=== decoder4_hold_flat ===
**src/rtl/decoder4_hold_pkg.sv**
```systemverilog
// Shared types for decoder4_hold: FSM state encoding and a constant-foldable
// clog2 used to size the hold counter.
package decoder4_hold_pkg;

  typedef enum logic {
    IDLE = 1'b0,
    HOLD = 1'b1
  } state_e;

  function automatic int clog2(input int v);
    int r;
    r = 0;
    while ((1 << r) < v) r++;
    return r;
  endfunction

endpackage

```
**src/rtl/decoder4_hold_if.sv**
```systemverilog
// Index-in / one-hot-out handshake bundle for decoder4_hold.
interface decoder4_hold_if #(
  parameter int N = 2
);
  logic [N-1:0]        I;
  logic                I_VALID;
  logic                I_READY;
  logic [(1<<N)-1:0]   O;
  logic                O_VALID;
  logic                O_READY;

  modport master (output I, I_VALID, O_READY, input I_READY, O, O_VALID);
  modport slave  (input I, I_VALID, O_READY, output I_READY, O, O_VALID);
endinterface

```
**src/rtl/decoder4_hold_hold_counter.sv**
```systemverilog
// Loadable down-counter that parks at zero; ZERO flags the parked state.
module hold_counter #(
  parameter int CNT_W = 3
) (
  input  logic             CLK,
  input  logic             RESETN,
  input  logic             LOAD,
  input  logic [CNT_W-1:0] D,
  output logic             ZERO
);
  logic [CNT_W-1:0] cnt_q, cnt_d;

  always_comb begin
    cnt_d = cnt_q;
    if (LOAD)               cnt_d = D;
    else if (cnt_q != '0)   cnt_d = cnt_q - CNT_W'(1);
  end

  always_ff @(posedge CLK or negedge RESETN) begin
    if (!RESETN) cnt_q <= '0;
    else         cnt_q <= cnt_d;
  end

  assign ZERO = (cnt_q == '0);
endmodule

```
**src/rtl/decoder4_hold.sv**
```systemverilog
// Sequential binary-to-one-hot decoder: latches an accepted index as a one-hot
// word, holds it a minimum number of cycles, then releases on downstream ack.
module decoder4_hold
  import decoder4_hold_pkg::*;
#(
  parameter int N           = 2,
  parameter int HOLD_CYCLES = 4
) (
  input  logic            CLK,
  input  logic            RESETN,
  decoder4_hold_if.slave  bus
);
  localparam int OW    = 1 << N;
  localparam int CNT_W = clog2(HOLD_CYCLES + 1);

  state_e          state_q, state_d;
  logic [OW-1:0]   onehot_q, onehot_d;
  logic            accept;
  logic            cnt_zero;

  always_comb begin
    state_d  = state_q;
    onehot_d = onehot_q;
    accept   = 1'b0;
    case (state_q)
      IDLE: if (bus.I_VALID) begin
        accept           = 1'b1;
        state_d          = HOLD;
        onehot_d         = '0;
        onehot_d[bus.I]  = 1'b1;
      end
      // An ack before the minimum hold has elapsed is simply dropped.
      HOLD: if (cnt_zero && bus.O_READY) begin
        state_d  = IDLE;
        onehot_d = '0;
      end
      default: begin
        state_d  = IDLE;
        onehot_d = '0;
      end
    endcase
  end

  always_ff @(posedge CLK or negedge RESETN) begin
    if (!RESETN) begin
      state_q  <= IDLE;
      onehot_q <= '0;
    end else begin
      state_q  <= state_d;
      onehot_q <= onehot_d;
    end
  end

  // Loaded with HOLD_CYCLES-1 so that, with ack held high, O is up for
  // exactly HOLD_CYCLES cycles.
  hold_counter #(.CNT_W(CNT_W)) u_hold_counter (
    .CLK    (CLK),
    .RESETN (RESETN),
    .LOAD   (accept),
    .D      (CNT_W'(HOLD_CYCLES - 1)),
    .ZERO   (cnt_zero)
  );

  assign bus.O       = onehot_q;
  assign bus.O_VALID = |onehot_q;
  assign bus.I_READY = (state_q == IDLE);
endmodule

```
**src/flat_wrapper.sv**
```systemverilog
// flat-port wrapper written by rule: the top's interface ports become plain ports
module decoder4_hold_flat import decoder4_hold_pkg::*;
#(
  parameter int N           = 2,
  parameter int HOLD_CYCLES = 4
)
  (CLK, RESETN, bus_I, bus_I_VALID, bus_O_READY, bus_I_READY, bus_O, bus_O_VALID);
  decoder4_hold_if #(.N(N)) bus_i ();
  input  logic CLK;
  input  logic RESETN;
  input wire logic [$bits(bus_i.I)-1:0] bus_I;
  input wire logic [$bits(bus_i.I_VALID)-1:0] bus_I_VALID;
  input wire logic [$bits(bus_i.O_READY)-1:0] bus_O_READY;
  output wire logic [$bits(bus_i.I_READY)-1:0] bus_I_READY;
  output wire logic [$bits(bus_i.O)-1:0] bus_O;
  output wire logic [$bits(bus_i.O_VALID)-1:0] bus_O_VALID;
  assign bus_i.I = bus_I;
  assign bus_i.I_VALID = bus_I_VALID;
  assign bus_i.O_READY = bus_O_READY;
  assign bus_I_READY = bus_i.I_READY;
  assign bus_O = bus_i.O;
  assign bus_O_VALID = bus_i.O_VALID;
  decoder4_hold #(.N(N), .HOLD_CYCLES(HOLD_CYCLES)) u_core (.CLK(CLK), .RESETN(RESETN), .bus(bus_i));
endmodule
```
**config.mk**
```make
export PLATFORM = sky130hd
export DESIGN_NAME = decoder4_hold_flat
export DESIGN_NICKNAME = d
export VERILOG_FILES = /design/src/rtl/decoder4_hold_pkg.sv /design/src/rtl/decoder4_hold_if.sv /design/src/rtl/decoder4_hold_hold_counter.sv /design/src/rtl/decoder4_hold.sv /design/src/flat_wrapper.sv
export SDC_FILE = /design/constraint.sdc
export NUM_CORES = 1
export LEC_CHECK = 0
export CAP_MARGIN = 20
export CORE_AREA = 5 5 42 44
export DETAILED_ROUTE_END_ITERATION = 10
export DIE_AREA = 0 0 47 49
export GPL_ROUTABILITY_DRIVEN = 0
export PLACE_DENSITY = 0.6
export SLEW_MARGIN = 0
export SYNTH_ARGS = -nofsm -noshare
export SYNTH_HDL_FRONTEND = slang
export SYNTH_HIERARCHICAL = 1
export SYNTH_SLANG_ARGS = --single-unit
```
**constraint.sdc**
```tcl
create_clock -name CLK -period 1.7 [get_ports CLK]
set_clock_uncertainty 0.2 [all_clocks]
set_input_delay 0.51 -clock CLK [delete_from_list [all_inputs] [get_ports CLK]]
set_output_delay 0.51 -clock CLK [all_outputs]
set_load 0.005 [all_outputs]
```
=== fp_mult_rr_arbiter ===
===== config.mk =====
export PLATFORM = sky130hd
export DESIGN_NAME = fp_mult_rr_arbiter
export DESIGN_NICKNAME = d
export VERILOG_FILES = /design/src/rtl/fp_mult_rr_arbiter.sv
export SDC_FILE = /design/constraint.sdc
export NUM_CORES = 1
export LEC_CHECK = 0
export CORE_ASPECT_RATIO = 1.5
export CORE_MARGIN = 2
export CORE_UTILIZATION = 36
export CTS_CLUSTER_DIAMETER = 40
export DETAILED_ROUTE_END_ITERATION = 12
export PLACE_DENSITY = 0.76
export SYNTH_ARGS = -nofsm -noshare
export SYNTH_HDL_FRONTEND = slang
export SYNTH_SLANG_ARGS = --single-unit

===== constraint.sdc =====
create_clock -name clk -period 3.6 [get_ports clk]
set_input_delay 0.36 -clock clk [delete_from_list [all_inputs] [get_ports clk]]
set_output_delay 0.36 -clock clk [all_outputs]
set_load 0.05 [all_outputs]

===== src/rtl/fp_mult_rr_arbiter.sv =====
// Round-robin front end sharing one fixed-latency FP multiplier between two requesters.
// Optional per-requester grant counters are enabled with `define FP_MULT_ARB_STATS_EN.
module fp_mult_rr_arbiter #(
    parameter int SIG_WIDTH = 23,
    parameter int EXP_WIDTH = 8,
    parameter int MULT_LAT  = 3,
    localparam int W        = 1 + EXP_WIDTH + SIG_WIDTH
) (
    input  logic         clk,
    input  logic         rst,
`ifdef FP_MULT_ARB_STATS_EN
    input  logic         stats_clr,
    output logic [15:0]  grant0_cnt,
    output logic [15:0]  grant1_cnt,
`endif
    input  logic         req0_valid,
    output logic         req0_ready,
    input  logic [W-1:0] req0_a,
    input  logic [W-1:0] req0_b,
    input  logic         req1_valid,
    output logic         req1_ready,
    input  logic [W-1:0] req1_a,
    input  logic [W-1:0] req1_b,
    output logic         mul_in_valid,
    output logic [W-1:0] mul_a,
    output logic [W-1:0] mul_b,
    input  logic [W-1:0] mul_result,
    output logic         resp0_valid,
    output logic         resp1_valid,
    output logic [W-1:0] resp_data,
    output logic         busy
);

    logic grant0;
    logic grant1;

    logic         last_grant_q,   last_grant_d;
    logic         mul_in_valid_q, mul_in_valid_d;
    logic         issue_owner_q,  issue_owner_d;
    logic [W-1:0] mul_a_q,        mul_a_d;
    logic [W-1:0] mul_b_q,        mul_b_d;

    logic [MULT_LAT-1:0] tag_valid_q, tag_valid_d;
    logic [MULT_LAT-1:0] tag_owner_q, tag_owner_d;

    logic         resp0_valid_q, resp0_valid_d;
    logic         resp1_valid_q, resp1_valid_d;
    logic [W-1:0] resp_data_q,   resp_data_d;

    // On contention the requester that did not win last time gets the slot.
    always_comb begin
        grant0 = 1'b0;
        grant1 = 1'b0;
        if (!rst) begin
            if (req0_valid && (!req1_valid || last_grant_q)) begin
                grant0 = 1'b1;
            end else if (req1_valid) begin
                grant1 = 1'b1;
            end
        end
    end

    always_comb begin
        mul_in_valid_d = grant0 | grant1;
        last_grant_d   = last_grant_q;
        issue_owner_d  = issue_owner_q;
        mul_a_d        = mul_a_q;
        mul_b_d        = mul_b_q;
        if (grant0) begin
            last_grant_d  = 1'b0;
            issue_owner_d = 1'b0;
            mul_a_d       = req0_a;
            mul_b_d       = req0_b;
        end else if (grant1) begin
            last_grant_d  = 1'b1;
            issue_owner_d = 1'b1;
            mul_a_d       = req1_a;
            mul_b_d       = req1_b;
        end
    end

    // Stage 0 captures the op on the multiplier inputs, so the tail lines up with mul_result.
    always_comb begin
        tag_valid_d    = '0;
        tag_owner_d    = '0;
        tag_valid_d[0] = mul_in_valid_q;
        tag_owner_d[0] = issue_owner_q;
        for (int i = 1; i < MULT_LAT; i++) begin
            tag_valid_d[i] = tag_valid_q[i-1];
            tag_owner_d[i] = tag_owner_q[i-1];
        end
    end

    always_comb begin
        resp0_valid_d = tag_valid_q[MULT_LAT-1] & ~tag_owner_q[MULT_LAT-1];
        resp1_valid_d = tag_valid_q[MULT_LAT-1] &  tag_owner_q[MULT_LAT-1];
        resp_data_d   = tag_valid_q[MULT_LAT-1] ? mul_result : resp_data_q;
    end

    always_ff @(posedge clk or posedge rst) begin
        if (rst) begin
            last_grant_q   <= 1'b1;
            mul_in_valid_q <= 1'b0;
            issue_owner_q  <= 1'b0;
            mul_a_q        <= '0;
            mul_b_q        <= '0;
            tag_valid_q    <= '0;
            tag_owner_q    <= '0;
            resp0_valid_q  <= 1'b0;
            resp1_valid_q  <= 1'b0;
            resp_data_q    <= '0;
        end else begin
            last_grant_q   <= last_grant_d;
            mul_in_valid_q <= mul_in_valid_d;
            issue_owner_q  <= issue_owner_d;
            mul_a_q        <= mul_a_d;
            mul_b_q        <= mul_b_d;
            tag_valid_q    <= tag_valid_d;
            tag_owner_q    <= tag_owner_d;
            resp0_valid_q  <= resp0_valid_d;
            resp1_valid_q  <= resp1_valid_d;
            resp_data_q    <= resp_data_d;
        end
    end

`ifdef FP_MULT_ARB_STATS_EN
    logic [15:0] grant0_cnt_q, grant0_cnt_d;
    logic [15:0] grant1_cnt_q, grant1_cnt_d;

    // Clear wins over a same-cycle increment; counts saturate rather than wrap.
    always_comb begin
        grant0_cnt_d = grant0_cnt_q;
        grant1_cnt_d = grant1_cnt_q;
        if (stats_clr) begin
            grant0_cnt_d = '0;
            grant1_cnt_d = '0;
        end else begin
            if (grant0 && grant0_cnt_q != 16'hFFFF) grant0_cnt_d = grant0_cnt_q + 16'd1;
            if (grant1 && grant1_cnt_q != 16'hFFFF) grant1_cnt_d = grant1_cnt_q + 16'd1;
        end
    end

    always_ff @(posedge clk or posedge rst) begin
        if (rst) begin
            grant0_cnt_q <= '0;
            grant1_cnt_q <= '0;
        end else begin
            grant0_cnt_q <= grant0_cnt_d;
            grant1_cnt_q <= grant1_cnt_d;
        end
    end

    assign grant0_cnt = grant0_cnt_q;
    assign grant1_cnt = grant1_cnt_q;
`endif

    assign req0_ready   = grant0;
    assign req1_ready   = grant1;
    assign mul_in_valid = mul_in_valid_q;
    assign mul_a        = mul_a_q;
    assign mul_b        = mul_b_q;
    assign resp0_valid  = resp0_valid_q;
    assign resp1_valid  = resp1_valid_q;
    assign resp_data    = resp_data_q;
    assign busy         = mul_in_valid_q | (|tag_valid_q) | resp0_valid_q | resp1_valid_q;

endmodule


==> fp_mult_rr_arbiter/placement_by_type.png <==
Scale: 2 px per um. Fill, decap, tap and diode cells in grey.
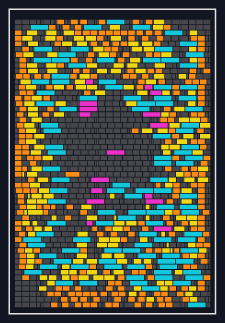
class	colour	cells	share of their area
sequential cells	cyan	107	33%
combinational and other logic	yellow	175	29%
remaining buffers and delay cells	orange	272	34%
clock drivers and dummy loads	magenta	16	3.9%

==> results.toml, fp_mult_rr_arbiter <==
# implementation run metrics
[yosys]
topCombFamilyByArea = "multiplexers"
syn_area_sq_um = 5220
adder_share_pct = 0
syn_inst = 301

[cts]
clkLatencyLatePin_ns = 0.35
cts_buffer_depth = 2
root_buffer = "clkbuf_16"
cts_tree = "done"

[pwr]
power.density_nw_per_um2 = 532
share_seq_of_total_power_pct = 34.6
finalPower_mw = 4.41
swShare_pct = 36.8
power.group.top = "combinational logic"
seq_power_mw = 1.52
p_comb_share_pct = 42.1

[worst_hold_path]
whs_path_depth = 0

[critical_path]
worstSetupPathDepth = 4
critPathTopFamily = "buffers and inverters"
critical_path_arrival_ns = 2.21
crit_end = "req1_ready"
timing.rr.end = "mul_a[7]"
cp_cell_sequence = "clkdlybuf4s50_1 -> nand2b_4 -> a21oi_1 -> clkdlybuf4s50_1"
cpMaxStageDelayCell = "clkdlybuf4s50_1"

[final_timing]
drv_slew = 0
setup_tns_ns = 0
hold_viol = 0
fmax_mhz = 389

[layout]
final_nets = 729
fillers = 1161
inv_count = 3
drive_gt1_share_pct = 33.2

[floorplanning]
tap_cells = 192
ios = 266

[run_status]
status = "finished, final reports clean"

[routing]
dr_wl_met2_um = 7400
wl_met3_um = 962
drtPass1Iterations = 4
vias = 3524
drt.antenna.violating_nets = 0

[placement]
pre_cts_slack_ns = 1.02
## fp_mult_rr_arbiter: registers in the layout (all words and copies together), names as in the netlist
name,cells
resp1_valid,1
last_grant_q,1
tag_owner_q,3
mul_in_valid,1
mul_a,32
resp_data,32
resp0_valid,1
issue_owner_q,1
tag_valid_q,3
mul_b,32
## fp_mult_rr_arbiter: through the flow
stage / hold WS [ns] / util, % / area, sq um
5_1_grt: 0.359 / 58.7 / 8290
2_1_floorplan: 0.331 / - / 5230
3_3_place_gp: 0.336 / 56.4 / 7970
6_report: 0.353 / 58.7 / 8290
4_1_cts: 0.357 / 58.7 / 8290
3_5_place_dp: 0.339 / 56.4 / 7970
## fp_mult_rr_arbiter: cell usage after synthesis (all sizes together)
| cell type | instances |
|---|---|
| mux2 | 160 |
| nand2 | 2 |
| dfrtp | 106 |
| buf | 19 |
| nand2b | 1 |
| dfstp | 1 |
| nor4 | 1 |
| a21oi | 1 |
| o211ai | 1 |
| and2 | 1 |
| nor2b | 2 |
| o21a | 2 |
| inv | 3 |
| nor2 | 1 |
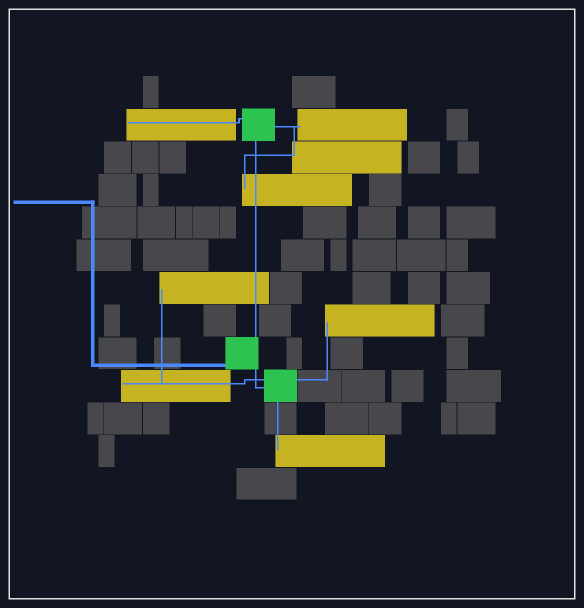
(decoder4_hold_flat/clk_routes.png)
Scale: 12 px per um.
[clock drivers] green | count: 3
[flip-flops] yellow | count: 8
[clock wires] blue | length: 114 um
routed clock nets	4

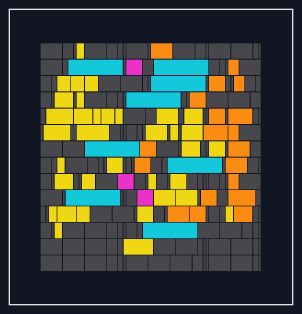
(decoder4_hold_flat/placement_by_type.png)
Scale: 6 px per um. Fill, decap, tap and diode cells in grey.
class	colour	cells	share of their area
combinational and other logic	yellow	35	41%
clock drivers	magenta	3	3.5%
remaining buffers and delay cells	orange	19	24%
sequential cells	cyan	8	31%

==> results.toml, decoder4_hold_flat <==
# implementation run metrics
[cts]
clkLatencyLatePin_ns = 0.24
clock-sinks = 8

[yosys]
ys_cells = 42
yosys.area.top_type = "dfrtp_1"
synth_flops = 8
edf_count = 0

[routing]
routed_wl_um = 1020
maxUsedRoutingLayer = "met4"
post-route-drc-count = 0
wl_met3_um = 95
detail_route.iter0.violations = 0

[layout]
sh_seq_area_pct = 30.3
logic_area_sq_um = 228
area_growth_pct = 47.5
ff_count = 8

[run_status]
violations = "setup timing"
status = "complete, but fails checks"

[pwr]
ir_drop_mv = 0.634
finalPower_mw = 1.04
power.density_nw_per_um2 = 1570
p_comb_share_pct = 53.3

[floorplanning]
ios = 12
die_x_um = 47
initial_utilization_pct = 32.0

[global_routing]
grt_util_met3_pct = 3.32

[final_timing]
hold_slack_ns = 0.354
final-setup-viol-count = 1
fin_ws_ns = -0.262

[placement]
place_inst = 78
io_buffers = 11

[critical_path]
critical_path_required_ns = 0.99
## decoder4_hold_flat: worst paths after layout
path / start / end / depth (start not counted)
worst max-delay path: u_core/bus.O[2] / bus_O_VALID / 2
worst min-delay path: RESETN / u_core/bus.O[3] / 1
worst max register to register: u_core/u_hold_counter/cnt_q[0] / u_core/bus.O[0] / 6
worst min register to register: u_core/bus.O[3] / u_core/bus.O[3] / 2
max in group asynchronous: RESETN / u_core/u_hold_counter/cnt_q[2] / 1
min in group CLK: u_core/bus.O[3] / u_core/bus.O[3] / 2
## decoder4_hold_flat: registers in the layout, indices dropped and copies added (netlist names)
name,cells
u_core/bus.O,4
u_core/u_hold_counter/cnt_q,3
u_core/state_q,1
## decoder4_hold_flat: cells by family (layout without fill, tap and decap cells)
| kind of cell | count (synthesis) | in the layout | synth area share (%) |
|---|---|---|---|
| other | 2 | 3 | 1.68 |
| adders and majority gates | 2 | 2 | 5.59 |
| buffers and inverters | 8 | 30 | 6.70 |
| and+or+nand+nor | 14 | 14 | 26.0 |
| DFF | 8 | 8 | 44.7 |
| AOI/OAI and AO/OA | 8 | 8 | 15.4 |

=== full_adder_cell ===
**config.mk**
```make
export PLATFORM = sky130hd
export DESIGN_NAME = full_adder_cell
export DESIGN_NICKNAME = d
export VERILOG_FILES = /design/src/rtl/full_adder_cell.sv
export SDC_FILE = /design/constraint.sdc
export NUM_CORES = 1
export LEC_CHECK = 0
export CAP_MARGIN = 0
export CORE_AREA = 2 2 39 41
export CTS_CLUSTER_DIAMETER = 50
export CTS_CLUSTER_SIZE = 25
export DETAILED_ROUTE_END_ITERATION = 8
export DIE_AREA = 0 0 41 43
export PLACE_DENSITY_LB_ADDON = 0.1
export SKIP_LAST_GASP = 1
export SLEW_MARGIN = 20
export SYNTH_ARGS = -nofsm -noshare
export SYNTH_HDL_FRONTEND = slang
export SYNTH_SLANG_ARGS = --single-unit
```
**constraint.sdc**
```tcl
create_clock -name clk -period 1.6 [get_ports clk]
set_clock_uncertainty 0.2 [all_clocks]
set_input_delay 0.4 -clock clk [delete_from_list [all_inputs] [get_ports clk]]
set_output_delay 0.4 -clock clk [all_outputs]
set_load 0.01 [all_outputs]
```
**src/rtl/full_adder_cell.sv**
```systemverilog
// full_adder_cell: 1-bit full adder bit cell for ripple-carry chains.
// Combinational sum/cout/p/g settle without a clock so long chains ripple
// freely; sum_q/cout_q are an optional pipelined copy with enable and
// synchronous active-high reset.
module full_adder_cell (
  input  logic clk,
  input  logic reset,
  input  logic a,
  input  logic b,
  input  logic cin,
  input  logic en,
  output logic sum,
  output logic cout,
  output logic p,
  output logic g,
  output logic sum_q,
  output logic cout_q
);

  logic w_p;
  logic w_g;
  logic w_sum;
  logic w_cout;
  logic r_sum_q;
  logic r_cout_q;

  // Propagate/generate form so cout is also usable by lookahead logic.
  always_comb begin
    w_p    = a ^ b;
    w_g    = a & b;
    w_sum  = w_p ^ cin;
    w_cout = w_g | (w_p & cin);
  end

  // Pipelined copy: reset wins over enable, otherwise capture or hold.
  always_ff @(posedge clk) begin
    if (reset) begin
      r_sum_q  <= 1'b0;
      r_cout_q <= 1'b0;
    end else if (en) begin
      r_sum_q  <= w_sum;
      r_cout_q <= w_cout;
    end
  end

  assign sum    = w_sum;
  assign cout   = w_cout;
  assign p      = w_p;
  assign g      = w_g;
  assign sum_q  = r_sum_q;
  assign cout_q = r_cout_q;

endmodule

```
=== apb_uart_initiator ===
$ cat src/rtl/apb_uart_initiator.sv
// rtl/apb_uart_initiator.sv - valid/ready command to two-phase APB requester for the UART register window
module apb_uart_initiator #(
  parameter int                ADDR_W      = 12,
  parameter int                WDATA_W     = 8,
  parameter int                RDATA_W     = 32,
  parameter logic [ADDR_W-1:0] BASE_ADDR   = 12'h400,
  parameter logic [ADDR_W-1:0] LAST_ADDR   = 12'h41C,
  parameter int                TIMEOUT_CYC = 255
) (
  input  logic               PCLK,
  input  logic               PRESETn,
  input  logic               cmd_valid,
  output logic               cmd_ready,
  input  logic               cmd_write,
  input  logic [ADDR_W-1:0]  cmd_addr,
  input  logic [WDATA_W-1:0] cmd_wdata,
  output logic               rsp_valid,
  input  logic               rsp_ready,
  output logic [RDATA_W-1:0] rsp_rdata,
  output logic               rsp_err,
  output logic               busy,
  output logic               PSEL,
  output logic               PENABLE,
  output logic               PWRITE,
  output logic [ADDR_W-1:0]  PADDR,
  output logic [WDATA_W-1:0] PWDATA,
  input  logic               PREADY,
  input  logic [RDATA_W-1:0] PRDATA
);

  localparam logic [1:0] ST_IDLE   = 2'd0;
  localparam logic [1:0] ST_SETUP  = 2'd1;
  localparam logic [1:0] ST_ACCESS = 2'd2;
  localparam logic [1:0] ST_RESP   = 2'd3;

  localparam int               CNT_W    = $clog2(TIMEOUT_CYC + 1);
  localparam logic [CNT_W-1:0] CNT_LAST = CNT_W'(TIMEOUT_CYC - 1);

  logic [1:0]       state;
  logic [CNT_W-1:0] tcnt;
  logic             addr_ok;

  assign addr_ok = (cmd_addr[1:0] == 2'b00) && (cmd_addr >= BASE_ADDR) && (cmd_addr <= LAST_ADDR);

  always_ff @(posedge PCLK) begin
    if (!PRESETn) begin
      state     <= ST_IDLE;
      tcnt      <= '0;
      cmd_ready <= 1'b0;
      busy      <= 1'b0;
      rsp_valid <= 1'b0;
      rsp_err   <= 1'b0;
      rsp_rdata <= '0;
      PSEL      <= 1'b0;
      PENABLE   <= 1'b0;
      PWRITE    <= 1'b0;
      PADDR     <= '0;
      PWDATA    <= '0;
    end else begin
      case (state)
        ST_IDLE: begin
          cmd_ready <= 1'b1;
          busy      <= 1'b0;
          if (cmd_valid && cmd_ready) begin
            PWRITE    <= cmd_write;
            PADDR     <= cmd_addr;
            PWDATA    <= cmd_wdata;
            cmd_ready <= 1'b0;
            busy      <= 1'b1;
            if (addr_ok) begin
              state <= ST_SETUP;
              PSEL  <= 1'b1;
            end else begin
              // Bad address never reaches the bus
              state     <= ST_RESP;
              rsp_valid <= 1'b1;
              rsp_err   <= 1'b1;
              rsp_rdata <= '0;
            end
          end
        end
        ST_SETUP: begin
          state   <= ST_ACCESS;
          PENABLE <= 1'b1;
          tcnt    <= '0;
        end
        ST_ACCESS: begin
          if (PREADY) begin
            state     <= ST_RESP;
            PSEL      <= 1'b0;
            PENABLE   <= 1'b0;
            rsp_valid <= 1'b1;
            rsp_err   <= 1'b0;
            rsp_rdata <= PWRITE ? '0 : PRDATA;
          end else if (tcnt == CNT_LAST) begin
            // This edge is the TIMEOUT_CYC-th not-ready ACCESS cycle
            state     <= ST_RESP;
            PSEL      <= 1'b0;
            PENABLE   <= 1'b0;
            rsp_valid <= 1'b1;
            rsp_err   <= 1'b1;
            rsp_rdata <= '0;
          end else begin
            tcnt <= tcnt + 1'b1;
          end
        end
        ST_RESP: begin
          if (rsp_ready) begin
            state     <= ST_IDLE;
            rsp_valid <= 1'b0;
            cmd_ready <= 1'b1;
            busy      <= 1'b0;
          end
        end
        default: state <= ST_IDLE;
      endcase
    end
  end

endmodule

$ cat config.mk
export PLATFORM = sky130hd
export DESIGN_NAME = apb_uart_initiator
export DESIGN_NICKNAME = d
export VERILOG_FILES = /design/src/rtl/apb_uart_initiator.sv
export SDC_FILE = /design/constraint.sdc
export NUM_CORES = 1
export LEC_CHECK = 0
export CAP_MARGIN = 5
export CORE_MARGIN = 2
export CORE_UTILIZATION = 60
export DETAILED_ROUTE_END_ITERATION = 8
export DONT_BUFFER_PORTS = 1
export MAX_ROUTING_LAYER = met4
export PLACE_DENSITY = 0.77
export REMOVE_ABC_BUFFERS = 1
export SLEW_MARGIN = 20
export SYNTH_ARGS = -nofsm -noshare
export SYNTH_HDL_FRONTEND = slang
export SYNTH_SLANG_ARGS = --single-unit
$ cat constraint.sdc
create_clock -name PCLK -period 3.4 [get_ports PCLK]
set_input_delay 0.51 -clock PCLK [delete_from_list [all_inputs] [get_ports PCLK]]
set_output_delay 0.51 -clock PCLK [all_outputs]
set_load 0.005 [all_outputs]
=== fxp_horner_eval_flat ===
<file path="config.mk">
export PLATFORM = sky130hd
export DESIGN_NAME = fxp_horner_eval_flat
export DESIGN_NICKNAME = d
export VERILOG_FILES = /design/src/rtl/fxp_horner_eval_if.sv /design/src/rtl/fxp_horner_eval.sv /design/src/flat_wrapper.sv
export SDC_FILE = /design/constraint.sdc
export NUM_CORES = 1
export LEC_CHECK = 0
export CAP_MARGIN = 15
export CORE_UTILIZATION = 51
export CTS_CLUSTER_DIAMETER = 40
export CTS_CLUSTER_SIZE = 25
export DETAILED_ROUTE_END_ITERATION = 10
export GPL_ROUTABILITY_DRIVEN = 0
export PLACE_DENSITY = 0.77
export SLEW_MARGIN = 20
export SYNTH_ARGS = -nofsm -noshare
export SYNTH_HDL_FRONTEND = slang
export SYNTH_SLANG_ARGS = --single-unit
</file>
<file path="constraint.sdc">
create_clock -name clk -period 2.9 [get_ports clk]
set_input_delay 0.725 -clock clk [delete_from_list [all_inputs] [get_ports clk]]
set_output_delay 0.725 -clock clk [all_outputs]
set_load 0.02 [all_outputs]
</file>
<file path="src/rtl/fxp_horner_eval_if.sv">
// rtl/fxp_horner_eval_if.sv - operand/opcode/result bus between the Horner sequencer and the ALU
interface fxp_horner_eval_if #(
  parameter int N = 32
);
  logic [N-1:0] alu_a;
  logic [N-1:0] alu_b;
  logic [1:0]   alu_op;
  logic [N-1:0] alu_out;

  modport master (output alu_a, output alu_b, output alu_op, input alu_out);
  modport slave  (input alu_a, input alu_b, input alu_op, output alu_out);
endinterface

</file>
<file path="src/rtl/fxp_horner_eval.sv">
// rtl/fxp_horner_eval.sv - Horner polynomial sequencer driving an external fixed-point ALU
// Optional sticky overflow flag on the accumulate step: FXP_HORNER_OVF_EN.
module fxp_horner_eval #(
  parameter int N     = 32,
  parameter int Q     = 12,
  parameter int DEG_W = 3
) (
  input  logic             clk,
  input  logic             rst_n,
  input  logic             coef_wr_en,
  input  logic [DEG_W-1:0] coef_wr_addr,
  input  logic [N-1:0]     coef_wr_data,
  input  logic             start,
  input  logic [N-1:0]     x_in,
  input  logic [DEG_W-1:0] degree,
  output logic             busy,
  output logic             done,
  output logic [N-1:0]     result,
`ifdef FXP_HORNER_OVF_EN
  output logic             ovf,
`endif
  fxp_horner_eval_if.master alu
);

  localparam int DEPTH = 2 ** DEG_W;

  if (Q >= N) begin : g_q_range
    $error("fxp_horner_eval: Q must be smaller than N");
  end

  typedef enum logic [1:0] {
    IDLE = 2'd0,
    MUL  = 2'd1,
    ADD  = 2'd2,
    FIN  = 2'd3
  } state_t;

  state_t           state_q, state_d;
  logic [N-1:0]     acc_q, acc_d;
  logic [N-1:0]     x_q, x_d;
  logic [DEG_W-1:0] idx_q, idx_d;
  logic             busy_q, busy_d;
  logic             done_q, done_d;
  logic [N-1:0]     result_q, result_d;
  logic [N-1:0]     bank_q [DEPTH];
  logic [N-1:0]     bank_d [DEPTH];
  logic [DEG_W-1:0] idx_m1;
`ifdef FXP_HORNER_OVF_EN
  logic             ovf_q, ovf_d;
`endif

  always_comb begin
    state_d    = state_q;
    acc_d      = acc_q;
    x_d        = x_q;
    idx_d      = idx_q;
    busy_d     = busy_q;
    done_d     = 1'b0;
    result_d   = result_q;
    bank_d     = bank_q;
    idx_m1     = idx_q - 1'b1;
    alu.alu_a  = '0;
    alu.alu_b  = '0;
    alu.alu_op = 2'b00;
`ifdef FXP_HORNER_OVF_EN
    ovf_d      = ovf_q;
`endif

    // Bank only changes while idle and not starting, so it is frozen for a whole evaluation.
    if (coef_wr_en && !busy_q && !start) begin
      bank_d[coef_wr_addr] = coef_wr_data;
    end

    case (state_q)
      IDLE: begin
        if (start) begin
          x_d     = x_in;
          acc_d   = bank_q[degree];
          idx_d   = degree;
          busy_d  = 1'b1;
          state_d = (degree != '0) ? MUL : FIN;
`ifdef FXP_HORNER_OVF_EN
          ovf_d   = 1'b0;
`endif
        end
      end
      MUL: begin
        alu.alu_a  = acc_q;
        alu.alu_b  = x_q;
        alu.alu_op = 2'b10;
        acc_d      = alu.alu_out;
        state_d    = ADD;
      end
      ADD: begin
        // idx_q >= 1 here: ADD is only reached through MUL, which requires a non-zero degree.
        alu.alu_a  = acc_q;
        alu.alu_b  = bank_q[idx_m1];
        alu.alu_op = 2'b00;
        acc_d      = alu.alu_out;
        idx_d      = idx_m1;
        state_d    = (idx_m1 == '0) ? FIN : MUL;
`ifdef FXP_HORNER_OVF_EN
        if ((acc_q[N-1] == bank_q[idx_m1][N-1]) && (alu.alu_out[N-1] != acc_q[N-1])) begin
          ovf_d = 1'b1;
        end
`endif
      end
      FIN: begin
        result_d = acc_q;
        done_d   = 1'b1;
        busy_d   = 1'b0;
        state_d  = IDLE;
      end
      default: state_d = IDLE;
    endcase
  end

  always_ff @(posedge clk) begin
    if (!rst_n) begin
      state_q  <= IDLE;
      acc_q    <= '0;
      x_q      <= '0;
      idx_q    <= '0;
      busy_q   <= 1'b0;
      done_q   <= 1'b0;
      result_q <= '0;
      for (int i = 0; i < DEPTH; i++) begin
        bank_q[i] <= '0;
      end
`ifdef FXP_HORNER_OVF_EN
      ovf_q    <= 1'b0;
`endif
    end else begin
      state_q  <= state_d;
      acc_q    <= acc_d;
      x_q      <= x_d;
      idx_q    <= idx_d;
      busy_q   <= busy_d;
      done_q   <= done_d;
      result_q <= result_d;
      for (int i = 0; i < DEPTH; i++) begin
        bank_q[i] <= bank_d[i];
      end
`ifdef FXP_HORNER_OVF_EN
      ovf_q    <= ovf_d;
`endif
    end
  end

  assign busy   = busy_q;
  assign done   = done_q;
  assign result = result_q;
`ifdef FXP_HORNER_OVF_EN
  assign ovf    = ovf_q;
`endif

endmodule

</file>
<file path="src/flat_wrapper.sv">
// flat-port wrapper written by rule: the top's interface ports become plain ports
module fxp_horner_eval_flat 
#(
  parameter int N     = 32,
  parameter int Q     = 12,
  parameter int DEG_W = 3
)
  (clk, rst_n, coef_wr_en, coef_wr_addr, coef_wr_data, start, x_in, degree, busy, done, result, alu_alu_a, alu_alu_b, alu_alu_op, alu_alu_out);
  fxp_horner_eval_if #(.N(N)) alu_i ();
  input  logic clk;
  input  logic rst_n;
  input  logic coef_wr_en;
  input  logic [DEG_W-1:0] coef_wr_addr;
  input  logic [N-1:0] coef_wr_data;
  input  logic start;
  input  logic [N-1:0] x_in;
  input  logic [DEG_W-1:0] degree;
  output logic busy;
  output logic done;
  output logic [N-1:0] result;
  output wire logic [$bits(alu_i.alu_a)-1:0] alu_alu_a;
  output wire logic [$bits(alu_i.alu_b)-1:0] alu_alu_b;
  output wire logic [$bits(alu_i.alu_op)-1:0] alu_alu_op;
  input wire logic [$bits(alu_i.alu_out)-1:0] alu_alu_out;
  assign alu_alu_a = alu_i.alu_a;
  assign alu_alu_b = alu_i.alu_b;
  assign alu_alu_op = alu_i.alu_op;
  assign alu_i.alu_out = alu_alu_out;
  fxp_horner_eval #(.N(N), .Q(Q), .DEG_W(DEG_W)) u_core (.clk(clk), .rst_n(rst_n), .coef_wr_en(coef_wr_en), .coef_wr_addr(coef_wr_addr), .coef_wr_data(coef_wr_data), .start(start), .x_in(x_in), .degree(degree), .busy(busy), .done(done), .result(result), .alu(alu_i));
endmodule
</file>
=== zrb_sd_cmd_framer_flat ===
**src/rtl/zrb_sd_cmd_framer_pkg.sv**
```systemverilog
// zrb_sd_pkg: shared types and constants for the SD-SPI command framer.
//   state_t     framer FSM states
//   constants   frame start bits, fill byte, CRC7 polynomial, R1 bit positions
//   crc7_byte   one byte of the SD CRC7 (x^7+x^3+1), MSB first
package zrb_sd_pkg;

   typedef enum logic [2:0] {
      ST_IDLE,
      ST_SEND,
      ST_POLL,
      ST_EXTRA,
      ST_DRAIN,
      ST_FINISH
   } state_t;

   localparam logic [1:0] CMD_START_BITS = 2'b01;
   localparam logic [7:0] FILL_BYTE      = 8'hFF;
   localparam logic [6:0] CRC7_POLY      = 7'h09;
   localparam int         R1_START_BIT   = 7;     // 0 marks a valid R1
   localparam logic [2:0] EXTRA_MAX      = 3'd4;

   function automatic logic [6:0] crc7_byte(input logic [6:0] crc_in,
                                            input logic [7:0] d);
      logic [6:0] c;
      logic       fb;
      c = crc_in;
      for (int i = 7; i >= 0; i--) begin
         fb = c[6] ^ d[i];
         c  = {c[5:0], 1'b0};
         if (fb) c = c ^ CRC7_POLY;
      end
      return c;
   endfunction

endpackage

```
**src/rtl/zrb_sd_cmd_framer_if.sv**
```systemverilog
// Byte bus between the command framer and the SPI engine FIFOs.
//   tx_valid/tx_data  write into engine input FIFO, tx_full backpressure
//   rx_empty/rx_data  engine output FIFO (first-word-fall-through)
//   rx_read           pop from engine output FIFO
// master = framer side, slave = engine side.
interface zrb_sd_cmd_framer_if;
   logic       tx_valid;
   logic [7:0] tx_data;
   logic       tx_full;
   logic       rx_empty;
   logic [7:0] rx_data;
   logic       rx_read;

   modport master (output tx_valid, tx_data, rx_read,
                   input  tx_full, rx_empty, rx_data);
   modport slave  (input  tx_valid, tx_data, rx_read,
                   output tx_full, rx_empty, rx_data);
endinterface

```
**src/rtl/zrb_crc7.sv**
```systemverilog
// Byte-serial SD CRC7 accumulator.
//   clear  zero the accumulator (takes priority over en)
//   en     fold data[7:0] in, one byte per cycle
//   crc    result, valid the cycle after the last en
module zrb_crc7
   import zrb_sd_pkg::*;
(
   input  logic       clk,
   input  logic       reset,
   input  logic       clear,
   input  logic       en,
   input  logic [7:0] data,
   output logic [6:0] crc
);

   always_ff @(posedge clk) begin
      if (!reset || clear) crc <= '0;
      else if (en)         crc <= crc7_byte(crc, data);
   end

endmodule

```
**src/rtl/zrb_sd_cmd_framer.sv**
```systemverilog
// SD-SPI command framer: builds the 6-byte command frame, pushes it into the
// SPI engine, polls 0xFF fills for R1, collects up to 4 trailing bytes and
// reports done or timeout.
//   clk, reset            clock, synchronous active-low reset
//   cmd_start/index/arg   command request (sampled in IDLE only)
//   resp_extra            trailing bytes after R1, clamped to 4
//   spi                   byte bus to the SPI engine (master side)
//   busy/done/timeout     status; done/timeout are one-cycle pulses
//   r1, resp_data         captured response
module zrb_sd_cmd_framer
   import zrb_sd_pkg::*;
#(
   parameter int NCR_MAX = 8,
   parameter int MAX_OUT = 2
) (
   input  logic                        clk,
   input  logic                        reset,
   input  logic                        cmd_start,
   input  logic [5:0]                  cmd_index,
   input  logic [31:0]                 cmd_arg,
   input  logic [2:0]                  resp_extra,
   zrb_sd_cmd_framer_if.master         spi,
   output logic                        busy,
   output logic                        done,
   output logic                        timeout,
   output logic [7:0]                  r1,
   output logic [31:0]                 resp_data
);

   localparam logic [2:0] MAX_OUT_C  = 3'(MAX_OUT);
   localparam logic [3:0] NCR_C      = 4'(NCR_MAX);
   localparam logic [3:0] NCR_LAST   = 4'(NCR_MAX - 1);

   state_t      state;
   logic [2:0]  tx_cnt;       // frame bytes issued in SEND
   logic [3:0]  rd_cnt;       // bytes read in POLL / EXTRA
   logic [2:0]  outstanding;  // sent to engine, response not yet read
   logic        rd_q;         // rx_read last cycle
   logic        to_flag;
   logic [5:0]  idx_q;
   logic [31:0] arg_q;
   logic [2:0]  extra_q;
   logic [6:0]  crc;

   logic        issuing, tx_go, rx_go;
   logic [3:0]  need;
   logic [7:0]  frame_byte;
   logic [2:0]  out_nxt;

   always_comb begin
      issuing = 1'b0;
      need    = '0;
      unique case (state)
         ST_SEND:  begin issuing = 1'b1; need = 4'd6 - {1'b0, tx_cnt};   end
         ST_POLL:  begin issuing = 1'b1; need = NCR_C - rd_cnt;          end
         ST_EXTRA: begin issuing = 1'b1; need = {1'b0, extra_q} - rd_cnt; end
         default:  ;
      endcase
   end

   always_comb begin
      frame_byte = FILL_BYTE;
      if (state == ST_SEND) begin
         unique case (tx_cnt)
            3'd0:    frame_byte = {CMD_START_BITS, idx_q};
            3'd1:    frame_byte = arg_q[31:24];
            3'd2:    frame_byte = arg_q[23:16];
            3'd3:    frame_byte = arg_q[15:8];
            3'd4:    frame_byte = arg_q[7:0];
            default: frame_byte = {crc, 1'b1};
         endcase
      end
   end

   // Never exceed the in-flight window nor ask for more bytes than the
   // phase can still consume.
   assign tx_go = issuing && !spi.tx_full && (outstanding < MAX_OUT_C) &&
                  ({1'b0, outstanding} < need);
   // One read every other cycle so the engine's empty flag has settled.
   assign rx_go = !spi.rx_empty && !rd_q &&
                  (state inside {ST_SEND, ST_POLL, ST_EXTRA, ST_DRAIN});
   assign out_nxt = outstanding + {2'b0, tx_go} - {2'b0, rx_go};

   assign spi.tx_valid = tx_go;
   assign spi.tx_data  = tx_go ? frame_byte : 8'h00;
   assign spi.rx_read  = rx_go;

   // CRC covers b0..b4 as they leave; b5 cannot issue before the cycle after b4.
   zrb_crc7 u_crc (
      .clk   (clk),
      .reset (reset),
      .clear (state == ST_IDLE),
      .en    (tx_go && state == ST_SEND && tx_cnt < 3'd5),
      .data  (frame_byte),
      .crc   (crc)
   );

   always_ff @(posedge clk) begin
      if (!reset) begin
         state       <= ST_IDLE;
         tx_cnt      <= '0;
         rd_cnt      <= '0;
         outstanding <= '0;
         rd_q        <= 1'b0;
         to_flag     <= 1'b0;
         idx_q       <= '0;
         arg_q       <= '0;
         extra_q     <= '0;
         busy        <= 1'b0;
         done        <= 1'b0;
         timeout     <= 1'b0;
         r1          <= '0;
         resp_data   <= '0;
      end else begin
         rd_q        <= rx_go;
         outstanding <= out_nxt;
         done        <= 1'b0;
         timeout     <= 1'b0;
         unique case (state)
            ST_IDLE: if (cmd_start) begin
               idx_q     <= cmd_index;
               arg_q     <= cmd_arg;
               extra_q   <= (resp_extra > EXTRA_MAX) ? EXTRA_MAX : resp_extra;
               r1        <= '0;
               resp_data <= '0;
               tx_cnt    <= '0;
               rd_cnt    <= '0;
               to_flag   <= 1'b0;
               busy      <= 1'b1;
               state     <= ST_SEND;
            end
            ST_SEND: begin
               if (tx_go && tx_cnt != 3'd6) tx_cnt <= tx_cnt + 3'd1;
               if (tx_cnt == 3'd6 && out_nxt == 3'd0) begin
                  rd_cnt <= '0;
                  state  <= ST_POLL;
               end
            end
            ST_POLL: if (rx_go) begin
               if (!spi.rx_data[R1_START_BIT]) begin
                  r1     <= spi.rx_data;
                  rd_cnt <= '0;
                  state  <= (extra_q != 3'd0) ? ST_EXTRA : ST_DRAIN;
               end else if (rd_cnt >= NCR_LAST) begin
                  to_flag <= 1'b1;
                  state   <= ST_DRAIN;
               end else begin
                  rd_cnt <= rd_cnt + 4'd1;
               end
            end
            ST_EXTRA: if (rx_go) begin
               resp_data <= {resp_data[23:0], spi.rx_data};
               if (rd_cnt >= {1'b0, extra_q} - 4'd1) state <= ST_DRAIN;
               else                                  rd_cnt <= rd_cnt + 4'd1;
            end
            ST_DRAIN: if (out_nxt == 3'd0) state <= ST_FINISH;
            ST_FINISH: begin
               done    <= !to_flag;
               timeout <= to_flag;
               busy    <= 1'b0;
               state   <= ST_IDLE;
            end
            default: state <= ST_IDLE;
         endcase
      end
   end

   a_no_underflow: assert property (@(posedge clk) disable iff (!reset)
      spi.rx_read |-> outstanding != 3'd0);
   a_window: assert property (@(posedge clk) disable iff (!reset)
      outstanding <= MAX_OUT_C);

endmodule

```
**src/flat_wrapper.sv**
```systemverilog
// flat-port wrapper written by rule: the top's interface ports become plain ports
module zrb_sd_cmd_framer_flat import zrb_sd_pkg::*;
#(
   parameter int NCR_MAX = 8,
   parameter int MAX_OUT = 2
)
  (clk, reset, cmd_start, cmd_index, cmd_arg, resp_extra, busy, done, timeout, r1, resp_data, spi_tx_valid, spi_tx_data, spi_rx_read, spi_tx_full, spi_rx_empty, spi_rx_data);
  zrb_sd_cmd_framer_if spi_i ();
  input  logic clk;
  input  logic reset;
  input  logic cmd_start;
  input  logic [5:0] cmd_index;
  input  logic [31:0] cmd_arg;
  input  logic [2:0] resp_extra;
  output logic busy;
  output logic done;
  output logic timeout;
  output logic [7:0] r1;
  output logic [31:0] resp_data;
  output wire logic [$bits(spi_i.tx_valid)-1:0] spi_tx_valid;
  output wire logic [$bits(spi_i.tx_data)-1:0] spi_tx_data;
  output wire logic [$bits(spi_i.rx_read)-1:0] spi_rx_read;
  input wire logic [$bits(spi_i.tx_full)-1:0] spi_tx_full;
  input wire logic [$bits(spi_i.rx_empty)-1:0] spi_rx_empty;
  input wire logic [$bits(spi_i.rx_data)-1:0] spi_rx_data;
  assign spi_tx_valid = spi_i.tx_valid;
  assign spi_tx_data = spi_i.tx_data;
  assign spi_rx_read = spi_i.rx_read;
  assign spi_i.tx_full = spi_tx_full;
  assign spi_i.rx_empty = spi_rx_empty;
  assign spi_i.rx_data = spi_rx_data;
  zrb_sd_cmd_framer #(.NCR_MAX(NCR_MAX), .MAX_OUT(MAX_OUT)) u_core (.clk(clk), .reset(reset), .cmd_start(cmd_start), .cmd_index(cmd_index), .cmd_arg(cmd_arg), .resp_extra(resp_extra), .spi(spi_i), .busy(busy), .done(done), .timeout(timeout), .r1(r1), .resp_data(resp_data));
endmodule
```
**config.mk**
```make
export PLATFORM = sky130hd
export DESIGN_NAME = zrb_sd_cmd_framer_flat
export DESIGN_NICKNAME = d
export VERILOG_FILES = /design/src/rtl/zrb_sd_cmd_framer_pkg.sv /design/src/rtl/zrb_sd_cmd_framer_if.sv /design/src/rtl/zrb_crc7.sv /design/src/rtl/zrb_sd_cmd_framer.sv /design/src/flat_wrapper.sv
export SDC_FILE = /design/constraint.sdc
export NUM_CORES = 1
export LEC_CHECK = 0
export ABC_AREA = 1
export CELL_PAD_IN_SITES_DETAIL_PLACEMENT = 1
export CELL_PAD_IN_SITES_GLOBAL_PLACEMENT = 2
export CORE_MARGIN = 4
export CORE_UTILIZATION = 25
export DETAILED_ROUTE_END_ITERATION = 8
export PLACE_DENSITY_LB_ADDON = 0.2
export SLEW_MARGIN = 20
export SYNTH_ARGS = -nofsm -noshare
export SYNTH_HDL_FRONTEND = slang
export SYNTH_SLANG_ARGS = --single-unit
```
**constraint.sdc**
```tcl
create_clock -name clk -period 11.75 [get_ports clk]
set_input_delay 1.175 -clock clk [delete_from_list [all_inputs] [get_ports clk]]
set_output_delay 1.175 -clock clk [all_outputs]
set_load 0.005 [all_outputs]
```

==> notes/layouts.md <==
Pictures saved along the way, in no particular order.

Cell outlines without signal wires.
panel A
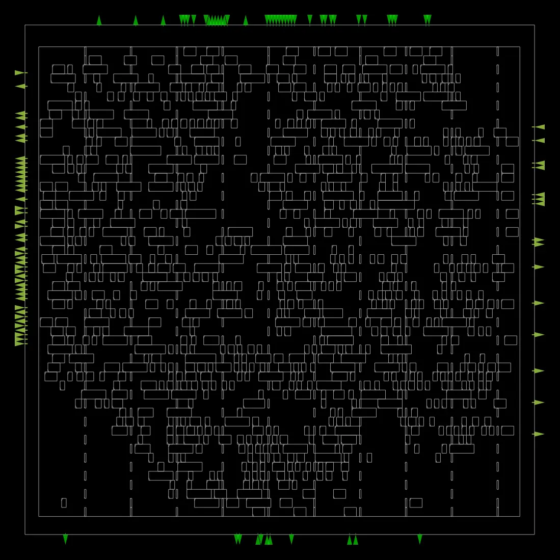
panel B
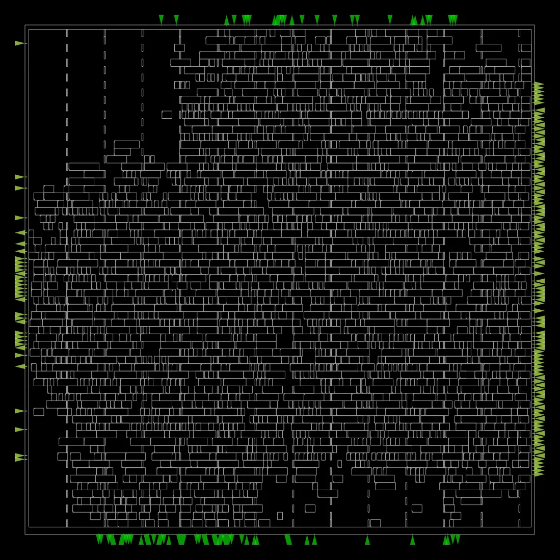
panel C
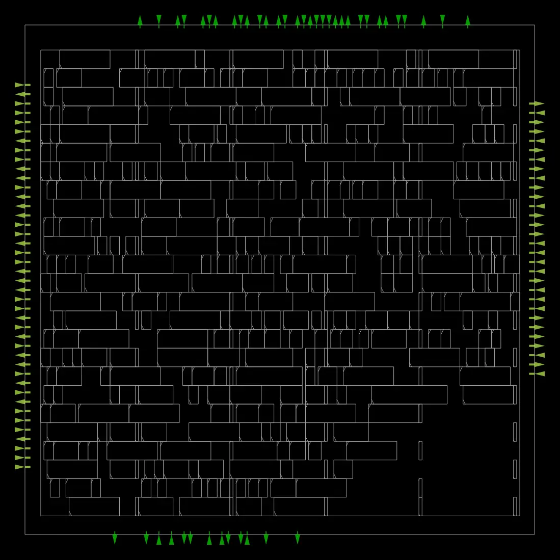
- panel C = apb_uart_initiator
- panel A = zrb_sd_cmd_framer_flat
- panel B = fxp_horner_eval_flat
Of these, fewest sequential cells: panel C

==> apb_uart_initiator/clk_routes.png <==
Scale: 8 px per um.
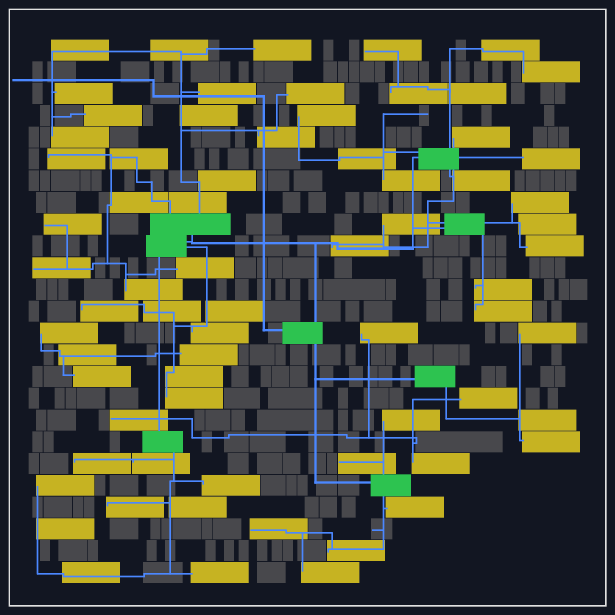
[flip-flops] yellow | count: 69
[clock wires] blue | length: 803 um
[clock drivers] green | count: 9
routed clock nets	10

==> results.toml, apb_uart_initiator <==
# implementation run metrics
[layout]
largest_reg_flops = 32
sh_seq_area_pct = 43.8
comb_area_share_pct = 45.5
logic_area_sq_um = 1440
area_growth_pct = 6.15
drive_gt1_share_pct = 7.00
logic_gates = 245
fillers = 418
largestRegisters = "rsp_rdata: 32 flops, PADDR: 12 flops"
flop_area_sq_um = 1380
final_nets = 402
ff_count = 69

[routing]
drt.antenna.violating_nets = 0
via_per_inst = 5.55
dr_wl_met2_um = 2670
wl_met3_um = 535
routed_wl_um = 5880
detail_route.iter0.violations = 127
drtPass1Iterations = 4
routedWlPerCell_um = 14.3

[yosys]
ys_seq_share_pct = 46.5
ys_sh_aoi_pct = 11.4
syn_inst = 343
synth_chip_area_sq_um = 2970
synth-main-ff-cell = "dfxtp_1"
avgSynthCellArea_sq_um = 8.66
topCombFamilyByArea = "simple AND/OR/NAND/NOR gates"
synth.area.top_cells = "dfxtp_1 46%, nand2_1 15%, mux2i_1 11%"
edf_count = 0

[placement]
finalWeightedCongestion = 0.819
io_buffers = 0
pre_cts_slack_ns = 1.14

[cts]
clkLatencyLatePin_ns = 0.33
cts_buffer_depth = 2
postCtsSetupRepairBufs = 0
cts_tree = "done"
cts_htree_levels = 3

[pwr]
power.density_nw_per_um2 = 749
ir_drop_mv = 0.436

[critical_path]
cp-end-kind = "flop"

[global_routing]
grt_pass1_vias = 2029
grt_start_max_net_pins = 39
grt_pass1_wl_um = 8870
grt_usage_pct = 21.4

[final_timing]
hold_viol = 0
grt_setup_unrepaired = "false"
min_period_over_period_pct = 65.5
setup_tns_ns = 0

[floorplanning]
ios = 117

[run_status]
status = "finished, final reports clean"
apb_uart_initiator: cell usage in the layout (no fill, tap or decap), drive strengths merged, types with 2 or more instances in the layout:
master and count:
and3 2, or4 2, mux2i 33, clkbuf 12, dfxtp 69, o2111ai 2, o211ai 2, xor2 3
and2 2, ha 6, nand2 116, a21oi 32, nor2b 2, o21ai 6, nor3 4, nand4 5
inv 10, nor2 7, buf 3, clkinv 2, nand3 3
apb_uart_initiator: where the power goes:
part | internal [mW] | switching (mW) | leakage, nW
Clock | 0.357 | 0.292 | 0.0964
Sequential | 0.896 | 0.0740 | 0.559
Combinational | 0.316 | 0.429 | 0.557
Total | 1.57 | 0.794 | 1.21
apb_uart_initiator: worst paths after layout:
kind | from | endpoint | slack [ns] | cells after the start
worst max-delay path | state[0] | rsp_rdata[9] | 1.17 | 6
worst min-delay path | cmd_wdata[5] | PWDATA[5] | 0.30 | 2
worst max register to register | state[0] | rsp_rdata[9] | 1.17 | 6
worst min register to register | PWDATA[5] | PWDATA[5] | 0.47 | 2
apb_uart_initiator: critical path: cells and delay by family (launching register included):
family	cells	cell delay, ns
fa+ha+maj	1	0.30
buf+inv	1	0.08
mux	1	0.36
simple gates	3	1.00
flops	1	0.38
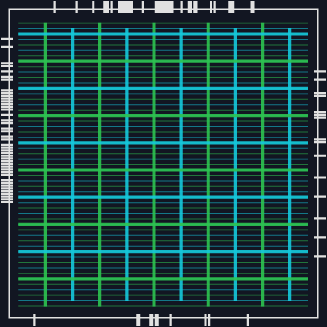
(zrb_sd_cmd_framer_flat/power_grid.png)
Scale: 2 px per um. Pins as bars on the die edge.
net	colour
VSS	green
VDD	cyan
met4 straps	10
met1 rails	53
signal pins	107
rows	52
met5 straps	10

==> results.toml, zrb_sd_cmd_framer_flat <==
# implementation run metrics
[layout]
buf_share_pct = 15.6
flop_area_sq_um = 2100
final_cell_mix = "216 x nand2_1, 105 x clkdlybuf4s50_1, 105 x dfxtp_1, 100 x a21oi_1"
n_antenna_cell = 0
fin_util_pct = 33.5
comb_area_share_pct = 39.9
fillers = 2564
finalNonFillerCells = 1130
logic_area_sq_um = 2740
largest_class = "combinational gates"
drive_gt1_share_pct = 5.00
area_growth_pct = 29.8
layout_top_cell = "nand2_1"
clock_buffers = 9
inv_count = 79

[run_status]
status = "finished, final reports clean"

[routing]
routedWlPerCell_um = 16.0
vias = 5248
drtPass1Iterations = 4
met1_length_um = 8260

[final_timing]
grt_setup_unrepaired = "false"
tightest_slew_ns = 1.02
hold_viol = 0

[yosys]
topCombFamilyByArea = "simple AND/OR/NAND/NOR gates"
synth_flops = 105
ys_seq_share_pct = 39.7
syn_area_sq_um = 5290
adder_share_pct = 5.49

[pwr]
power_combinational_mw = 0.655
clkPwrFrac_pct = 22.3
p_comb_share_pct = 44.8
power.density_nw_per_um2 = 213

[critical_path]
critPathTopFamily = "adder cells"
cp_num_buf_inv = 4
critical_path_required_ns = 11.99
timing.rr.end = "u_core.rd_cnt[3]"
worstSetupPathDepth = 27
cp-startpoint = "u_core.state[0]"

[floorplanning]
initial_utilization_pct = 25.8
dieArea_sq_um = 23500
tap_cells = 270

[placement]
pre_cts_slack_ns = 6.35

[cts]
postCtsSetupRepairBufs = 0
cts-hold-fix-buffers = 0

[flow_run]
tool_warnings = 30

[global_routing]
grt_start_max_net_pins = 63
## zrb_sd_cmd_framer_flat: registers in the layout, summed over array words and instances, names as in the netlist, 4 cells and up
register / count
u_core.arg_q: 32
u_core.r1: 7
u_core.u_crc.crc: 7
u_core.resp_data: 32
u_core.rd_cnt: 4
u_core.idx_q: 6
## zrb_sd_cmd_framer_flat: synth_stat cells, drive strengths merged
| master | number | area share, % |
|---|---|---|
| nand3 | 49 | 5.1 |
| nor4 | 1 | 0.40 |
| dfxtp | 105 | 40 |
| o211ai | 1 | 0.14 |
| conb | 1 | 0.071 |
| a31oi | 3 | 0.35 |
| o22ai | 7 | 0.83 |
| xor2 | 3 | 0.50 |
| inv | 79 | 5.7 |
| fa | 2 | 0.76 |
| clkbuf | 19 | 1.3 |
| ha | 20 | 4.7 |
| buf | 13 | 1.5 |
| or2 | 1 | 0.12 |
| o21bai | 1 | 0.14 |
| o21ai | 44 | 4.2 |
| nand2 | 219 | 16 |
| a21oi | 102 | 9.8 |
| a22oi | 1 | 0.14 |
| xnor2 | 2 | 0.33 |
| nand4 | 17 | 2.4 |
| nor2 | 73 | 5.3 |
| a32o | 1 | 0.19 |
| nor3 | 4 | 0.47 |
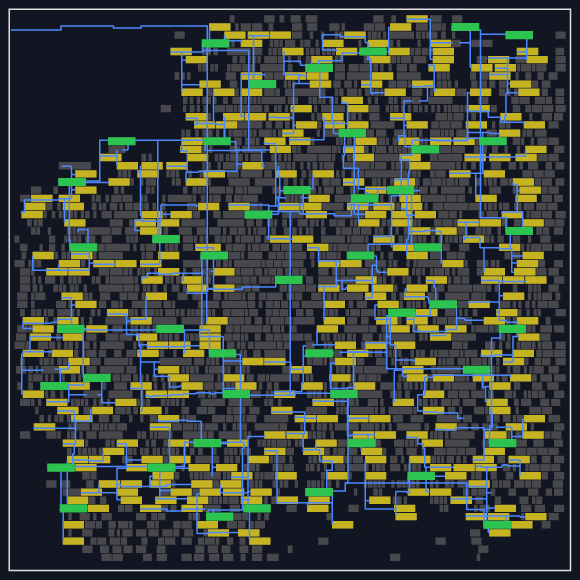
(fxp_horner_eval_flat/clk_routes.png)
Scale: 3 px per um.
[clock wires] blue | length: 4,360 um
[clock drivers] green | count: 46
[flip-flops] yellow | count: 359
flops lie	spread over the die
routed clock nets	47

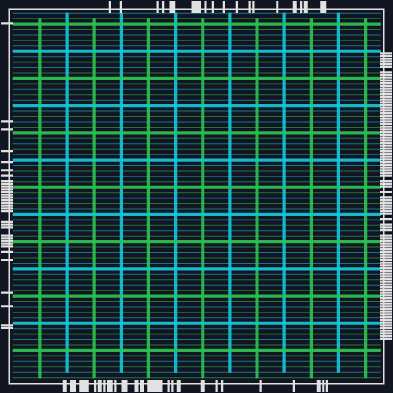
(fxp_horner_eval_flat/power_grid.png)
Scale: 2 px per um. Pins as bars on the die edge.
net	colour
VDD	cyan
VSS	green
signal pins	206
met5 straps	13

==> results.toml, fxp_horner_eval_flat <==
# implementation run metrics
[run_status]
status = "complete, but fails checks"
violations = "setup timing"

[critical_path]
critPathTopFamily = "buffers and inverters"
crit_end = "alu_alu_b[17]"
start_kind = "flop"
cp-end-kind = "output port"

[pwr]
p_leak_nw = 8.04
power.density_nw_per_um2 = 777
swShare_pct = 33.7
ir_drop_mv = 0.560

[yosys]
syn_inst = 2060
yosysUniqueCellTypes = 34
yosysWarnings = 0
common_cells = "682 x nand2_1, 359 x dfxtp_1, 293 x a21oi_1, 161 x mux2i_1, 128 x a22oi_1"
avgSynthCellArea_sq_um = 8.43
syn_area_sq_um = 17400
synth.mux.area_fraction_pct = 17.6
synth-main-ff-cell = "dfxtp_1"
yosys.area.top_type = "dfxtp_1"
topCombFamilyByArea = "simple AND/OR/NAND/NOR gates"

[global_routing]
grt_antenna_before_repair = 1
grt_usage_pct = 32.2

[cts]
clk_pin_slew_worst_paths_ns = 0.07
numCtsBuffers = 46
root_buffer = "clkbuf_16"
cts-hold-fix-buffers = 0
cts_htree_levels = 2

[final_timing]
min_period_over_period_pct = 111
period_minus_slack_ns = 3.22
final-setup-viol-count = 32
tightest_slew_ns = 1.02
hold_viol = 0
fin_ws_ns = -0.321

[worst_hold_path]
whs_path_depth = 2
hold_path.class = "flop to flop"
hold_start = "u_core.x_q[1]"

[layout]
drive_gt1_share_pct = 16.2
finalNonFillerCells = 2694
fin_util_pct = 65.2

[routing]
routedWlPerCell_um = 21.5
detail_route.iter0.violations = 2024
via_per_inst = 6.12
routed_wl_um = 57800

[placement]
place_inst = 2581
io_buffers = 204
placed_area_sq_um = 20000
pre_cts_slack_ns = -0.212
hpwl_um = 35900

[flow_run]
maxCapViolations = 0

[floorplanning]
dieArea_sq_um = 34800
fp.dieH_um = 187
fxp_horner_eval_flat: worst register-to-register path, cell delays in order, from the launching register on:
cell and delay [ns]:
dfxtp_1 0.37, inv_1 0.11, ha_4 0.26, buf_4 0.19, o21ai_4 0.82, a22oi_1 0.27
o22ai_1 0.16
fxp_horner_eval_flat: routing by layer:
| metal | wire (um) | vias up | GRT usage (%) |
|---|---|---|---|
| met5 | 0 | - | 0 |
| met4 | 2910 | 0 | 17.1 |
| met3 | 6360 | 236 | 6.32 |
| met2 | 26600 | 1109 | 51.6 |
| met1 | 22000 | 7783 | 41.1 |
| li1 | - | 7362 | - |
fxp_horner_eval_flat: layout make-up:
class                           count  share of cell area (%)
Antenna cell                        2                  0.0229
Clock buffer                       52                    5.56
Inverter                            9                   0.200
Timing Repair Buffer              310                    14.3
Multi-Input combinational cell   1480                    42.4
Clock inverter                     34                    2.02
Tap cell                          448                    2.56
Sequential cell                   359                    32.9
fxp_horner_eval_flat: kinds of logic after synthesis:
family / Yosys count
AND-OR/OR-AND: 464
XOR/XNOR: 1
adder cells (fa/ha/maj): 6
buffers and inverters: 221
flip-flops: 359
multiplexers: 225
other: 1
AND/OR/NAND/NOR: 783
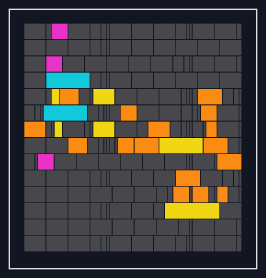
(full_adder_cell/placement_by_type.png)
Scale: 6 px per um. Fill, decap, tap and diode cells in grey.
class	colour	cells	share of their area
combinational and other logic	yellow	6	26%
clock drivers	magenta	3	8.1%
sequential cells	cyan	2	14%
remaining buffers and delay cells	orange	16	51%

==> results.toml, full_adder_cell <==
# implementation run metrics
[yosys]
avgSynthCellArea_sq_um = 12.5
syn_inst = 8
synth_chip_area_sq_um = 100
ys_seq_share_pct = 40.0
syn_nets = 16

[routing]
vias = 136
drt.antenna.violating_nets = 0
detail_route.iter0.violations = 0
routed_wl_um = 344

[placement]
io_buffers = 11
placed_area_sq_um = 260
finalWeightedCongestion = 0.473

[run_status]
status = "complete, but fails checks"
violations = "setup timing"

[critical_path]
start_kind = "input pin"
slowest_delay_ns = 0.54
cp-startpoint = "cin"
crit_fanout = 2
cp_num_buf_inv = 2
critical_path_required_ns = 1.00
critical_path_arrival_ns = 1.17

[layout]
buf_share_pct = 47.7
ff_count = 2
flop_area_sq_um = 40.0
clock_buffers = 3
buffers = 16
drive_gt1_share_pct = 59.3
finalNonFillerCells = 43

[global_routing]
grt.overflow.total = 0
grt_start_max_net_pins = 3
grt_pass1_vias = 143
grt_util_met2_pct = 5.94

[cts]
clkLatencyLatePin_ns = 0.22
cts_buffer_depth = 2
cts_tree = "done"
cts_htree_levels = 1
numCtsBuffers = 3
clock-sinks = 2

[final_timing]
fin_ws_ns = -0.167
drv_slew = 0
min_period_over_period_pct = 110
tightest_slew_ns = 0.132
final-setup-viol-count = 2

[floorplanning]
initial_utilization_pct = 7.23
core-area_sq_um = 1380

[flow_run]
maxCapViolations = 0
tool_warnings = 28

[pwr]
p_leak_nw = 0.146
full_adder_cell: registers in the layout (all words and copies together) (netlist names):
signal	cells
cout_q	1
sum_q	1
full_adder_cell: worst min-delay path by stage:
stage / to / slack (ns) / depth (start not counted)
3_5_place_dp: sum_q / 0.28 / 2
6_report: sum_q / 0.29 / 2
5_1_grt: cout_q / 0.34 / 2
3_3_place_gp: cout_q / 0.29 / 2
4_1_cts: sum_q / 0.29 / 2
2_1_floorplan: cout_q / 0.27 / 1
full_adder_cell: synth_stat cells (all sizes together):
cell type  number  share of area (%)
dfxtp           2                 40
fa              1                 20
ha              1                 12
mux2i           2                 20
nor2            2                7.5
full_adder_cell: cells in the final DEF (no fill, tap or decap), drive strengths merged:
cell type	instances
buf	12
clkbuf	3
clkdlybuf4s50	2
dfxtp	2
dlygate4sd2	2
fa	1
ha	1
mux2i	2
nor2	2
full_adder_cell: kinds of logic after synthesis:
kind of cell | synth area share [%]
adders and majority gates | 32.5
DFF | 40.0
muxes | 20.0
and+or+nand+nor | 7.50
full_adder_cell: power breakdown:
part | switching [mW] | internal (mW)
Combinational | 0.0283 | 0.0502
Sequential | 0.00166 | 0.0544
Clock | 0.0283 | 0.0827
Total | 0.0583 | 0.187

=== instr_fetch_unit ===
==> instr_fetch_unit/clk_routes.png <==
Scale: 4 px per um.
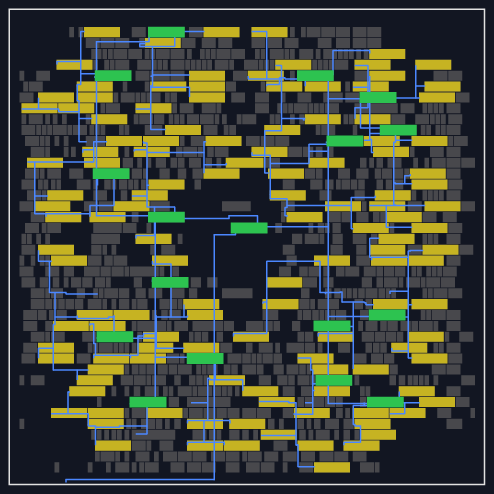

==> config.mk <==
export PLATFORM = sky130hd
export DESIGN_NAME = instr_fetch_unit
export DESIGN_NICKNAME = d
export VERILOG_FILES = /design/src/rtl/instr_fetch_unit.sv
export SDC_FILE = /design/constraint.sdc
export NUM_CORES = 1
export LEC_CHECK = 0
export CAP_MARGIN = 40
export CORE_MARGIN = 2
export CORE_UTILIZATION = 44
export DETAILED_ROUTE_END_ITERATION = 8
export PLACE_DENSITY = 0.81
export SYNTH_ARGS = -nofsm -noshare
export SYNTH_HDL_FRONTEND = slang
export SYNTH_SLANG_ARGS = --single-unit
==> constraint.sdc <==
create_clock -name clk -period 2.2 [get_ports clk]
set_input_delay 0.44 -clock clk [delete_from_list [all_inputs] [get_ports clk]]
set_output_delay 0.44 -clock clk [all_outputs]
set_load 0.02 [all_outputs]
==> src/rtl/instr_fetch_unit.sv <==
// Instruction fetch stage: PC, req/ack fetch from instruction memory, valid/ready hand-off to decode.
// Optional FETCH_STALL_CNT_EN build enables the memory-wait counter on stall_cnt.
module instr_fetch_unit #(
    parameter int              ADDR_W   = 32,
    parameter logic [ADDR_W-1:0] RESET_PC = '0
) (
    input  logic              clk,
    input  logic              rst,
    output logic              imem_req,
    output logic [ADDR_W-1:0] imem_addr,
    input  logic              imem_ack,
    input  logic [31:0]       imem_rdata,
    output logic              id_valid,
    input  logic              id_ready,
    output logic [31:0]       instr,
    output logic [3:0]        opCode,
    output logic [3:0]        fCode,
    output logic [ADDR_W-1:0] pc_out,
    output logic [ADDR_W-1:0] pc_plus4,
    input  logic              redirect,
    input  logic [ADDR_W-1:0] redirect_target,
    input  logic              halt,
    output logic [15:0]       stall_cnt,
    output logic [1:0]        dbgState
);

    // Decode handshake: an instruction transfers on any rising edge where
    // id_valid and id_ready are both 1; id_valid holds until that edge.
    localparam logic [1:0] S_REQ  = 2'd0;
    localparam logic [1:0] S_HOLD = 2'd1;
    localparam logic [1:0] S_HALT = 2'd2;

    localparam logic [ADDR_W-1:0] FOUR      = ADDR_W'(4);
    localparam logic [ADDR_W-1:0] ALIGN_MSK = ~ADDR_W'(3);

    logic [1:0]        state;
    logic [ADDR_W-1:0] pc;
    logic [ADDR_W-1:0] pcNext;

    assign pcNext    = pc + FOUR;
    assign imem_addr = pc;
    assign dbgState  = state;

    always_ff @(posedge clk or negedge rst) begin
        if (!rst) begin
            state    <= S_REQ;
            pc       <= RESET_PC;
            imem_req <= 1'b0;
            id_valid <= 1'b0;
            instr    <= '0;
            opCode   <= '0;
            fCode    <= '0;
            pc_out   <= '0;
            pc_plus4 <= FOUR;
        end else if (redirect && state != S_HALT) begin
            // Flush: the request slot goes idle for a cycle so any ack for the
            // abandoned fetch lands while imem_req=0 and is dropped.
            pc       <= redirect_target & ALIGN_MSK;
            id_valid <= 1'b0;
            imem_req <= 1'b0;
            state    <= S_REQ;
        end else begin
            case (state)
                S_REQ: begin
                    if (imem_req && imem_ack) begin
                        instr    <= imem_rdata;
                        opCode   <= imem_rdata[31:28];
                        fCode    <= imem_rdata[3:0];
                        pc_out   <= pc;
                        pc_plus4 <= pcNext;
                        pc       <= pcNext;
                        id_valid <= 1'b1;
                        imem_req <= 1'b0;
                        state    <= S_HOLD;
                    end else begin
                        imem_req <= 1'b1;
                    end
                end
                S_HOLD: begin
                    if (id_valid && id_ready) begin
                        id_valid <= 1'b0;
                        if (halt) begin
                            state <= S_HALT;
                        end else begin
                            state    <= S_REQ;
                            imem_req <= 1'b1;
                        end
                    end
                end
                S_HALT: begin
                    imem_req <= 1'b0;
                    id_valid <= 1'b0;
                end
                default: begin
                    state    <= S_REQ;
                    imem_req <= 1'b0;
                    id_valid <= 1'b0;
                end
            endcase
        end
    end

`ifdef FETCH_STALL_CNT_EN
    // Counts cycles the memory keeps an issued request waiting; saturates.
    always_ff @(posedge clk or negedge rst) begin
        if (!rst) begin
            stall_cnt <= '0;
        end else if (state == S_REQ && imem_req && !imem_ack && stall_cnt != 16'hFFFF) begin
            stall_cnt <= stall_cnt + 16'd1;
        end
    end
`else
    assign stall_cnt = '0;
`endif

endmodule

=== serial_adder_nbit ===
## config.mk

```make
export PLATFORM = sky130hd
export DESIGN_NAME = serial_adder_nbit
export DESIGN_NICKNAME = d
export VERILOG_FILES = /design/src/rtl/serial_adder_nbit.sv
export SDC_FILE = /design/constraint.sdc
export NUM_CORES = 1
export LEC_CHECK = 0
export ABC_CLOCK_PERIOD_IN_PS = 3200
export CORE_UTILIZATION = 46
export CTS_CLUSTER_DIAMETER = 80
export DETAILED_ROUTE_END_ITERATION = 6
export PLACE_DENSITY_LB_ADDON = 0.15
export SYNTH_ARGS = -nofsm -noshare
export SYNTH_HDL_FRONTEND = slang
export SYNTH_SLANG_ARGS = --single-unit
```

## constraint.sdc

```tcl
create_clock -name clk -period 3.2 [get_ports clk]
set_input_delay 0.48 -clock clk [delete_from_list [all_inputs] [get_ports clk]]
set_output_delay 0.48 -clock clk [all_outputs]
set_load 0.05 [all_outputs]
```

## src/rtl/serial_adder_nbit.sv

```systemverilog
// Multi-cycle N-bit add/subtract, CHUNK bits per clock, carry kept in a register between chunks.
// Latency: out_valid rises WIDTH/CHUNK cycles after the accept edge; one operation per NCHUNK+2 cycles.
// Backpressure: in_ready only in IDLE; result held in DONE until out_ready. Define SERIAL_ADDER_ZERO_FLAG_EN to add the zero output.
module serial_adder_nbit #(
    parameter int WIDTH = 16,
    parameter int CHUNK = 4
) (
    input  logic             clk,
    input  logic             rst,
    input  logic             in_valid,
    output logic             in_ready,
    input  logic [WIDTH-1:0] in0,
    input  logic [WIDTH-1:0] in1,
    input  logic             cin,
    input  logic             sub,
    output logic             out_valid,
    input  logic             out_ready,
    output logic [WIDTH-1:0] sum,
    output logic             cout,
    output logic             overflow
`ifdef SERIAL_ADDER_ZERO_FLAG_EN
    ,
    output logic             zero
`endif
);

    localparam int NCHUNK = WIDTH / CHUNK;
    localparam int IDXW   = (NCHUNK > 1) ? $clog2(NCHUNK) : 1;
    localparam int MSB    = WIDTH - 1;
    localparam logic [IDXW-1:0] LAST = IDXW'(NCHUNK - 1);

    typedef enum logic [1:0] {IDLE, RUN, DONE} state_t;

    state_t           state;
    logic [WIDTH-1:0] a_q;
    logic [WIDTH-1:0] b_q;
    logic             carry;
    logic [IDXW-1:0]  idx;

    logic [CHUNK-1:0] a_ch;
    logic [CHUNK-1:0] b_ch;
    logic [CHUNK:0]   ch_sum;
    logic [WIDTH-1:0] sum_nxt;
    logic             last;
    logic             ovf_nxt;

    // Constant-slice muxes keep the part-selects static for any CHUNK/WIDTH pair.
    always_comb begin
        a_ch    = '0;
        b_ch    = '0;
        sum_nxt = sum;
        for (int i = 0; i < NCHUNK; i++) begin
            if (idx == IDXW'(i)) begin
                a_ch = a_q[i*CHUNK +: CHUNK];
                b_ch = b_q[i*CHUNK +: CHUNK];
            end
        end
        ch_sum = {1'b0, a_ch} + {1'b0, b_ch} + {{CHUNK{1'b0}}, carry};
        for (int i = 0; i < NCHUNK; i++) begin
            if (idx == IDXW'(i)) begin
                sum_nxt[i*CHUNK +: CHUNK] = ch_sum[CHUNK-1:0];
            end
        end
        last    = (idx == LAST);
        // On the last chunk the top bit of ch_sum's data part is the final sum MSB.
        ovf_nxt = (a_q[MSB] == b_q[MSB]) && (ch_sum[CHUNK-1] != a_q[MSB]);
    end

`ifdef SERIAL_ADDER_ZERO_FLAG_EN
    logic zacc;
    logic ch_zero;
    assign ch_zero = ~|ch_sum[CHUNK-1:0];

    always_ff @(posedge clk or posedge rst) begin
        if (rst) begin
            zacc <= 1'b0;
            zero <= 1'b0;
        end else if (state == IDLE && in_valid && in_ready) begin
            zacc <= 1'b1;
            zero <= 1'b0;
        end else if (state == RUN) begin
            zacc <= zacc & ch_zero;
            if (last) begin
                zero <= zacc & ch_zero;
            end
        end
    end
`endif

    always_ff @(posedge clk or posedge rst) begin
        if (rst) begin
            state     <= IDLE;
            in_ready  <= 1'b1;
            out_valid <= 1'b0;
            sum       <= '0;
            cout      <= 1'b0;
            overflow  <= 1'b0;
            idx       <= '0;
            carry     <= 1'b0;
            a_q       <= '0;
            b_q       <= '0;
        end else begin
            case (state)
                IDLE: begin
                    if (in_valid && in_ready) begin
                        a_q      <= in0;
                        b_q      <= sub ? ~in1 : in1;
                        carry    <= sub | cin;
                        idx      <= '0;
                        in_ready <= 1'b0;
                        state    <= RUN;
                    end
                end
                RUN: begin
                    sum   <= sum_nxt;
                    carry <= ch_sum[CHUNK];
                    if (last) begin
                        cout      <= ch_sum[CHUNK];
                        overflow  <= ovf_nxt;
                        out_valid <= 1'b1;
                        idx       <= '0;
                        state     <= DONE;
                    end else begin
                        idx <= idx + 1'b1;
                    end
                end
                DONE: begin
                    if (out_ready) begin
                        out_valid <= 1'b0;
                        in_ready  <= 1'b1;
                        state     <= IDLE;
                    end
                end
                default: begin
                    state     <= IDLE;
                    in_ready  <= 1'b1;
                    out_valid <= 1'b0;
                end
            endcase
        end
    end

endmodule

```

=== banco_seq ===
==> src/rtl/banco_seq.sv <==
// Command sequencer for a register bank: latch, write, optional readback.
// Readback (READ/RESP, res_* ports) is built only with BANCO_SEQ_READBACK_EN.
module banco_seq #(
    parameter int DW = 8,
    parameter int RW = 16
) (
    input  logic          clk,
    input  logic          reset,
    input  logic          cmd_valid,
    output logic          cmd_ready,
    input  logic [DW-1:0] cmd_x,
    input  logic [DW-1:0] cmd_y,
    input  logic          cmd_c,
    input  logic [2:0]    cmd_dst,
    input  logic [2:0]    cmd_src,
    output logic [DW-1:0] X,
    output logic [DW-1:0] Y,
    output logic          C,
    output logic [2:0]    w_addr,
    output logic          en_addr,
    output logic [2:0]    SEL,
    input  logic [RW-1:0] R,
    output logic          res_valid,
    input  logic          res_ready,
    output logic [RW-1:0] res_data,
    output logic          busy,
    output logic [7:0]    cmd_count
);

    typedef enum logic [1:0] {
        IDLE  = 2'd0,
        WRITE = 2'd1,
        READ  = 2'd2,
        RESP  = 2'd3
    } state_e;

    state_e state_q, state_d;

    logic [DW-1:0] x_q, x_d;
    logic [DW-1:0] y_q, y_d;
    logic          c_q, c_d;
    logic [2:0]    dst_q, dst_d;
    logic [7:0]    count_q, count_d;
    logic          accept;
    logic          done;

`ifdef BANCO_SEQ_READBACK_EN
    logic [2:0]    src_q, src_d;
    logic [RW-1:0] res_q, res_d;
`endif

    // State register
    always_ff @(posedge clk or negedge reset) begin
        if (!reset) begin
            state_q <= IDLE;
        end else begin
            state_q <= state_d;
        end
    end

    // Next-state logic
    always_comb begin
        state_d = state_q;
        unique case (state_q)
            IDLE: begin
                if (cmd_valid) state_d = WRITE;
            end
`ifdef BANCO_SEQ_READBACK_EN
            WRITE: state_d = READ;
            READ:  state_d = RESP;
            RESP: begin
                if (res_ready) state_d = IDLE;
            end
`else
            WRITE: state_d = IDLE;
            READ:  state_d = IDLE;
            RESP:  state_d = IDLE;
`endif
            default: state_d = IDLE;
        endcase
    end

    // Output logic, purely from state so reset clears it at once
    always_comb begin
        cmd_ready = 1'b0;
        busy      = 1'b1;
        en_addr   = 1'b0;
        res_valid = 1'b0;
        unique case (state_q)
            IDLE: begin
                cmd_ready = 1'b1;
                busy      = 1'b0;
            end
            WRITE: en_addr = 1'b1;
`ifdef BANCO_SEQ_READBACK_EN
            RESP: res_valid = 1'b1;
`endif
            default: ;
        endcase
    end

    assign accept = cmd_valid && (state_q == IDLE);

`ifdef BANCO_SEQ_READBACK_EN
    assign done = (state_q == RESP) && res_ready;
`else
    assign done = (state_q == WRITE);
`endif

    always_comb begin
        x_d     = x_q;
        y_d     = y_q;
        c_d     = c_q;
        dst_d   = dst_q;
        count_d = count_q;
        if (accept) begin
            x_d   = cmd_x;
            y_d   = cmd_y;
            c_d   = cmd_c;
            dst_d = cmd_dst;
        end
        if (done) count_d = count_q + 8'd1;
    end

    always_ff @(posedge clk or negedge reset) begin
        if (!reset) begin
            x_q     <= '0;
            y_q     <= '0;
            c_q     <= 1'b0;
            dst_q   <= '0;
            count_q <= '0;
        end else begin
            x_q     <= x_d;
            y_q     <= y_d;
            c_q     <= c_d;
            dst_q   <= dst_d;
            count_q <= count_d;
        end
    end

`ifdef BANCO_SEQ_READBACK_EN
    // res_q only loads in READ, so it is frozen through RESP
    always_comb begin
        src_d = src_q;
        res_d = res_q;
        if (accept) src_d = cmd_src;
        if (state_q == READ) res_d = R;
    end

    always_ff @(posedge clk or negedge reset) begin
        if (!reset) begin
            src_q <= '0;
            res_q <= '0;
        end else begin
            src_q <= src_d;
            res_q <= res_d;
        end
    end

    assign SEL      = src_q;
    assign res_data = res_q;
`else
    logic unused_rb;
    assign unused_rb = ^{R, res_ready, cmd_src};

    assign SEL      = dst_q;
    assign res_data = '0;
`endif

    assign X         = x_q;
    assign Y         = y_q;
    assign C         = c_q;
    assign w_addr    = dst_q;
    assign cmd_count = count_q;

endmodule

==> config.mk <==
export PLATFORM = sky130hd
export DESIGN_NAME = banco_seq
export DESIGN_NICKNAME = d
export VERILOG_FILES = /design/src/rtl/banco_seq.sv
export SDC_FILE = /design/constraint.sdc
export NUM_CORES = 1
export LEC_CHECK = 0
export CAP_MARGIN = 25
export CORE_MARGIN = 1.5
export CORE_UTILIZATION = 34
export CTS_CLUSTER_DIAMETER = 30
export DETAILED_ROUTE_END_ITERATION = 10
export PLACE_DENSITY = 0.8
export SYNTH_ARGS = -nofsm -noshare
export SYNTH_HDL_FRONTEND = slang
export SYNTH_SLANG_ARGS = --single-unit
==> constraint.sdc <==
create_clock -name clk -period 1.5 [get_ports clk]
set_input_delay 0.225 -clock clk [delete_from_list [all_inputs] [get_ports clk]]
set_output_delay 0.225 -clock clk [all_outputs]
set_load 0.02 [all_outputs]
==> banco_seq/power_grid.png <==
Scale: 6 px per um. Pins as bars on the die edge.
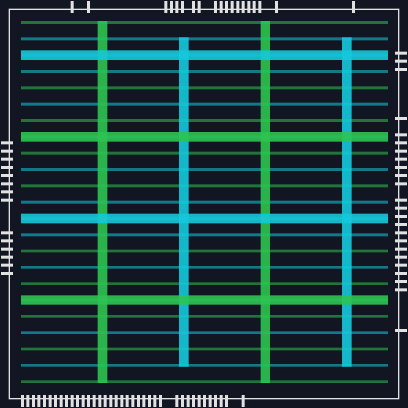
net	colour
VDD	cyan
VSS	green
met4 straps	4
signal pins	94
rows	22

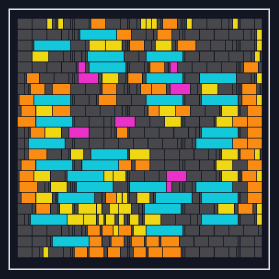
(banco_seq/placement_by_type.png)
Scale: 4 px per um. Fill, decap, tap and diode cells in grey.
class	colour	cells	share of their area
clock drivers and dummy loads	magenta	8	4.5%
remaining buffers and delay cells	orange	61	33%
combinational and other logic	yellow	57	24%
sequential cells	cyan	29	39%

==> results.toml, banco_seq <==
# implementation run metrics
[final_timing]
hold_slack_ns = 0.334
clock_skew_ns = 0.00468
final-setup-viol-count = 0

[routing]
post-route-drc-count = 0
drtPass1Iterations = 2
routed_wl_um = 2410
maxUsedRoutingLayer = "met4"
via_per_inst = 4.09

[cts]
clock-sinks = 29
cts_buffer_depth = 2
numCtsBuffers = 5
clk_pin_slew_worst_paths_ns = 0.06

[layout]
final_cell_mix = "36 x clkdlybuf4s50_1, 29 x dfrtp_1, 21 x mux2_2, 17 x conb_1, 11 x dlygate4sd2_1"
clock_buffers = 6
drive_gt1_share_pct = 21.9
flop_area_sq_um = 726
finalNonFillerCells = 203
logic_gates = 56

[pwr]
ir_drop_mv = 0.589

[run_status]
status = "finished, final reports clean"

[yosys]
synth_top_area_share_pct = 56.1
adder_share_pct = 0.968
xor_share_pct = 4.74
ys_sh_aoi_pct = 0
synth.mux.area_fraction_pct = 18.3
yosysWarnings = 0

[global_routing]
grt_util_met3_pct = 3.13
grt_antenna_before_repair = 0
grt_util_met2_pct = 23.3

[floorplanning]
core-area_sq_um = 3660

[critical_path]
critPathTopFamily = "buffers and inverters"
crit_type = "flop to output port"
critical_path_required_ns = 1.27

[flow_run]
maxCapViolations = 0

[placement]
place_inst = 195
[banco_seq: path summary, 6_finish.rpt]
path | startpoint | to | slack (ns) | cells after the start
worst min-delay path | reset | cmd_count[1] | 0.33 | 2
worst min register to register | cmd_count[7] | cmd_count[7] | 0.47 | 1
worst max-delay path | SEL[2] | SEL[2] | 0.04 | 1
max in group asynchronous | reset | C | 0.90 | 2
min in group clk | cmd_count[7] | cmd_count[7] | 0.47 | 1
worst max register to register | state_q[0] | Y[5] | 0.26 | 3
[banco_seq: flip-flops by register name, indices dropped and copies added (netlist names)]
signal	flops
state_q	1
cmd_count	8
Y	8
X	8
SEL	3
C	1
[banco_seq: repair_timing]
action,CTS,global route
hold buffers,0,0
setup endpoints to repair,11,9
pin swaps,0,0
gates resized,11,9
[banco_seq: Yosys cell counts (all sizes together)]
library cell	instances
xor2	4
mux2	21
conb	1
buf	24
nor2b	1
nor2	3
ha	1
nand2	2
xnor2	3
inv	1
dfrtp	29
nand4	4
[banco_seq: power breakdown]
part / switching [mW] / total (mW) / internal, mW
logic: 0.425 / 0.844 / 0.419
clock network: 0.263 / 0.583 / 0.320
registers: 0.152 / 1.09 / 0.942
total: 0.839 / 2.52 / 1.68
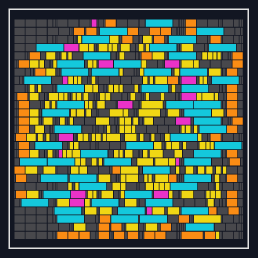
(serial_adder_nbit/placement_by_type.png)
Scale: 3 px per um. Fill, decap, tap and diode cells in grey.
class	colour	cells	share of their area
clock drivers and dummy loads	magenta	16	5.0%
remaining buffers and delay cells	orange	61	18%
sequential cells	cyan	57	41%
combinational and other logic	yellow	190	36%

==> results.toml, serial_adder_nbit <==
# implementation run metrics
[run_status]
status = "finished, final reports clean"

[placement]
place_inst = 380

[yosys]
synth-main-ff-cell = "dfrtp_1"
async_flop_share_pct = 100
synth_flops = 57
synth.area.top_cells = "dfrtp_1 51%, mux2_1 8.2%, a21oi_1 6.9%"
ys_sh_aoi_pct = 12.4
edf_count = 0

[layout]
logic_area_sq_um = 1240
comb_area_share_pct = 34.9

[global_routing]
grt_pass1_vias = 1934

[final_timing]
slew_headroom_pct = 35.7
grt_setup_unrepaired = "false"
tightest_slew_ns = 0.962
setup_tns_ns = 0
period_minus_slack_ns = 2.89

[critical_path]
cp-end-kind = "flop"
reg2regPathDepth = 6
timing.rr.end = "sum[2]"

[floorplanning]
die_x_um = 79.2

[routing]
met1_length_um = 2570

[worst_hold_path]
hold_path.class = "flop to flop"
## serial_adder_nbit: where the power goes
group          switching, mW  internal [mW]  leakage [nW]
combinational           1.13          0.738         0.701
sequential             0.201           1.05         0.696
clock                  0.276          0.320        0.0932
## serial_adder_nbit: timing repair
item | 4_1_cts | 5_1_grt
gates resized | 0 | 1
setup buffers | 0 | 0
hold endpoints to repair | 0 | 0
endpoints found under the setup margin | 0 | 7
## serial_adder_nbit: cells by family after synthesis
kind of cell / after synthesis
flip-flops: 57
XOR/XNOR: 17
AND-OR/OR-AND: 63
multiplexers: 24
buffers and inverters: 19
adder cells (fa/ha/maj): 9
AND/OR/NAND/NOR: 73
## serial_adder_nbit: worst max-delay path: cells and delay by family (launching register included)
family	cells	cell delay [ns]
flops	1	0.40
xor+xnor	1	0.35
compound gates	2	0.45
fa+ha+maj	3	1.54
## serial_adder_nbit: worst max path at each step
stage	start	end	slack, ns	cells past startpoint
3_5_place_dp	idx[1]	sum[2]	0.22	10
2_1_floorplan	idx[0]	overflow	0.49	12
5_1_grt	idx[1]	sum[2]	0.02	10
6_report	idx[0]	sum[2]	0.31	6
3_3_place_gp	idx[1]	sum[6]	0.33	10
4_1_cts	idx[1]	sum[2]	0.19	10
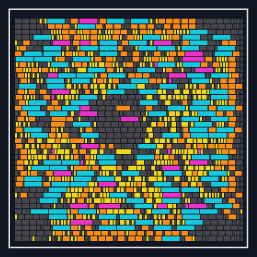
(instr_fetch_unit/placement_by_type.png)
Scale: 2 px per um. Fill, decap, tap and diode cells in grey.
class	colour	cells	share of their area
remaining buffers and delay cells	orange	236	28%
combinational and other logic	yellow	460	27%
clock drivers and dummy loads	magenta	32	7.2%
sequential cells	cyan	126	38%

About instr_fetch_unit/clk_routes.png:
[flip-flops] yellow | count: 126
[clock drivers] green | count: 17
[clock wires] blue | length: 1,610 um
flops lie	spread over the die
routed clock nets	18

==> results.toml, instr_fetch_unit <==
# implementation run metrics
[critical_path]
reg2reg_slack_ns = 0.13
worstSetupPathDepth = 1
cp-end-kind = "output port"
cpMaxStageDelayCell = "clkdlybuf4s50_1"
crit_type = "flop to output port"
cp-startpoint = "imem_addr[9]"

[run_status]
status = "finished, final reports clean"

[yosys]
synth_chip_area_sq_um = 5760
synth.area.top_cells = "dfrtp_1 54%, nand2_1 15%, o21ai_0 4.7%"
edf_count = 0
most_common_cell = "nand2_1"
yosysWarnings = 0
simple_gate_share_pct = 23.0
avgSynthCellArea_sq_um = 9.13
yosysUniqueCellTypes = 47
ys_sh_aoi_pct = 10.4
synth_top_area_share_pct = 54.3
synth_flops = 126
common_cells = "230 x nand2_1, 125 x dfrtp_1, 54 x o21ai_0, 34 x buf_4, 23 x clkbuf_1"
yosys.area.top_type = "dfrtp_1"

[layout]
finish.instance_area_sq_um = 8610
logic_area_sq_um = 2280
final_nets = 912

[routing]
via_per_inst = 5.19
routedWlPerCell_um = 16.1
routed_wl_um = 16600
post-route-drc-count = 0

[final_timing]
grt_setup_unrepaired = "false"
tightest_slew_ns = 0.604

[placement]
io_buffers = 201

[floorplanning]
fp.dieH_um = 118
dieArea_sq_um = 14000

[cts]
root_buffer = "clkbuf_16"

[flow_run]
maxCapViolations = 0
[instr_fetch_unit: sequential cells by signal, indices dropped and copies added (netlist names)]
register   count
instr         31
imem_addr     30
pc_out        30
pc_plus4      30
dbgState       2
id_valid       1
imem_req       1
opCode         1
[instr_fetch_unit: power by group]
group / internal (mW) / switching (mW)
clock network: 1.90 / 0.973
registers: 2.32 / 0
logic: 0.112 / 0.102
[instr_fetch_unit: area by class of cell]
cell class | count | area share [%]
Clock inverter | 6 | 1.22
Inverter | 5 | 0.218
Tap cell | 172 | 2.50
Sequential cell | 126 | 36.6
Multi-Input combinational cell | 455 | 26.5
Clock buffer | 26 | 5.80
Timing Repair Buffer | 236 | 27.1
[instr_fetch_unit: what timing repair did]
action                     4_1_cts  5_1_grt
setup endpoints to repair        0        3
setup buffers                    0        1
resized                          0        0
[instr_fetch_unit: routing by layer]
metal	part of all wire, %	GRT usage (%)	wire, um
met3	7.8	6.66	1290
met4	2.8	10.4	459
met5	0	0	0
met2	48	38.3	7950
met1	41	30.7	6850

=== fifo ===
==> fifo/power_grid.png <==
Scale: 4 px per um. Pins as bars on the die edge.
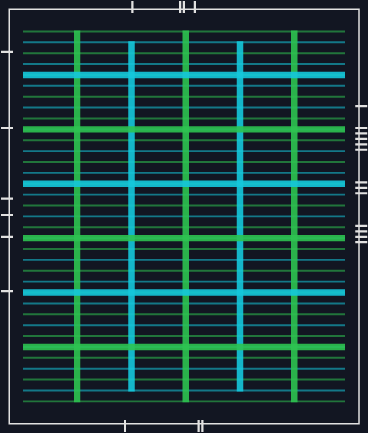

<file path="config.mk">
export PLATFORM = sky130hd
export DESIGN_NAME = fifo
export DESIGN_NICKNAME = d
export VERILOG_FILES = /design/src/rtl/fifo.sv
export SDC_FILE = /design/constraint.sdc
export NUM_CORES = 1
export LEC_CHECK = 0
export ABC_AREA = 1
export CAP_MARGIN = 0
export CORE_ASPECT_RATIO = 1.2
export CORE_MARGIN = 3
export CORE_UTILIZATION = 46
export DETAILED_ROUTE_END_ITERATION = 12
export SLEW_MARGIN = 30
export SYNTH_ARGS = -nofsm -noshare
export SYNTH_HDL_FRONTEND = slang
export SYNTH_SLANG_ARGS = --single-unit
</file>
<file path="constraint.sdc">
create_clock -name clk -period 6.6 [get_ports clk]
set_input_delay 1.65 -clock clk [delete_from_list [all_inputs] [get_ports clk]]
set_output_delay 1.65 -clock clk [all_outputs]
set_load 0.02 [all_outputs]
</file>
<file path="src/rtl/fifo.sv">
// fifo: 8x8 single-clock FIFO; clk, active-low async rst, wr/rd strobes, data_in -> data_out, empty/full/fifo_cnt
module fifo #(
  parameter int DATA_WIDTH = 8,
  parameter int DEPTH      = 8,
  parameter int ADDR_WIDTH = 3
) (
  input  logic                  clk,
  input  logic                  rst,
  input  logic                  wr,
  input  logic                  rd,
  input  logic [DATA_WIDTH-1:0] data_in,
  output logic [DATA_WIDTH-1:0] data_out,
  output logic                  empty,
  output logic                  full,
  output logic [ADDR_WIDTH:0]   fifo_cnt
);
  logic [DATA_WIDTH-1:0] mem [DEPTH];
  logic [ADDR_WIDTH-1:0] wr_ptr, rd_ptr;
  logic                  wr_ok, rd_ok;
  always_comb begin
    empty = fifo_cnt == '0;
    full  = fifo_cnt == (ADDR_WIDTH+1)'(DEPTH);
    wr_ok = wr & ~full;
    rd_ok = rd & ~empty;
  end
  always_ff @(posedge clk)
    if (wr_ok) mem[wr_ptr] <= data_in;
  always_ff @(posedge clk or negedge rst)
    if (!rst) begin
      wr_ptr   <= '0;
      rd_ptr   <= '0;
      fifo_cnt <= '0;
      data_out <= '0;
    end else begin
      if (wr_ok) wr_ptr <= wr_ptr + 1'b1;
      if (rd_ok) begin
        rd_ptr   <= rd_ptr + 1'b1;
        data_out <= mem[rd_ptr];
      end
      fifo_cnt <= fifo_cnt + {{ADDR_WIDTH{1'b0}}, wr_ok} - {{ADDR_WIDTH{1'b0}}, rd_ok};
    end
endmodule

</file>
=== reg_bank_slave_flat ===
### src/rtl/reg_bank_slave_if.sv
// reg_bank_slave_if: request/response bus between a host initiator and the
// register bank responder.
//
// Handshake (both channels): a beat transfers on a rising clk edge where
// valid and ready are both 1. Once the slave raises rsp_valid, it holds
// rsp_valid, rsp_rdata and rsp_err stable until the host's rsp_ready
// completes the beat. The host may drop req_valid at any time before the
// request transfers.
//
// Signals:
//   req_valid / req_ready   request channel handshake
//   req_wr                  1 = write, 0 = read
//   req_addr  [ADDR_W]      register index
//   req_wdata [DATA_W]      write data
//   req_be    [DATA_W/8]    byte enables, bit i covers bits [8i+7:8i]
//   rsp_valid / rsp_ready   response channel handshake
//   rsp_rdata [DATA_W]      read data (0 for writes and errors)
//   rsp_err                 address out of range
interface reg_bank_slave_if #(
    parameter int ADDR_W = 3,
    parameter int DATA_W = 32
);
    logic                  req_valid;
    logic                  req_ready;
    logic                  req_wr;
    logic [ADDR_W-1:0]     req_addr;
    logic [DATA_W-1:0]     req_wdata;
    logic [DATA_W/8-1:0]   req_be;
    logic                  rsp_valid;
    logic                  rsp_ready;
    logic [DATA_W-1:0]     rsp_rdata;
    logic                  rsp_err;

    modport master (
        output req_valid, req_wr, req_addr, req_wdata, req_be, rsp_ready,
        input  req_ready, rsp_valid, rsp_rdata, rsp_err
    );

    modport slave (
        input  req_valid, req_wr, req_addr, req_wdata, req_be, rsp_ready,
        output req_ready, rsp_valid, rsp_rdata, rsp_err
    );
endinterface

### src/rtl/reg_bank_slave.sv
// reg_bank_slave: bus-side responder for a bank of byte-enable-written
// configuration registers. One request is accepted in IDLE, its response is
// presented in RESP until the host takes it, giving at most one request per
// two cycles.
//
// Ports:
//   clk        system clock, all state on rising edge
//   rst_n      asynchronous active-low reset
//   bus        reg_bank_slave_if slave modport (request + response channels)
//   reg_out    flattened register contents, reg k at [k*DATA_W +: DATA_W]
//   wr_pulse   one-cycle strobe per register written (first RESP cycle)
//   dbg_state  current FSM state (0 = IDLE, 1 = RESP)
module reg_bank_slave #(
    parameter int NUM_REGS = 6,
    parameter int ADDR_W   = 3,
    parameter int DATA_W   = 32
) (
    input  logic                       clk,
    input  logic                       rst_n,
    reg_bank_slave_if.slave            bus,
    output logic [NUM_REGS*DATA_W-1:0] reg_out,
    output logic [NUM_REGS-1:0]        wr_pulse,
    output logic                       dbg_state
);
    localparam int NB = DATA_W / 8;

    typedef enum logic {
        IDLE = 1'b0,
        RESP = 1'b1
    } state_t;

    state_t              state_q, state_d;
    logic [DATA_W-1:0]   regs_q [NUM_REGS];
    logic                rsp_valid_q;
    logic [DATA_W-1:0]   rsp_rdata_q;
    logic                rsp_err_q;
    logic [NUM_REGS-1:0] wr_pulse_q;

    logic                accept;
    logic                in_range;
    logic                wr_hit;
    logic [DATA_W-1:0]   rd_val;

    // req_ready is the only output not taken from a flop; it is gated by
    // rst_n so it reads 0 for the whole time reset is asserted.
    assign bus.req_ready = rst_n && (state_q == IDLE);
    assign accept        = bus.req_valid && (state_q == IDLE);
    // One extra bit so NUM_REGS == 2**ADDR_W still compares correctly.
    assign in_range      = {1'b0, bus.req_addr} < (ADDR_W+1)'(NUM_REGS);
    assign wr_hit        = accept && bus.req_wr && in_range;

    // Read mux; out-of-range addresses fall through to 0.
    always_comb begin
        rd_val = '0;
        for (int k = 0; k < NUM_REGS; k++) begin
            if (bus.req_addr == ADDR_W'(k)) begin
                rd_val = regs_q[k];
            end
        end
    end

    always_comb begin
        state_d = state_q;
        case (state_q)
            IDLE: if (bus.req_valid) state_d = RESP;
            RESP: if (bus.rsp_ready) state_d = IDLE;
            default: state_d = IDLE;
        endcase
    end

    always_ff @(posedge clk or negedge rst_n) begin
        if (!rst_n) begin
            state_q <= IDLE;
        end else begin
            state_q <= state_d;
        end
    end

    // Response registers: captured at the accept edge, held through RESP.
    always_ff @(posedge clk or negedge rst_n) begin
        if (!rst_n) begin
            rsp_valid_q <= 1'b0;
            rsp_rdata_q <= '0;
            rsp_err_q   <= 1'b0;
        end else if (accept) begin
            rsp_valid_q <= 1'b1;
            rsp_rdata_q <= (!bus.req_wr && in_range) ? rd_val : '0;
            rsp_err_q   <= !in_range;
        end else if (state_q == RESP && bus.rsp_ready) begin
            rsp_valid_q <= 1'b0;
        end
    end

    // Strobe lives only in the cycle after the accept edge, so a stalled
    // response never repeats it.
    always_ff @(posedge clk or negedge rst_n) begin
        if (!rst_n) begin
            wr_pulse_q <= '0;
        end else begin
            wr_pulse_q <= '0;
            for (int k = 0; k < NUM_REGS; k++) begin
                if (wr_hit && bus.req_addr == ADDR_W'(k)) begin
                    wr_pulse_q[k] <= 1'b1;
                end
            end
        end
    end

    always_ff @(posedge clk or negedge rst_n) begin
        if (!rst_n) begin
            for (int k = 0; k < NUM_REGS; k++) begin
                regs_q[k] <= '0;
            end
        end else if (wr_hit) begin
            for (int k = 0; k < NUM_REGS; k++) begin
                if (bus.req_addr == ADDR_W'(k)) begin
                    for (int b = 0; b < NB; b++) begin
                        if (bus.req_be[b]) begin
                            regs_q[k][8*b +: 8] <= bus.req_wdata[8*b +: 8];
                        end
                    end
                end
            end
        end
    end

    for (genvar g = 0; g < NUM_REGS; g++) begin : g_out
        assign reg_out[g*DATA_W +: DATA_W] = regs_q[g];
    end

    assign bus.rsp_valid = rsp_valid_q;
    assign bus.rsp_rdata = rsp_rdata_q;
    assign bus.rsp_err   = rsp_err_q;
    assign wr_pulse      = wr_pulse_q;
    assign dbg_state     = state_q;
endmodule

### src/flat_wrapper.sv
// flat-port wrapper written by rule: the top's interface ports become plain ports
module reg_bank_slave_flat 
#(
    parameter int NUM_REGS = 6,
    parameter int ADDR_W   = 3,
    parameter int DATA_W   = 32
)
  (clk, rst_n, reg_out, wr_pulse, dbg_state, bus_req_valid, bus_req_wr, bus_req_addr, bus_req_wdata, bus_req_be, bus_rsp_ready, bus_req_ready, bus_rsp_valid, bus_rsp_rdata, bus_rsp_err);
  reg_bank_slave_if #(.ADDR_W(ADDR_W), .DATA_W(DATA_W)) bus_i ();
  input  logic clk;
  input  logic rst_n;
  output logic [NUM_REGS*DATA_W-1:0] reg_out;
  output logic [NUM_REGS-1:0] wr_pulse;
  output logic dbg_state;
  input wire logic [$bits(bus_i.req_valid)-1:0] bus_req_valid;
  input wire logic [$bits(bus_i.req_wr)-1:0] bus_req_wr;
  input wire logic [$bits(bus_i.req_addr)-1:0] bus_req_addr;
  input wire logic [$bits(bus_i.req_wdata)-1:0] bus_req_wdata;
  input wire logic [$bits(bus_i.req_be)-1:0] bus_req_be;
  input wire logic [$bits(bus_i.rsp_ready)-1:0] bus_rsp_ready;
  output wire logic [$bits(bus_i.req_ready)-1:0] bus_req_ready;
  output wire logic [$bits(bus_i.rsp_valid)-1:0] bus_rsp_valid;
  output wire logic [$bits(bus_i.rsp_rdata)-1:0] bus_rsp_rdata;
  output wire logic [$bits(bus_i.rsp_err)-1:0] bus_rsp_err;
  assign bus_i.req_valid = bus_req_valid;
  assign bus_i.req_wr = bus_req_wr;
  assign bus_i.req_addr = bus_req_addr;
  assign bus_i.req_wdata = bus_req_wdata;
  assign bus_i.req_be = bus_req_be;
  assign bus_i.rsp_ready = bus_rsp_ready;
  assign bus_req_ready = bus_i.req_ready;
  assign bus_rsp_valid = bus_i.rsp_valid;
  assign bus_rsp_rdata = bus_i.rsp_rdata;
  assign bus_rsp_err = bus_i.rsp_err;
  reg_bank_slave #(.NUM_REGS(NUM_REGS), .ADDR_W(ADDR_W), .DATA_W(DATA_W)) u_core (.clk(clk), .rst_n(rst_n), .bus(bus_i), .reg_out(reg_out), .wr_pulse(wr_pulse), .dbg_state(dbg_state));
endmodule
### config.mk
export PLATFORM = sky130hd
export DESIGN_NAME = reg_bank_slave_flat
export DESIGN_NICKNAME = d
export VERILOG_FILES = /design/src/rtl/reg_bank_slave_if.sv /design/src/rtl/reg_bank_slave.sv /design/src/flat_wrapper.sv
export SDC_FILE = /design/constraint.sdc
export NUM_CORES = 1
export LEC_CHECK = 0
export CAP_MARGIN = 20
export CORE_MARGIN = 2
export CORE_UTILIZATION = 55
export DETAILED_ROUTE_END_ITERATION = 10
export DONT_BUFFER_PORTS = 1
export GPL_TIMING_DRIVEN = 0
export MAX_ROUTING_LAYER = met4
export PLACE_DENSITY = 0.81
export SETUP_SLACK_MARGIN = 0.15
export SLEW_MARGIN = 20
export SYNTH_ARGS = -nofsm -noshare
export SYNTH_HDL_FRONTEND = slang
export SYNTH_SLANG_ARGS = --single-unit
### constraint.sdc
create_clock -name clk -period 4.13 [get_ports clk]
set_clock_uncertainty 0.05 [all_clocks]
set_input_delay 0.826 -clock clk [delete_from_list [all_inputs] [get_ports clk]]
set_output_delay 0.826 -clock clk [all_outputs]
set_load 0.05 [all_outputs]
=== vram_arbiter_flat ===
**config.mk**
```make
export PLATFORM = sky130hd
export DESIGN_NAME = vram_arbiter_flat
export DESIGN_NICKNAME = d
export VERILOG_FILES = /design/src/rtl/vram_arbiter_if.sv /design/src/rtl/vram_arbiter.sv /design/src/flat_wrapper.sv
export SDC_FILE = /design/constraint.sdc
export NUM_CORES = 1
export LEC_CHECK = 0
export ABC_AREA = 1
export CAP_MARGIN = 25
export CORE_AREA = 2 2 99 101
export CTS_CLUSTER_SIZE = 16
export DETAILED_ROUTE_END_ITERATION = 10
export DIE_AREA = 0 0 101 103
export MAX_ROUTING_LAYER = met4
export PLACE_DENSITY_LB_ADDON = 0.3
export REMOVE_ABC_BUFFERS = 1
export SLEW_MARGIN = 40
export SYNTH_ARGS = -nofsm -noshare
export SYNTH_HDL_FRONTEND = slang
export SYNTH_SLANG_ARGS = --single-unit
```
**constraint.sdc**
```tcl
create_clock -name clk -period 0.9 [get_ports clk]
set_input_delay 0.18 -clock clk [delete_from_list [all_inputs] [get_ports clk]]
set_output_delay 0.18 -clock clk [all_outputs]
set_load 0.01 [all_outputs]
```
**src/rtl/vram_arbiter_if.sv**
```systemverilog
// Master-side bus bundle for vram_arbiter.
//   m_valid  : per-master request valid, held until the matching m_ready pulse
//   m_addr   : per-master word address, master i in slice i
//   m_wdata  : per-master write data
//   m_wstrb  : per-master byte strobes, all-zero means read
//   m_ready  : per-master one-cycle completion pulse (one-hot or zero)
//   m_rdata  : shared read data, valid while any m_ready bit is high
interface vram_arbiter_if #(
  parameter int unsigned AW  = 11,
  parameter int unsigned DW  = 32,
  parameter int unsigned NCH = 2
);
  localparam int unsigned NB = DW / 8;

  logic [NCH-1:0]    m_valid;
  logic [NCH*AW-1:0] m_addr;
  logic [NCH*DW-1:0] m_wdata;
  logic [NCH*NB-1:0] m_wstrb;
  logic [NCH-1:0]    m_ready;
  logic [DW-1:0]     m_rdata;

  modport master (
    output m_valid, m_addr, m_wdata, m_wstrb,
    input  m_ready, m_rdata
  );

  modport slave (
    input  m_valid, m_addr, m_wdata, m_wstrb,
    output m_ready, m_rdata
  );
endinterface

```
**src/rtl/vram_arbiter.sv**
```systemverilog
// Arbitrates NCH bus masters onto one synchronous single-port VRAM; the video
// fetch path has absolute priority and takes the RAM port whenever
// vid_active_i is high.
// Ports:
//   clk, resetn        : clock, asynchronous active-low reset
//   vid_active_i       : video fetch window (video owns the RAM while high)
//   vid_addr_i         : video word address
//   vid_rdata_o        : video read data (RAM output, one cycle after address)
//   mbus               : master bus bundle (vram_arbiter_if.slave)
//   mem_ce_o/we_o/addr_o/wdata_o : RAM control, byte-lane write enables
//   mem_rdata_i        : RAM read data, one cycle after ce
// Build option: define VRAM_ARB_RR_EN for round-robin grant; otherwise the
// lowest requesting master index wins.
module vram_arbiter #(
  parameter int unsigned AW  = 11,
  parameter int unsigned DW  = 32,
  parameter int unsigned NCH = 2
) (
  input  logic            clk,
  input  logic            resetn,
  input  logic            vid_active_i,
  input  logic [AW-1:0]   vid_addr_i,
  output logic [DW-1:0]   vid_rdata_o,
  vram_arbiter_if.slave   mbus,
  output logic            mem_ce_o,
  output logic [DW/8-1:0] mem_we_o,
  output logic [AW-1:0]   mem_addr_o,
  output logic [DW-1:0]   mem_wdata_o,
  input  logic [DW-1:0]   mem_rdata_i
);
  localparam int unsigned NB = DW / 8;
  localparam int unsigned GW = (NCH > 1) ? $clog2(NCH) : 1;

  localparam logic [1:0] ST_IDLE  = 2'd0;
  localparam logic [1:0] ST_ISSUE = 2'd1;
  localparam logic [1:0] ST_RESP  = 2'd2;

  logic [1:0]     state_q, state_d;
  logic [GW-1:0]  g_q, g_d;
  logic [NCH-1:0] ready_q, ready_d;
  logic [GW-1:0]  grant_c;

  // Per-master views of the flattened request buses
  logic [AW-1:0] addr_a  [NCH];
  logic [DW-1:0] wdata_a [NCH];
  logic [NB-1:0] wstrb_a [NCH];

  for (genvar i = 0; i < NCH; i++) begin : g_unpack
    assign addr_a[i]  = mbus.m_addr[i*AW +: AW];
    assign wdata_a[i] = mbus.m_wdata[i*DW +: DW];
    assign wstrb_a[i] = mbus.m_wstrb[i*NB +: NB];
  end

`ifdef VRAM_ARB_RR_EN
  logic [GW-1:0] ptr_q, ptr_d;
  logic          found;

  // Round-robin: first requester after the last granted index, wrapping
  always_comb begin
    grant_c = '0;
    found   = 1'b0;
    for (int unsigned k = 1; k <= NCH; k++) begin
      if (!found && mbus.m_valid[GW'((32'(ptr_q) + k) % NCH)]) begin
        grant_c = GW'((32'(ptr_q) + k) % NCH);
        found   = 1'b1;
      end
    end
  end
`else
  // Fixed priority: scan high to low so the lowest requester wins
  always_comb begin
    grant_c = '0;
    for (int i = int'(NCH) - 1; i >= 0; i--) begin
      if (mbus.m_valid[GW'(i)]) grant_c = GW'(i);
    end
  end
`endif

  // Next-state and registered-output logic
  always_comb begin
    state_d = state_q;
    g_d     = g_q;
    ready_d = '0;
`ifdef VRAM_ARB_RR_EN
    ptr_d   = ptr_q;
`endif
    case (state_q)
      ST_IDLE: begin
        if ((|mbus.m_valid) && !vid_active_i) begin
          g_d     = grant_c;
          state_d = ST_ISSUE;
`ifdef VRAM_ARB_RR_EN
          ptr_d   = grant_c;
`endif
        end
      end
      ST_ISSUE: begin
        // Video steals the port this cycle; retry until it lets go
        if (!vid_active_i) begin
          state_d      = ST_RESP;
          ready_d[g_q] = 1'b1;
        end
      end
      ST_RESP:  state_d = ST_IDLE;
      default:  state_d = ST_IDLE;
    endcase
  end

  always_ff @(posedge clk or negedge resetn) begin
    if (!resetn) begin
      state_q <= ST_IDLE;
      g_q     <= '0;
      ready_q <= '0;
`ifdef VRAM_ARB_RR_EN
      ptr_q   <= GW'(NCH - 1);
`endif
    end else begin
      state_q <= state_d;
      g_q     <= g_d;
      ready_q <= ready_d;
`ifdef VRAM_ARB_RR_EN
      ptr_q   <= ptr_d;
`endif
    end
  end

  // RAM port mux: video first, then the granted master during ISSUE.
  // Reset forces IDLE asynchronously, so no write enable can leak out.
  always_comb begin
    mem_ce_o    = 1'b0;
    mem_we_o    = '0;
    mem_addr_o  = addr_a[g_q];
    mem_wdata_o = wdata_a[g_q];
    if (vid_active_i) begin
      mem_ce_o   = 1'b1;
      mem_addr_o = vid_addr_i;
    end else if (state_q == ST_ISSUE) begin
      mem_ce_o = 1'b1;
      mem_we_o = wstrb_a[g_q];
    end
  end

  // RAM output in RESP still holds the ISSUE-cycle access
  assign mbus.m_ready = ready_q;
  assign mbus.m_rdata = mem_rdata_i;
  assign vid_rdata_o  = mem_rdata_i;

endmodule

```
**src/flat_wrapper.sv**
```systemverilog
// flat-port wrapper written by rule: the top's interface ports become plain ports
module vram_arbiter_flat 
#(
  parameter int unsigned AW  = 11,
  parameter int unsigned DW  = 32,
  parameter int unsigned NCH = 2
)
  (clk, resetn, vid_active_i, vid_addr_i, vid_rdata_o, mem_ce_o, mem_we_o, mem_addr_o, mem_wdata_o, mem_rdata_i, mbus_m_valid, mbus_m_addr, mbus_m_wdata, mbus_m_wstrb, mbus_m_ready, mbus_m_rdata);
  vram_arbiter_if #(.AW(AW), .DW(DW), .NCH(NCH)) mbus_i ();
  input  logic clk;
  input  logic resetn;
  input  logic vid_active_i;
  input  logic [AW-1:0] vid_addr_i;
  output logic [DW-1:0] vid_rdata_o;
  output logic mem_ce_o;
  output logic [DW/8-1:0] mem_we_o;
  output logic [AW-1:0] mem_addr_o;
  output logic [DW-1:0] mem_wdata_o;
  input  logic [DW-1:0] mem_rdata_i;
  input wire logic [$bits(mbus_i.m_valid)-1:0] mbus_m_valid;
  input wire logic [$bits(mbus_i.m_addr)-1:0] mbus_m_addr;
  input wire logic [$bits(mbus_i.m_wdata)-1:0] mbus_m_wdata;
  input wire logic [$bits(mbus_i.m_wstrb)-1:0] mbus_m_wstrb;
  output wire logic [$bits(mbus_i.m_ready)-1:0] mbus_m_ready;
  output wire logic [$bits(mbus_i.m_rdata)-1:0] mbus_m_rdata;
  assign mbus_i.m_valid = mbus_m_valid;
  assign mbus_i.m_addr = mbus_m_addr;
  assign mbus_i.m_wdata = mbus_m_wdata;
  assign mbus_i.m_wstrb = mbus_m_wstrb;
  assign mbus_m_ready = mbus_i.m_ready;
  assign mbus_m_rdata = mbus_i.m_rdata;
  vram_arbiter #(.AW(AW), .DW(DW), .NCH(NCH)) u_core (.clk(clk), .resetn(resetn), .vid_active_i(vid_active_i), .vid_addr_i(vid_addr_i), .vid_rdata_o(vid_rdata_o), .mbus(mbus_i), .mem_ce_o(mem_ce_o), .mem_we_o(mem_we_o), .mem_addr_o(mem_addr_o), .mem_wdata_o(mem_wdata_o), .mem_rdata_i(mem_rdata_i));
endmodule
```
==> vram_arbiter_flat/placement_by_type.png <==
Scale: 3 px per um. Fill, decap, tap and diode cells in grey.
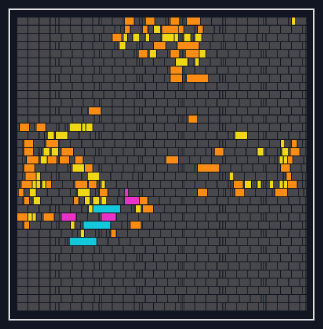
class	colour	cells	share of their area
sequential cells	cyan	3	7.6%
remaining buffers and delay cells	orange	61	57%
clock drivers and dummy loads	magenta	4	4.6%
combinational and other logic	yellow	53	31%

==> results.toml, vram_arbiter_flat <==
# implementation run metrics
[final_timing]
drv_slew = 0
fin_ws_ns = -0.362
min_period_over_period_pct = 140
period_minus_slack_ns = 1.26
final-setup-viol-count = 17
hold_viol = 0

[cts]
postCtsSetupRepairBufs = 6
clkLatencyLatePin_ns = 0.22
root_buffer = "clkbuf_8"
cts_htree_levels = 1

[floorplanning]
ios = 256

[yosys]
ys_cells = 155
common_cells = "98 x buf_4, 34 x nand2_1, 7 x inv_1, 5 x nor2_1, 3 x dfrtp_1"
synth.mux.area_fraction_pct = 0
synth_top_area_share_pct = 71.4
simple_gate_share_pct = 15.4
synth_flops = 3
ys_seq_share_pct = 7.29
most_common_cell = "buf_4"
async_flop_share_pct = 100
synth.area.top_cells = "buf_4 71%, nand2_1 12%, dfrtp_1 7.3%"

[critical_path]
crit_type = "flop to output port"
slowest_delay_ns = 0.41
reg2regPathDepth = 6
reg2reg_slack_ns = -0.07
cpMaxStageDelayCell = "dfrtp_1"
critPathTopFamily = "flip-flops"
timing.rr.start = "u_core.state_q[0]"
timing.rr.end = "u_core.state_q[0]"

[routing]
drtPass1Iterations = 4
via_per_inst = 3.29
drt.antenna.violating_nets = 0
post-route-drc-count = 0

[layout]
n_antenna_cell = 3
flop_area_sq_um = 75.1
fin_util_pct = 12.0
final_nets = 264
finalNonFillerCells = 238
sh_seq_area_pct = 6.59
buffers = 61

[placement]
finalWeightedCongestion = 0.774
place_inst = 223
hpwl_um = 11100

[pwr]
finalPower_mw = 1.09
p_comb_share_pct = 47.8
p_leak_nw = 0.603

[run_status]
violations = "setup timing"
status = "complete, but fails checks"

[flow_run]
maxCapViolations = 0
tool_warnings = 74
-- vram_arbiter_flat: layer usage --
layer,vias to the layer above,wire length [um],GRT usage [%]
met5,-,0,-
met4,0,214,3.95
met3,12,3830,32.1
met2,181,6730,44.5
met1,294,845,4.28
li1,295,-,-
-- vram_arbiter_flat: cells in the final DEF, fill, tap and decap left out --
cell             netlist  layout
dlygate4sd2_1          0      20
nand2_2                1      15
nand2_1               34      14
buf_2                  0      13
buf_6                  1      10
clkdlybuf4s50_1        0       7
nand2_4                0       6
inv_1                  7       5
buf_4                 98       5
diode_2                0       3
clkbuf_8               0       3
buf_12                 0       3
dfrtp_1                3       3
inv_2                  1       2
nor2_1                 5       2
nor2_2                 0       2
o21ai_0                2       2
dlymetal6s2s_1         0       2
nor2_4                 0       1
inv_8                  0       1
or2_0                  1       1
o21ai_1                1       1
conb_1                 1       1
clkbuf_1               0       1
buf_8                  0       1
-- vram_arbiter_flat: flip-flops by register name, summed over array words and instances (netlist names) --
register and count:
u_core.state_q 2, u_core.mbus.m_ready 1
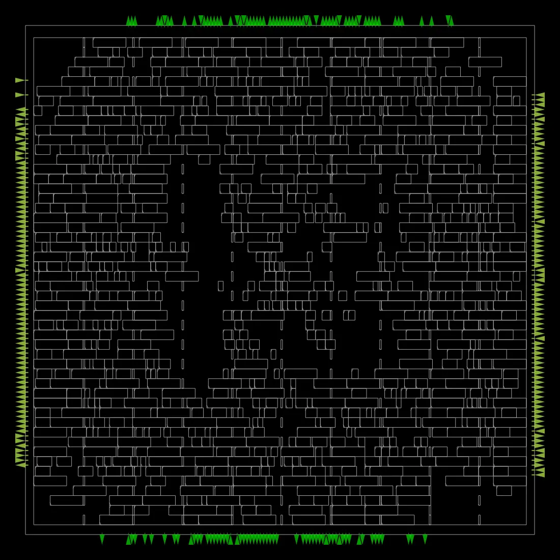
(reg_bank_slave_flat/placement.png)
std cell rows: 50
flop count: 233

==> results.toml, reg_bank_slave_flat <==
# implementation run metrics
[run_status]
status = "complete, but fails checks"
violations = "hold timing"

[critical_path]
cpMaxStageDelayCell = "nor2b_1"
cp-startpoint = "u_core.dbg_state"
worstSetupPathDepth = 1
crit_end = "bus_req_ready"

[layout]
drive_gt1_share_pct = 34.9
flop_area_sq_um = 5830

[final_timing]
drv_slew = 0
hold_slack_ns = -0.0488
hold_viol = 111

[placement]
finalWeightedCongestion = 0.862
placed_area_sq_um = 10800
place_inst = 1057

[yosys]
ys_sh_aoi_pct = 10.1
syn_inst = 823
syn_area_sq_um = 10500
synth_flops = 233

[pwr]
clkPwrFrac_pct = 31.4
swShare_pct = 39.1
seq_power_mw = 4.17
finalPower_mw = 6.97

[global_routing]
met1_usage_pct = 37.4
grt_antenna_before_repair = 0

[worst_hold_path]
hold_path.class = "input pin to asynchronous set/reset pin"
reg_bank_slave_flat: flip-flops by register name, indices dropped and copies added (netlist names):
signal,flops
u_core.bus.rsp_valid,1
u_core.bus.rsp_rdata,32
u_core.bus.rsp_err,1
u_core.dbg_state,1
u_core.reg_out,192
u_core.wr_pulse,6
reg_bank_slave_flat: cells in the final DEF, fill, tap and decap left out, types with 3 or more instances in the layout:
| cell type | count |
|---|---|
| mux2_1 | 3 |
| a21oi_1 | 33 |
| dfrtp_1 | 233 |
| clkbuf_1 | 36 |
| mux2_2 | 221 |
| clkbuf_8 | 4 |
| clkbuf_16 | 25 |
| o21ai_0 | 62 |
| a32oi_1 | 32 |
| and2_1 | 15 |
| o21ai_1 | 4 |
| buf_2 | 13 |
| nand2b_1 | 34 |
| buf_4 | 16 |
| nand2_1 | 66 |
| nor2b_1 | 3 |
| nor2_1 | 3 |
| nand2_2 | 8 |
| a221oi_1 | 31 |
| clkinv_2 | 4 |
reg_bank_slave_flat: metal layers:
layer | routed length, um | vias to the layer above
li1 | - | 3050
met1 | 11900 | 3749
met2 | 14900 | 422
met3 | 3580 | 78
met4 | 1120 | 0
met5 | 0 | -
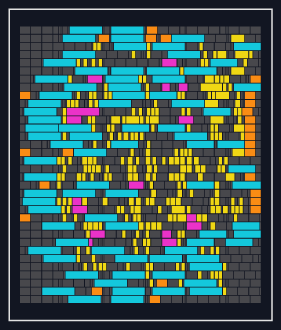
(fifo/placement_by_type.png)
Scale: 3 px per um. Fill, decap, tap and diode cells in grey.
class	colour	cells	share of their area
sequential cells	cyan	82	60%
remaining buffers and delay cells	orange	25	6.3%
combinational and other logic	yellow	252	29%
clock drivers and dummy loads	magenta	16	5.0%

Notes on fifo/power_grid.png above:
net	colour
VDD	cyan
VSS	green
met4 straps	5
met5 straps	6

==> results.toml, fifo <==
# implementation run metrics
[layout]
fillers = 650
n_antenna_cell = 0
logic_area_sq_um = 898
final_cell_mix = "109 x nand2_1, 64 x edfxtp_1, 61 x inv_1, 50 x nand3_1, 25 x clkdlybuf4s50_1"
flop_area_sq_um = 2370
finish.instance_area_sq_um = 4080
final_nets = 391

[yosys]
synth_flops = 82
ys_seq_share_pct = 65.4
ys_cells = 346

[placement]
placed_area_sq_um = 3880

[run_status]
status = "finished, final reports clean"

[critical_path]
reg2reg_slack_ns = 4.27
critPathTopFamily = "buffers and inverters"
crit_path_frequent_cell = "inv_1"
cp-startpoint = "fifo_cnt[2]"
cpMaxStageDelayCell = "clkdlybuf4s50_1"
worstSetupPathDepth = 5

[cts]
cts_tree = "done"
clkLatencyLatePin_ns = 0.36

[pwr]
powerClk_mw = 0.367
switching_power_mw = 0.695

[global_routing]
grt_usage_pct = 20.7
grt_util_met3_pct = 3.09

[final_timing]
period_minus_slack_ns = 3.45
==> fifo: final cells by class <==
cell class                      instances  area share (%)
Clock inverter                          7            1.87
Multi-Input combinational cell        187            22.0
Inverter                               65            6.10
Timing Repair Buffer                   25            6.13
Sequential cell                        82            58.1
Clock buffer                            9            3.03
Tap cell                               90            2.76
==> fifo: metrics by stage <==
step	total power, mW	worst slack [ns]	hold WS, ns
after floorplan	1.23	3.55	0.500
after global placement	1.42	2.87	0.465
after detailed placement	1.43	2.83	0.475
after CTS	1.80	3.12	0.497
after global routing	1.91	3.06	0.527
final	1.79	3.15	0.497
==> fifo: cell usage after synthesis, drive strengths merged <==
library cell / count / share of area, %
a21oi: 1 / 0.14
nand2: 110 / 12
dfrtp: 18 / 12
o21ai: 2 / 0.28
buf: 12 / 3.0
fa: 1 / 0.55
inv: 64 / 6.8
nor2: 8 / 0.83
or2: 1 / 0.24
nand3: 51 / 7.2
edfxtp: 64 / 53
xor2: 3 / 0.72
clkinv: 1 / 0.10
xnor2: 2 / 0.48
ha: 8 / 2.8
==> fifo: flip-flops by register name, indices dropped and copies added (netlist names) <==
signal,cells
wr_ptr,3
data_out,8
rd_ptr,3
fifo_cnt,4
mem,64

## Gallery

Routed metal, one colour a layer.
Plate I
Scale: 4 px per um. Two of the layers only.
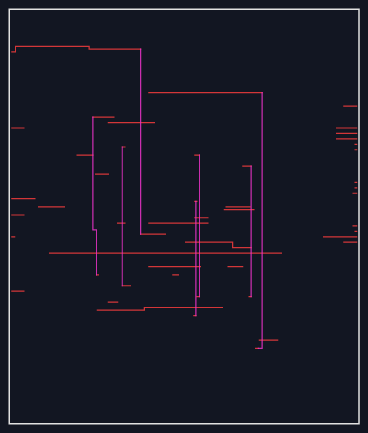
Plate II
Scale: 3 px per um. Two of the layers only.
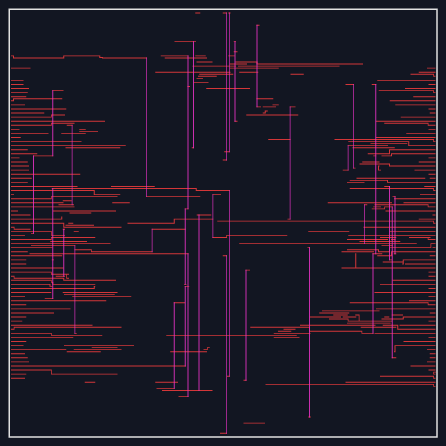
Plate III
Scale: 4 px per um. Two of the layers only.
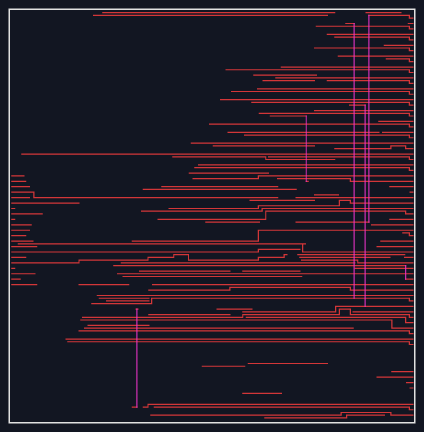
- smallest die: Plate I
Plate III: vram_arbiter_flat
Plate I: fifo
Plate II: reg_bank_slave_flat



## Gallery

Routed metal, one colour a layer.
shot_01.png
Scale: 4 px per um. Two of the layers only.
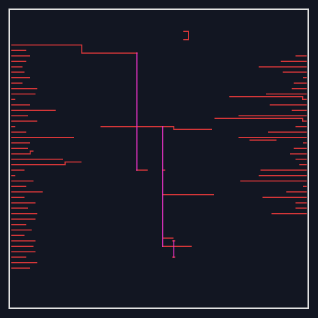
shot_02.png
Scale: 8 px per um. Two of the layers only.
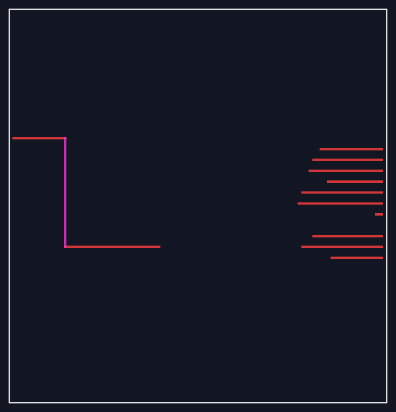
shot_03.png
Scale: 3 px per um. Two of the layers only.
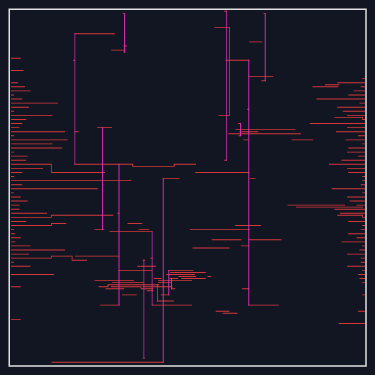
shot_04.png
Scale: 2 px per um. Two of the layers only.
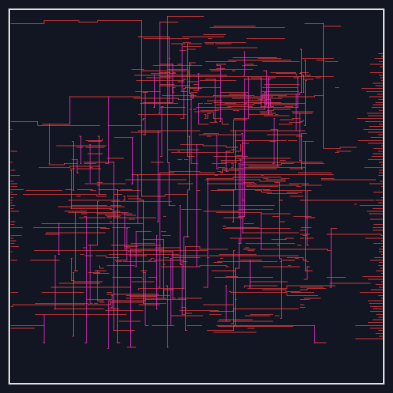
shot_05.png
Scale: 6 px per um. Two of the layers only.
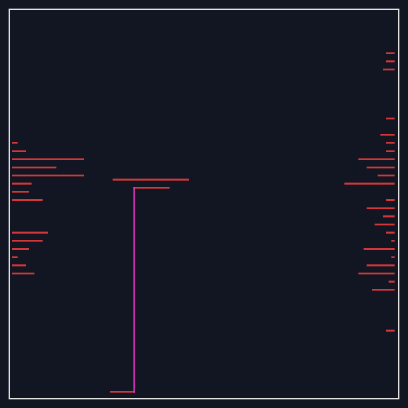
shot_06.png
Scale: 2 px per um. Two of the layers only.
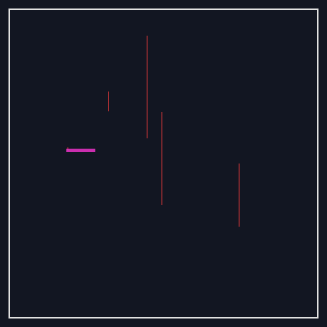
The one with the largest die is shot_04.png.
The one with the smallest die is shot_02.png.
shot_04.png comes from fxp_horner_eval_flat.
shot_01.png comes from apb_uart_initiator.
shot_02.png comes from decoder4_hold_flat.
shot_06.png comes from zrb_sd_cmd_framer_flat.
shot_05.png comes from banco_seq.
shot_03.png comes from instr_fetch_unit.

Key to shot_03.png:
layer	colour	wire length
metal 4	magenta	460 um
metal 3	red	1,290 um


==> gallery <==
Routed metal, one colour a layer.
(a)
Scale: 4 px per um. Two of the layers only.
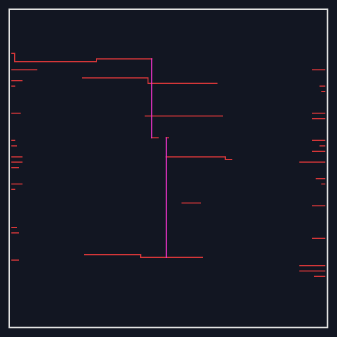
(b)
Scale: 2 px per um. Two of the layers only.
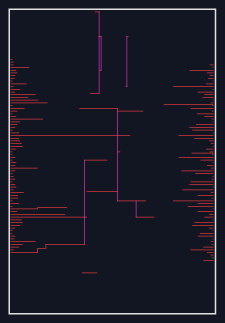
(c)
Scale: 8 px per um. Two of the layers only.
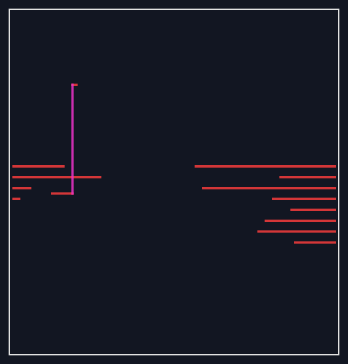
For serial_adder_nbit, see (a).
For fp_mult_rr_arbiter, see (b).
For full_adder_cell, see (c).
- least wire: (c)
- smallest die: (c)

Power is estimated from default activity; no workload was simulated.
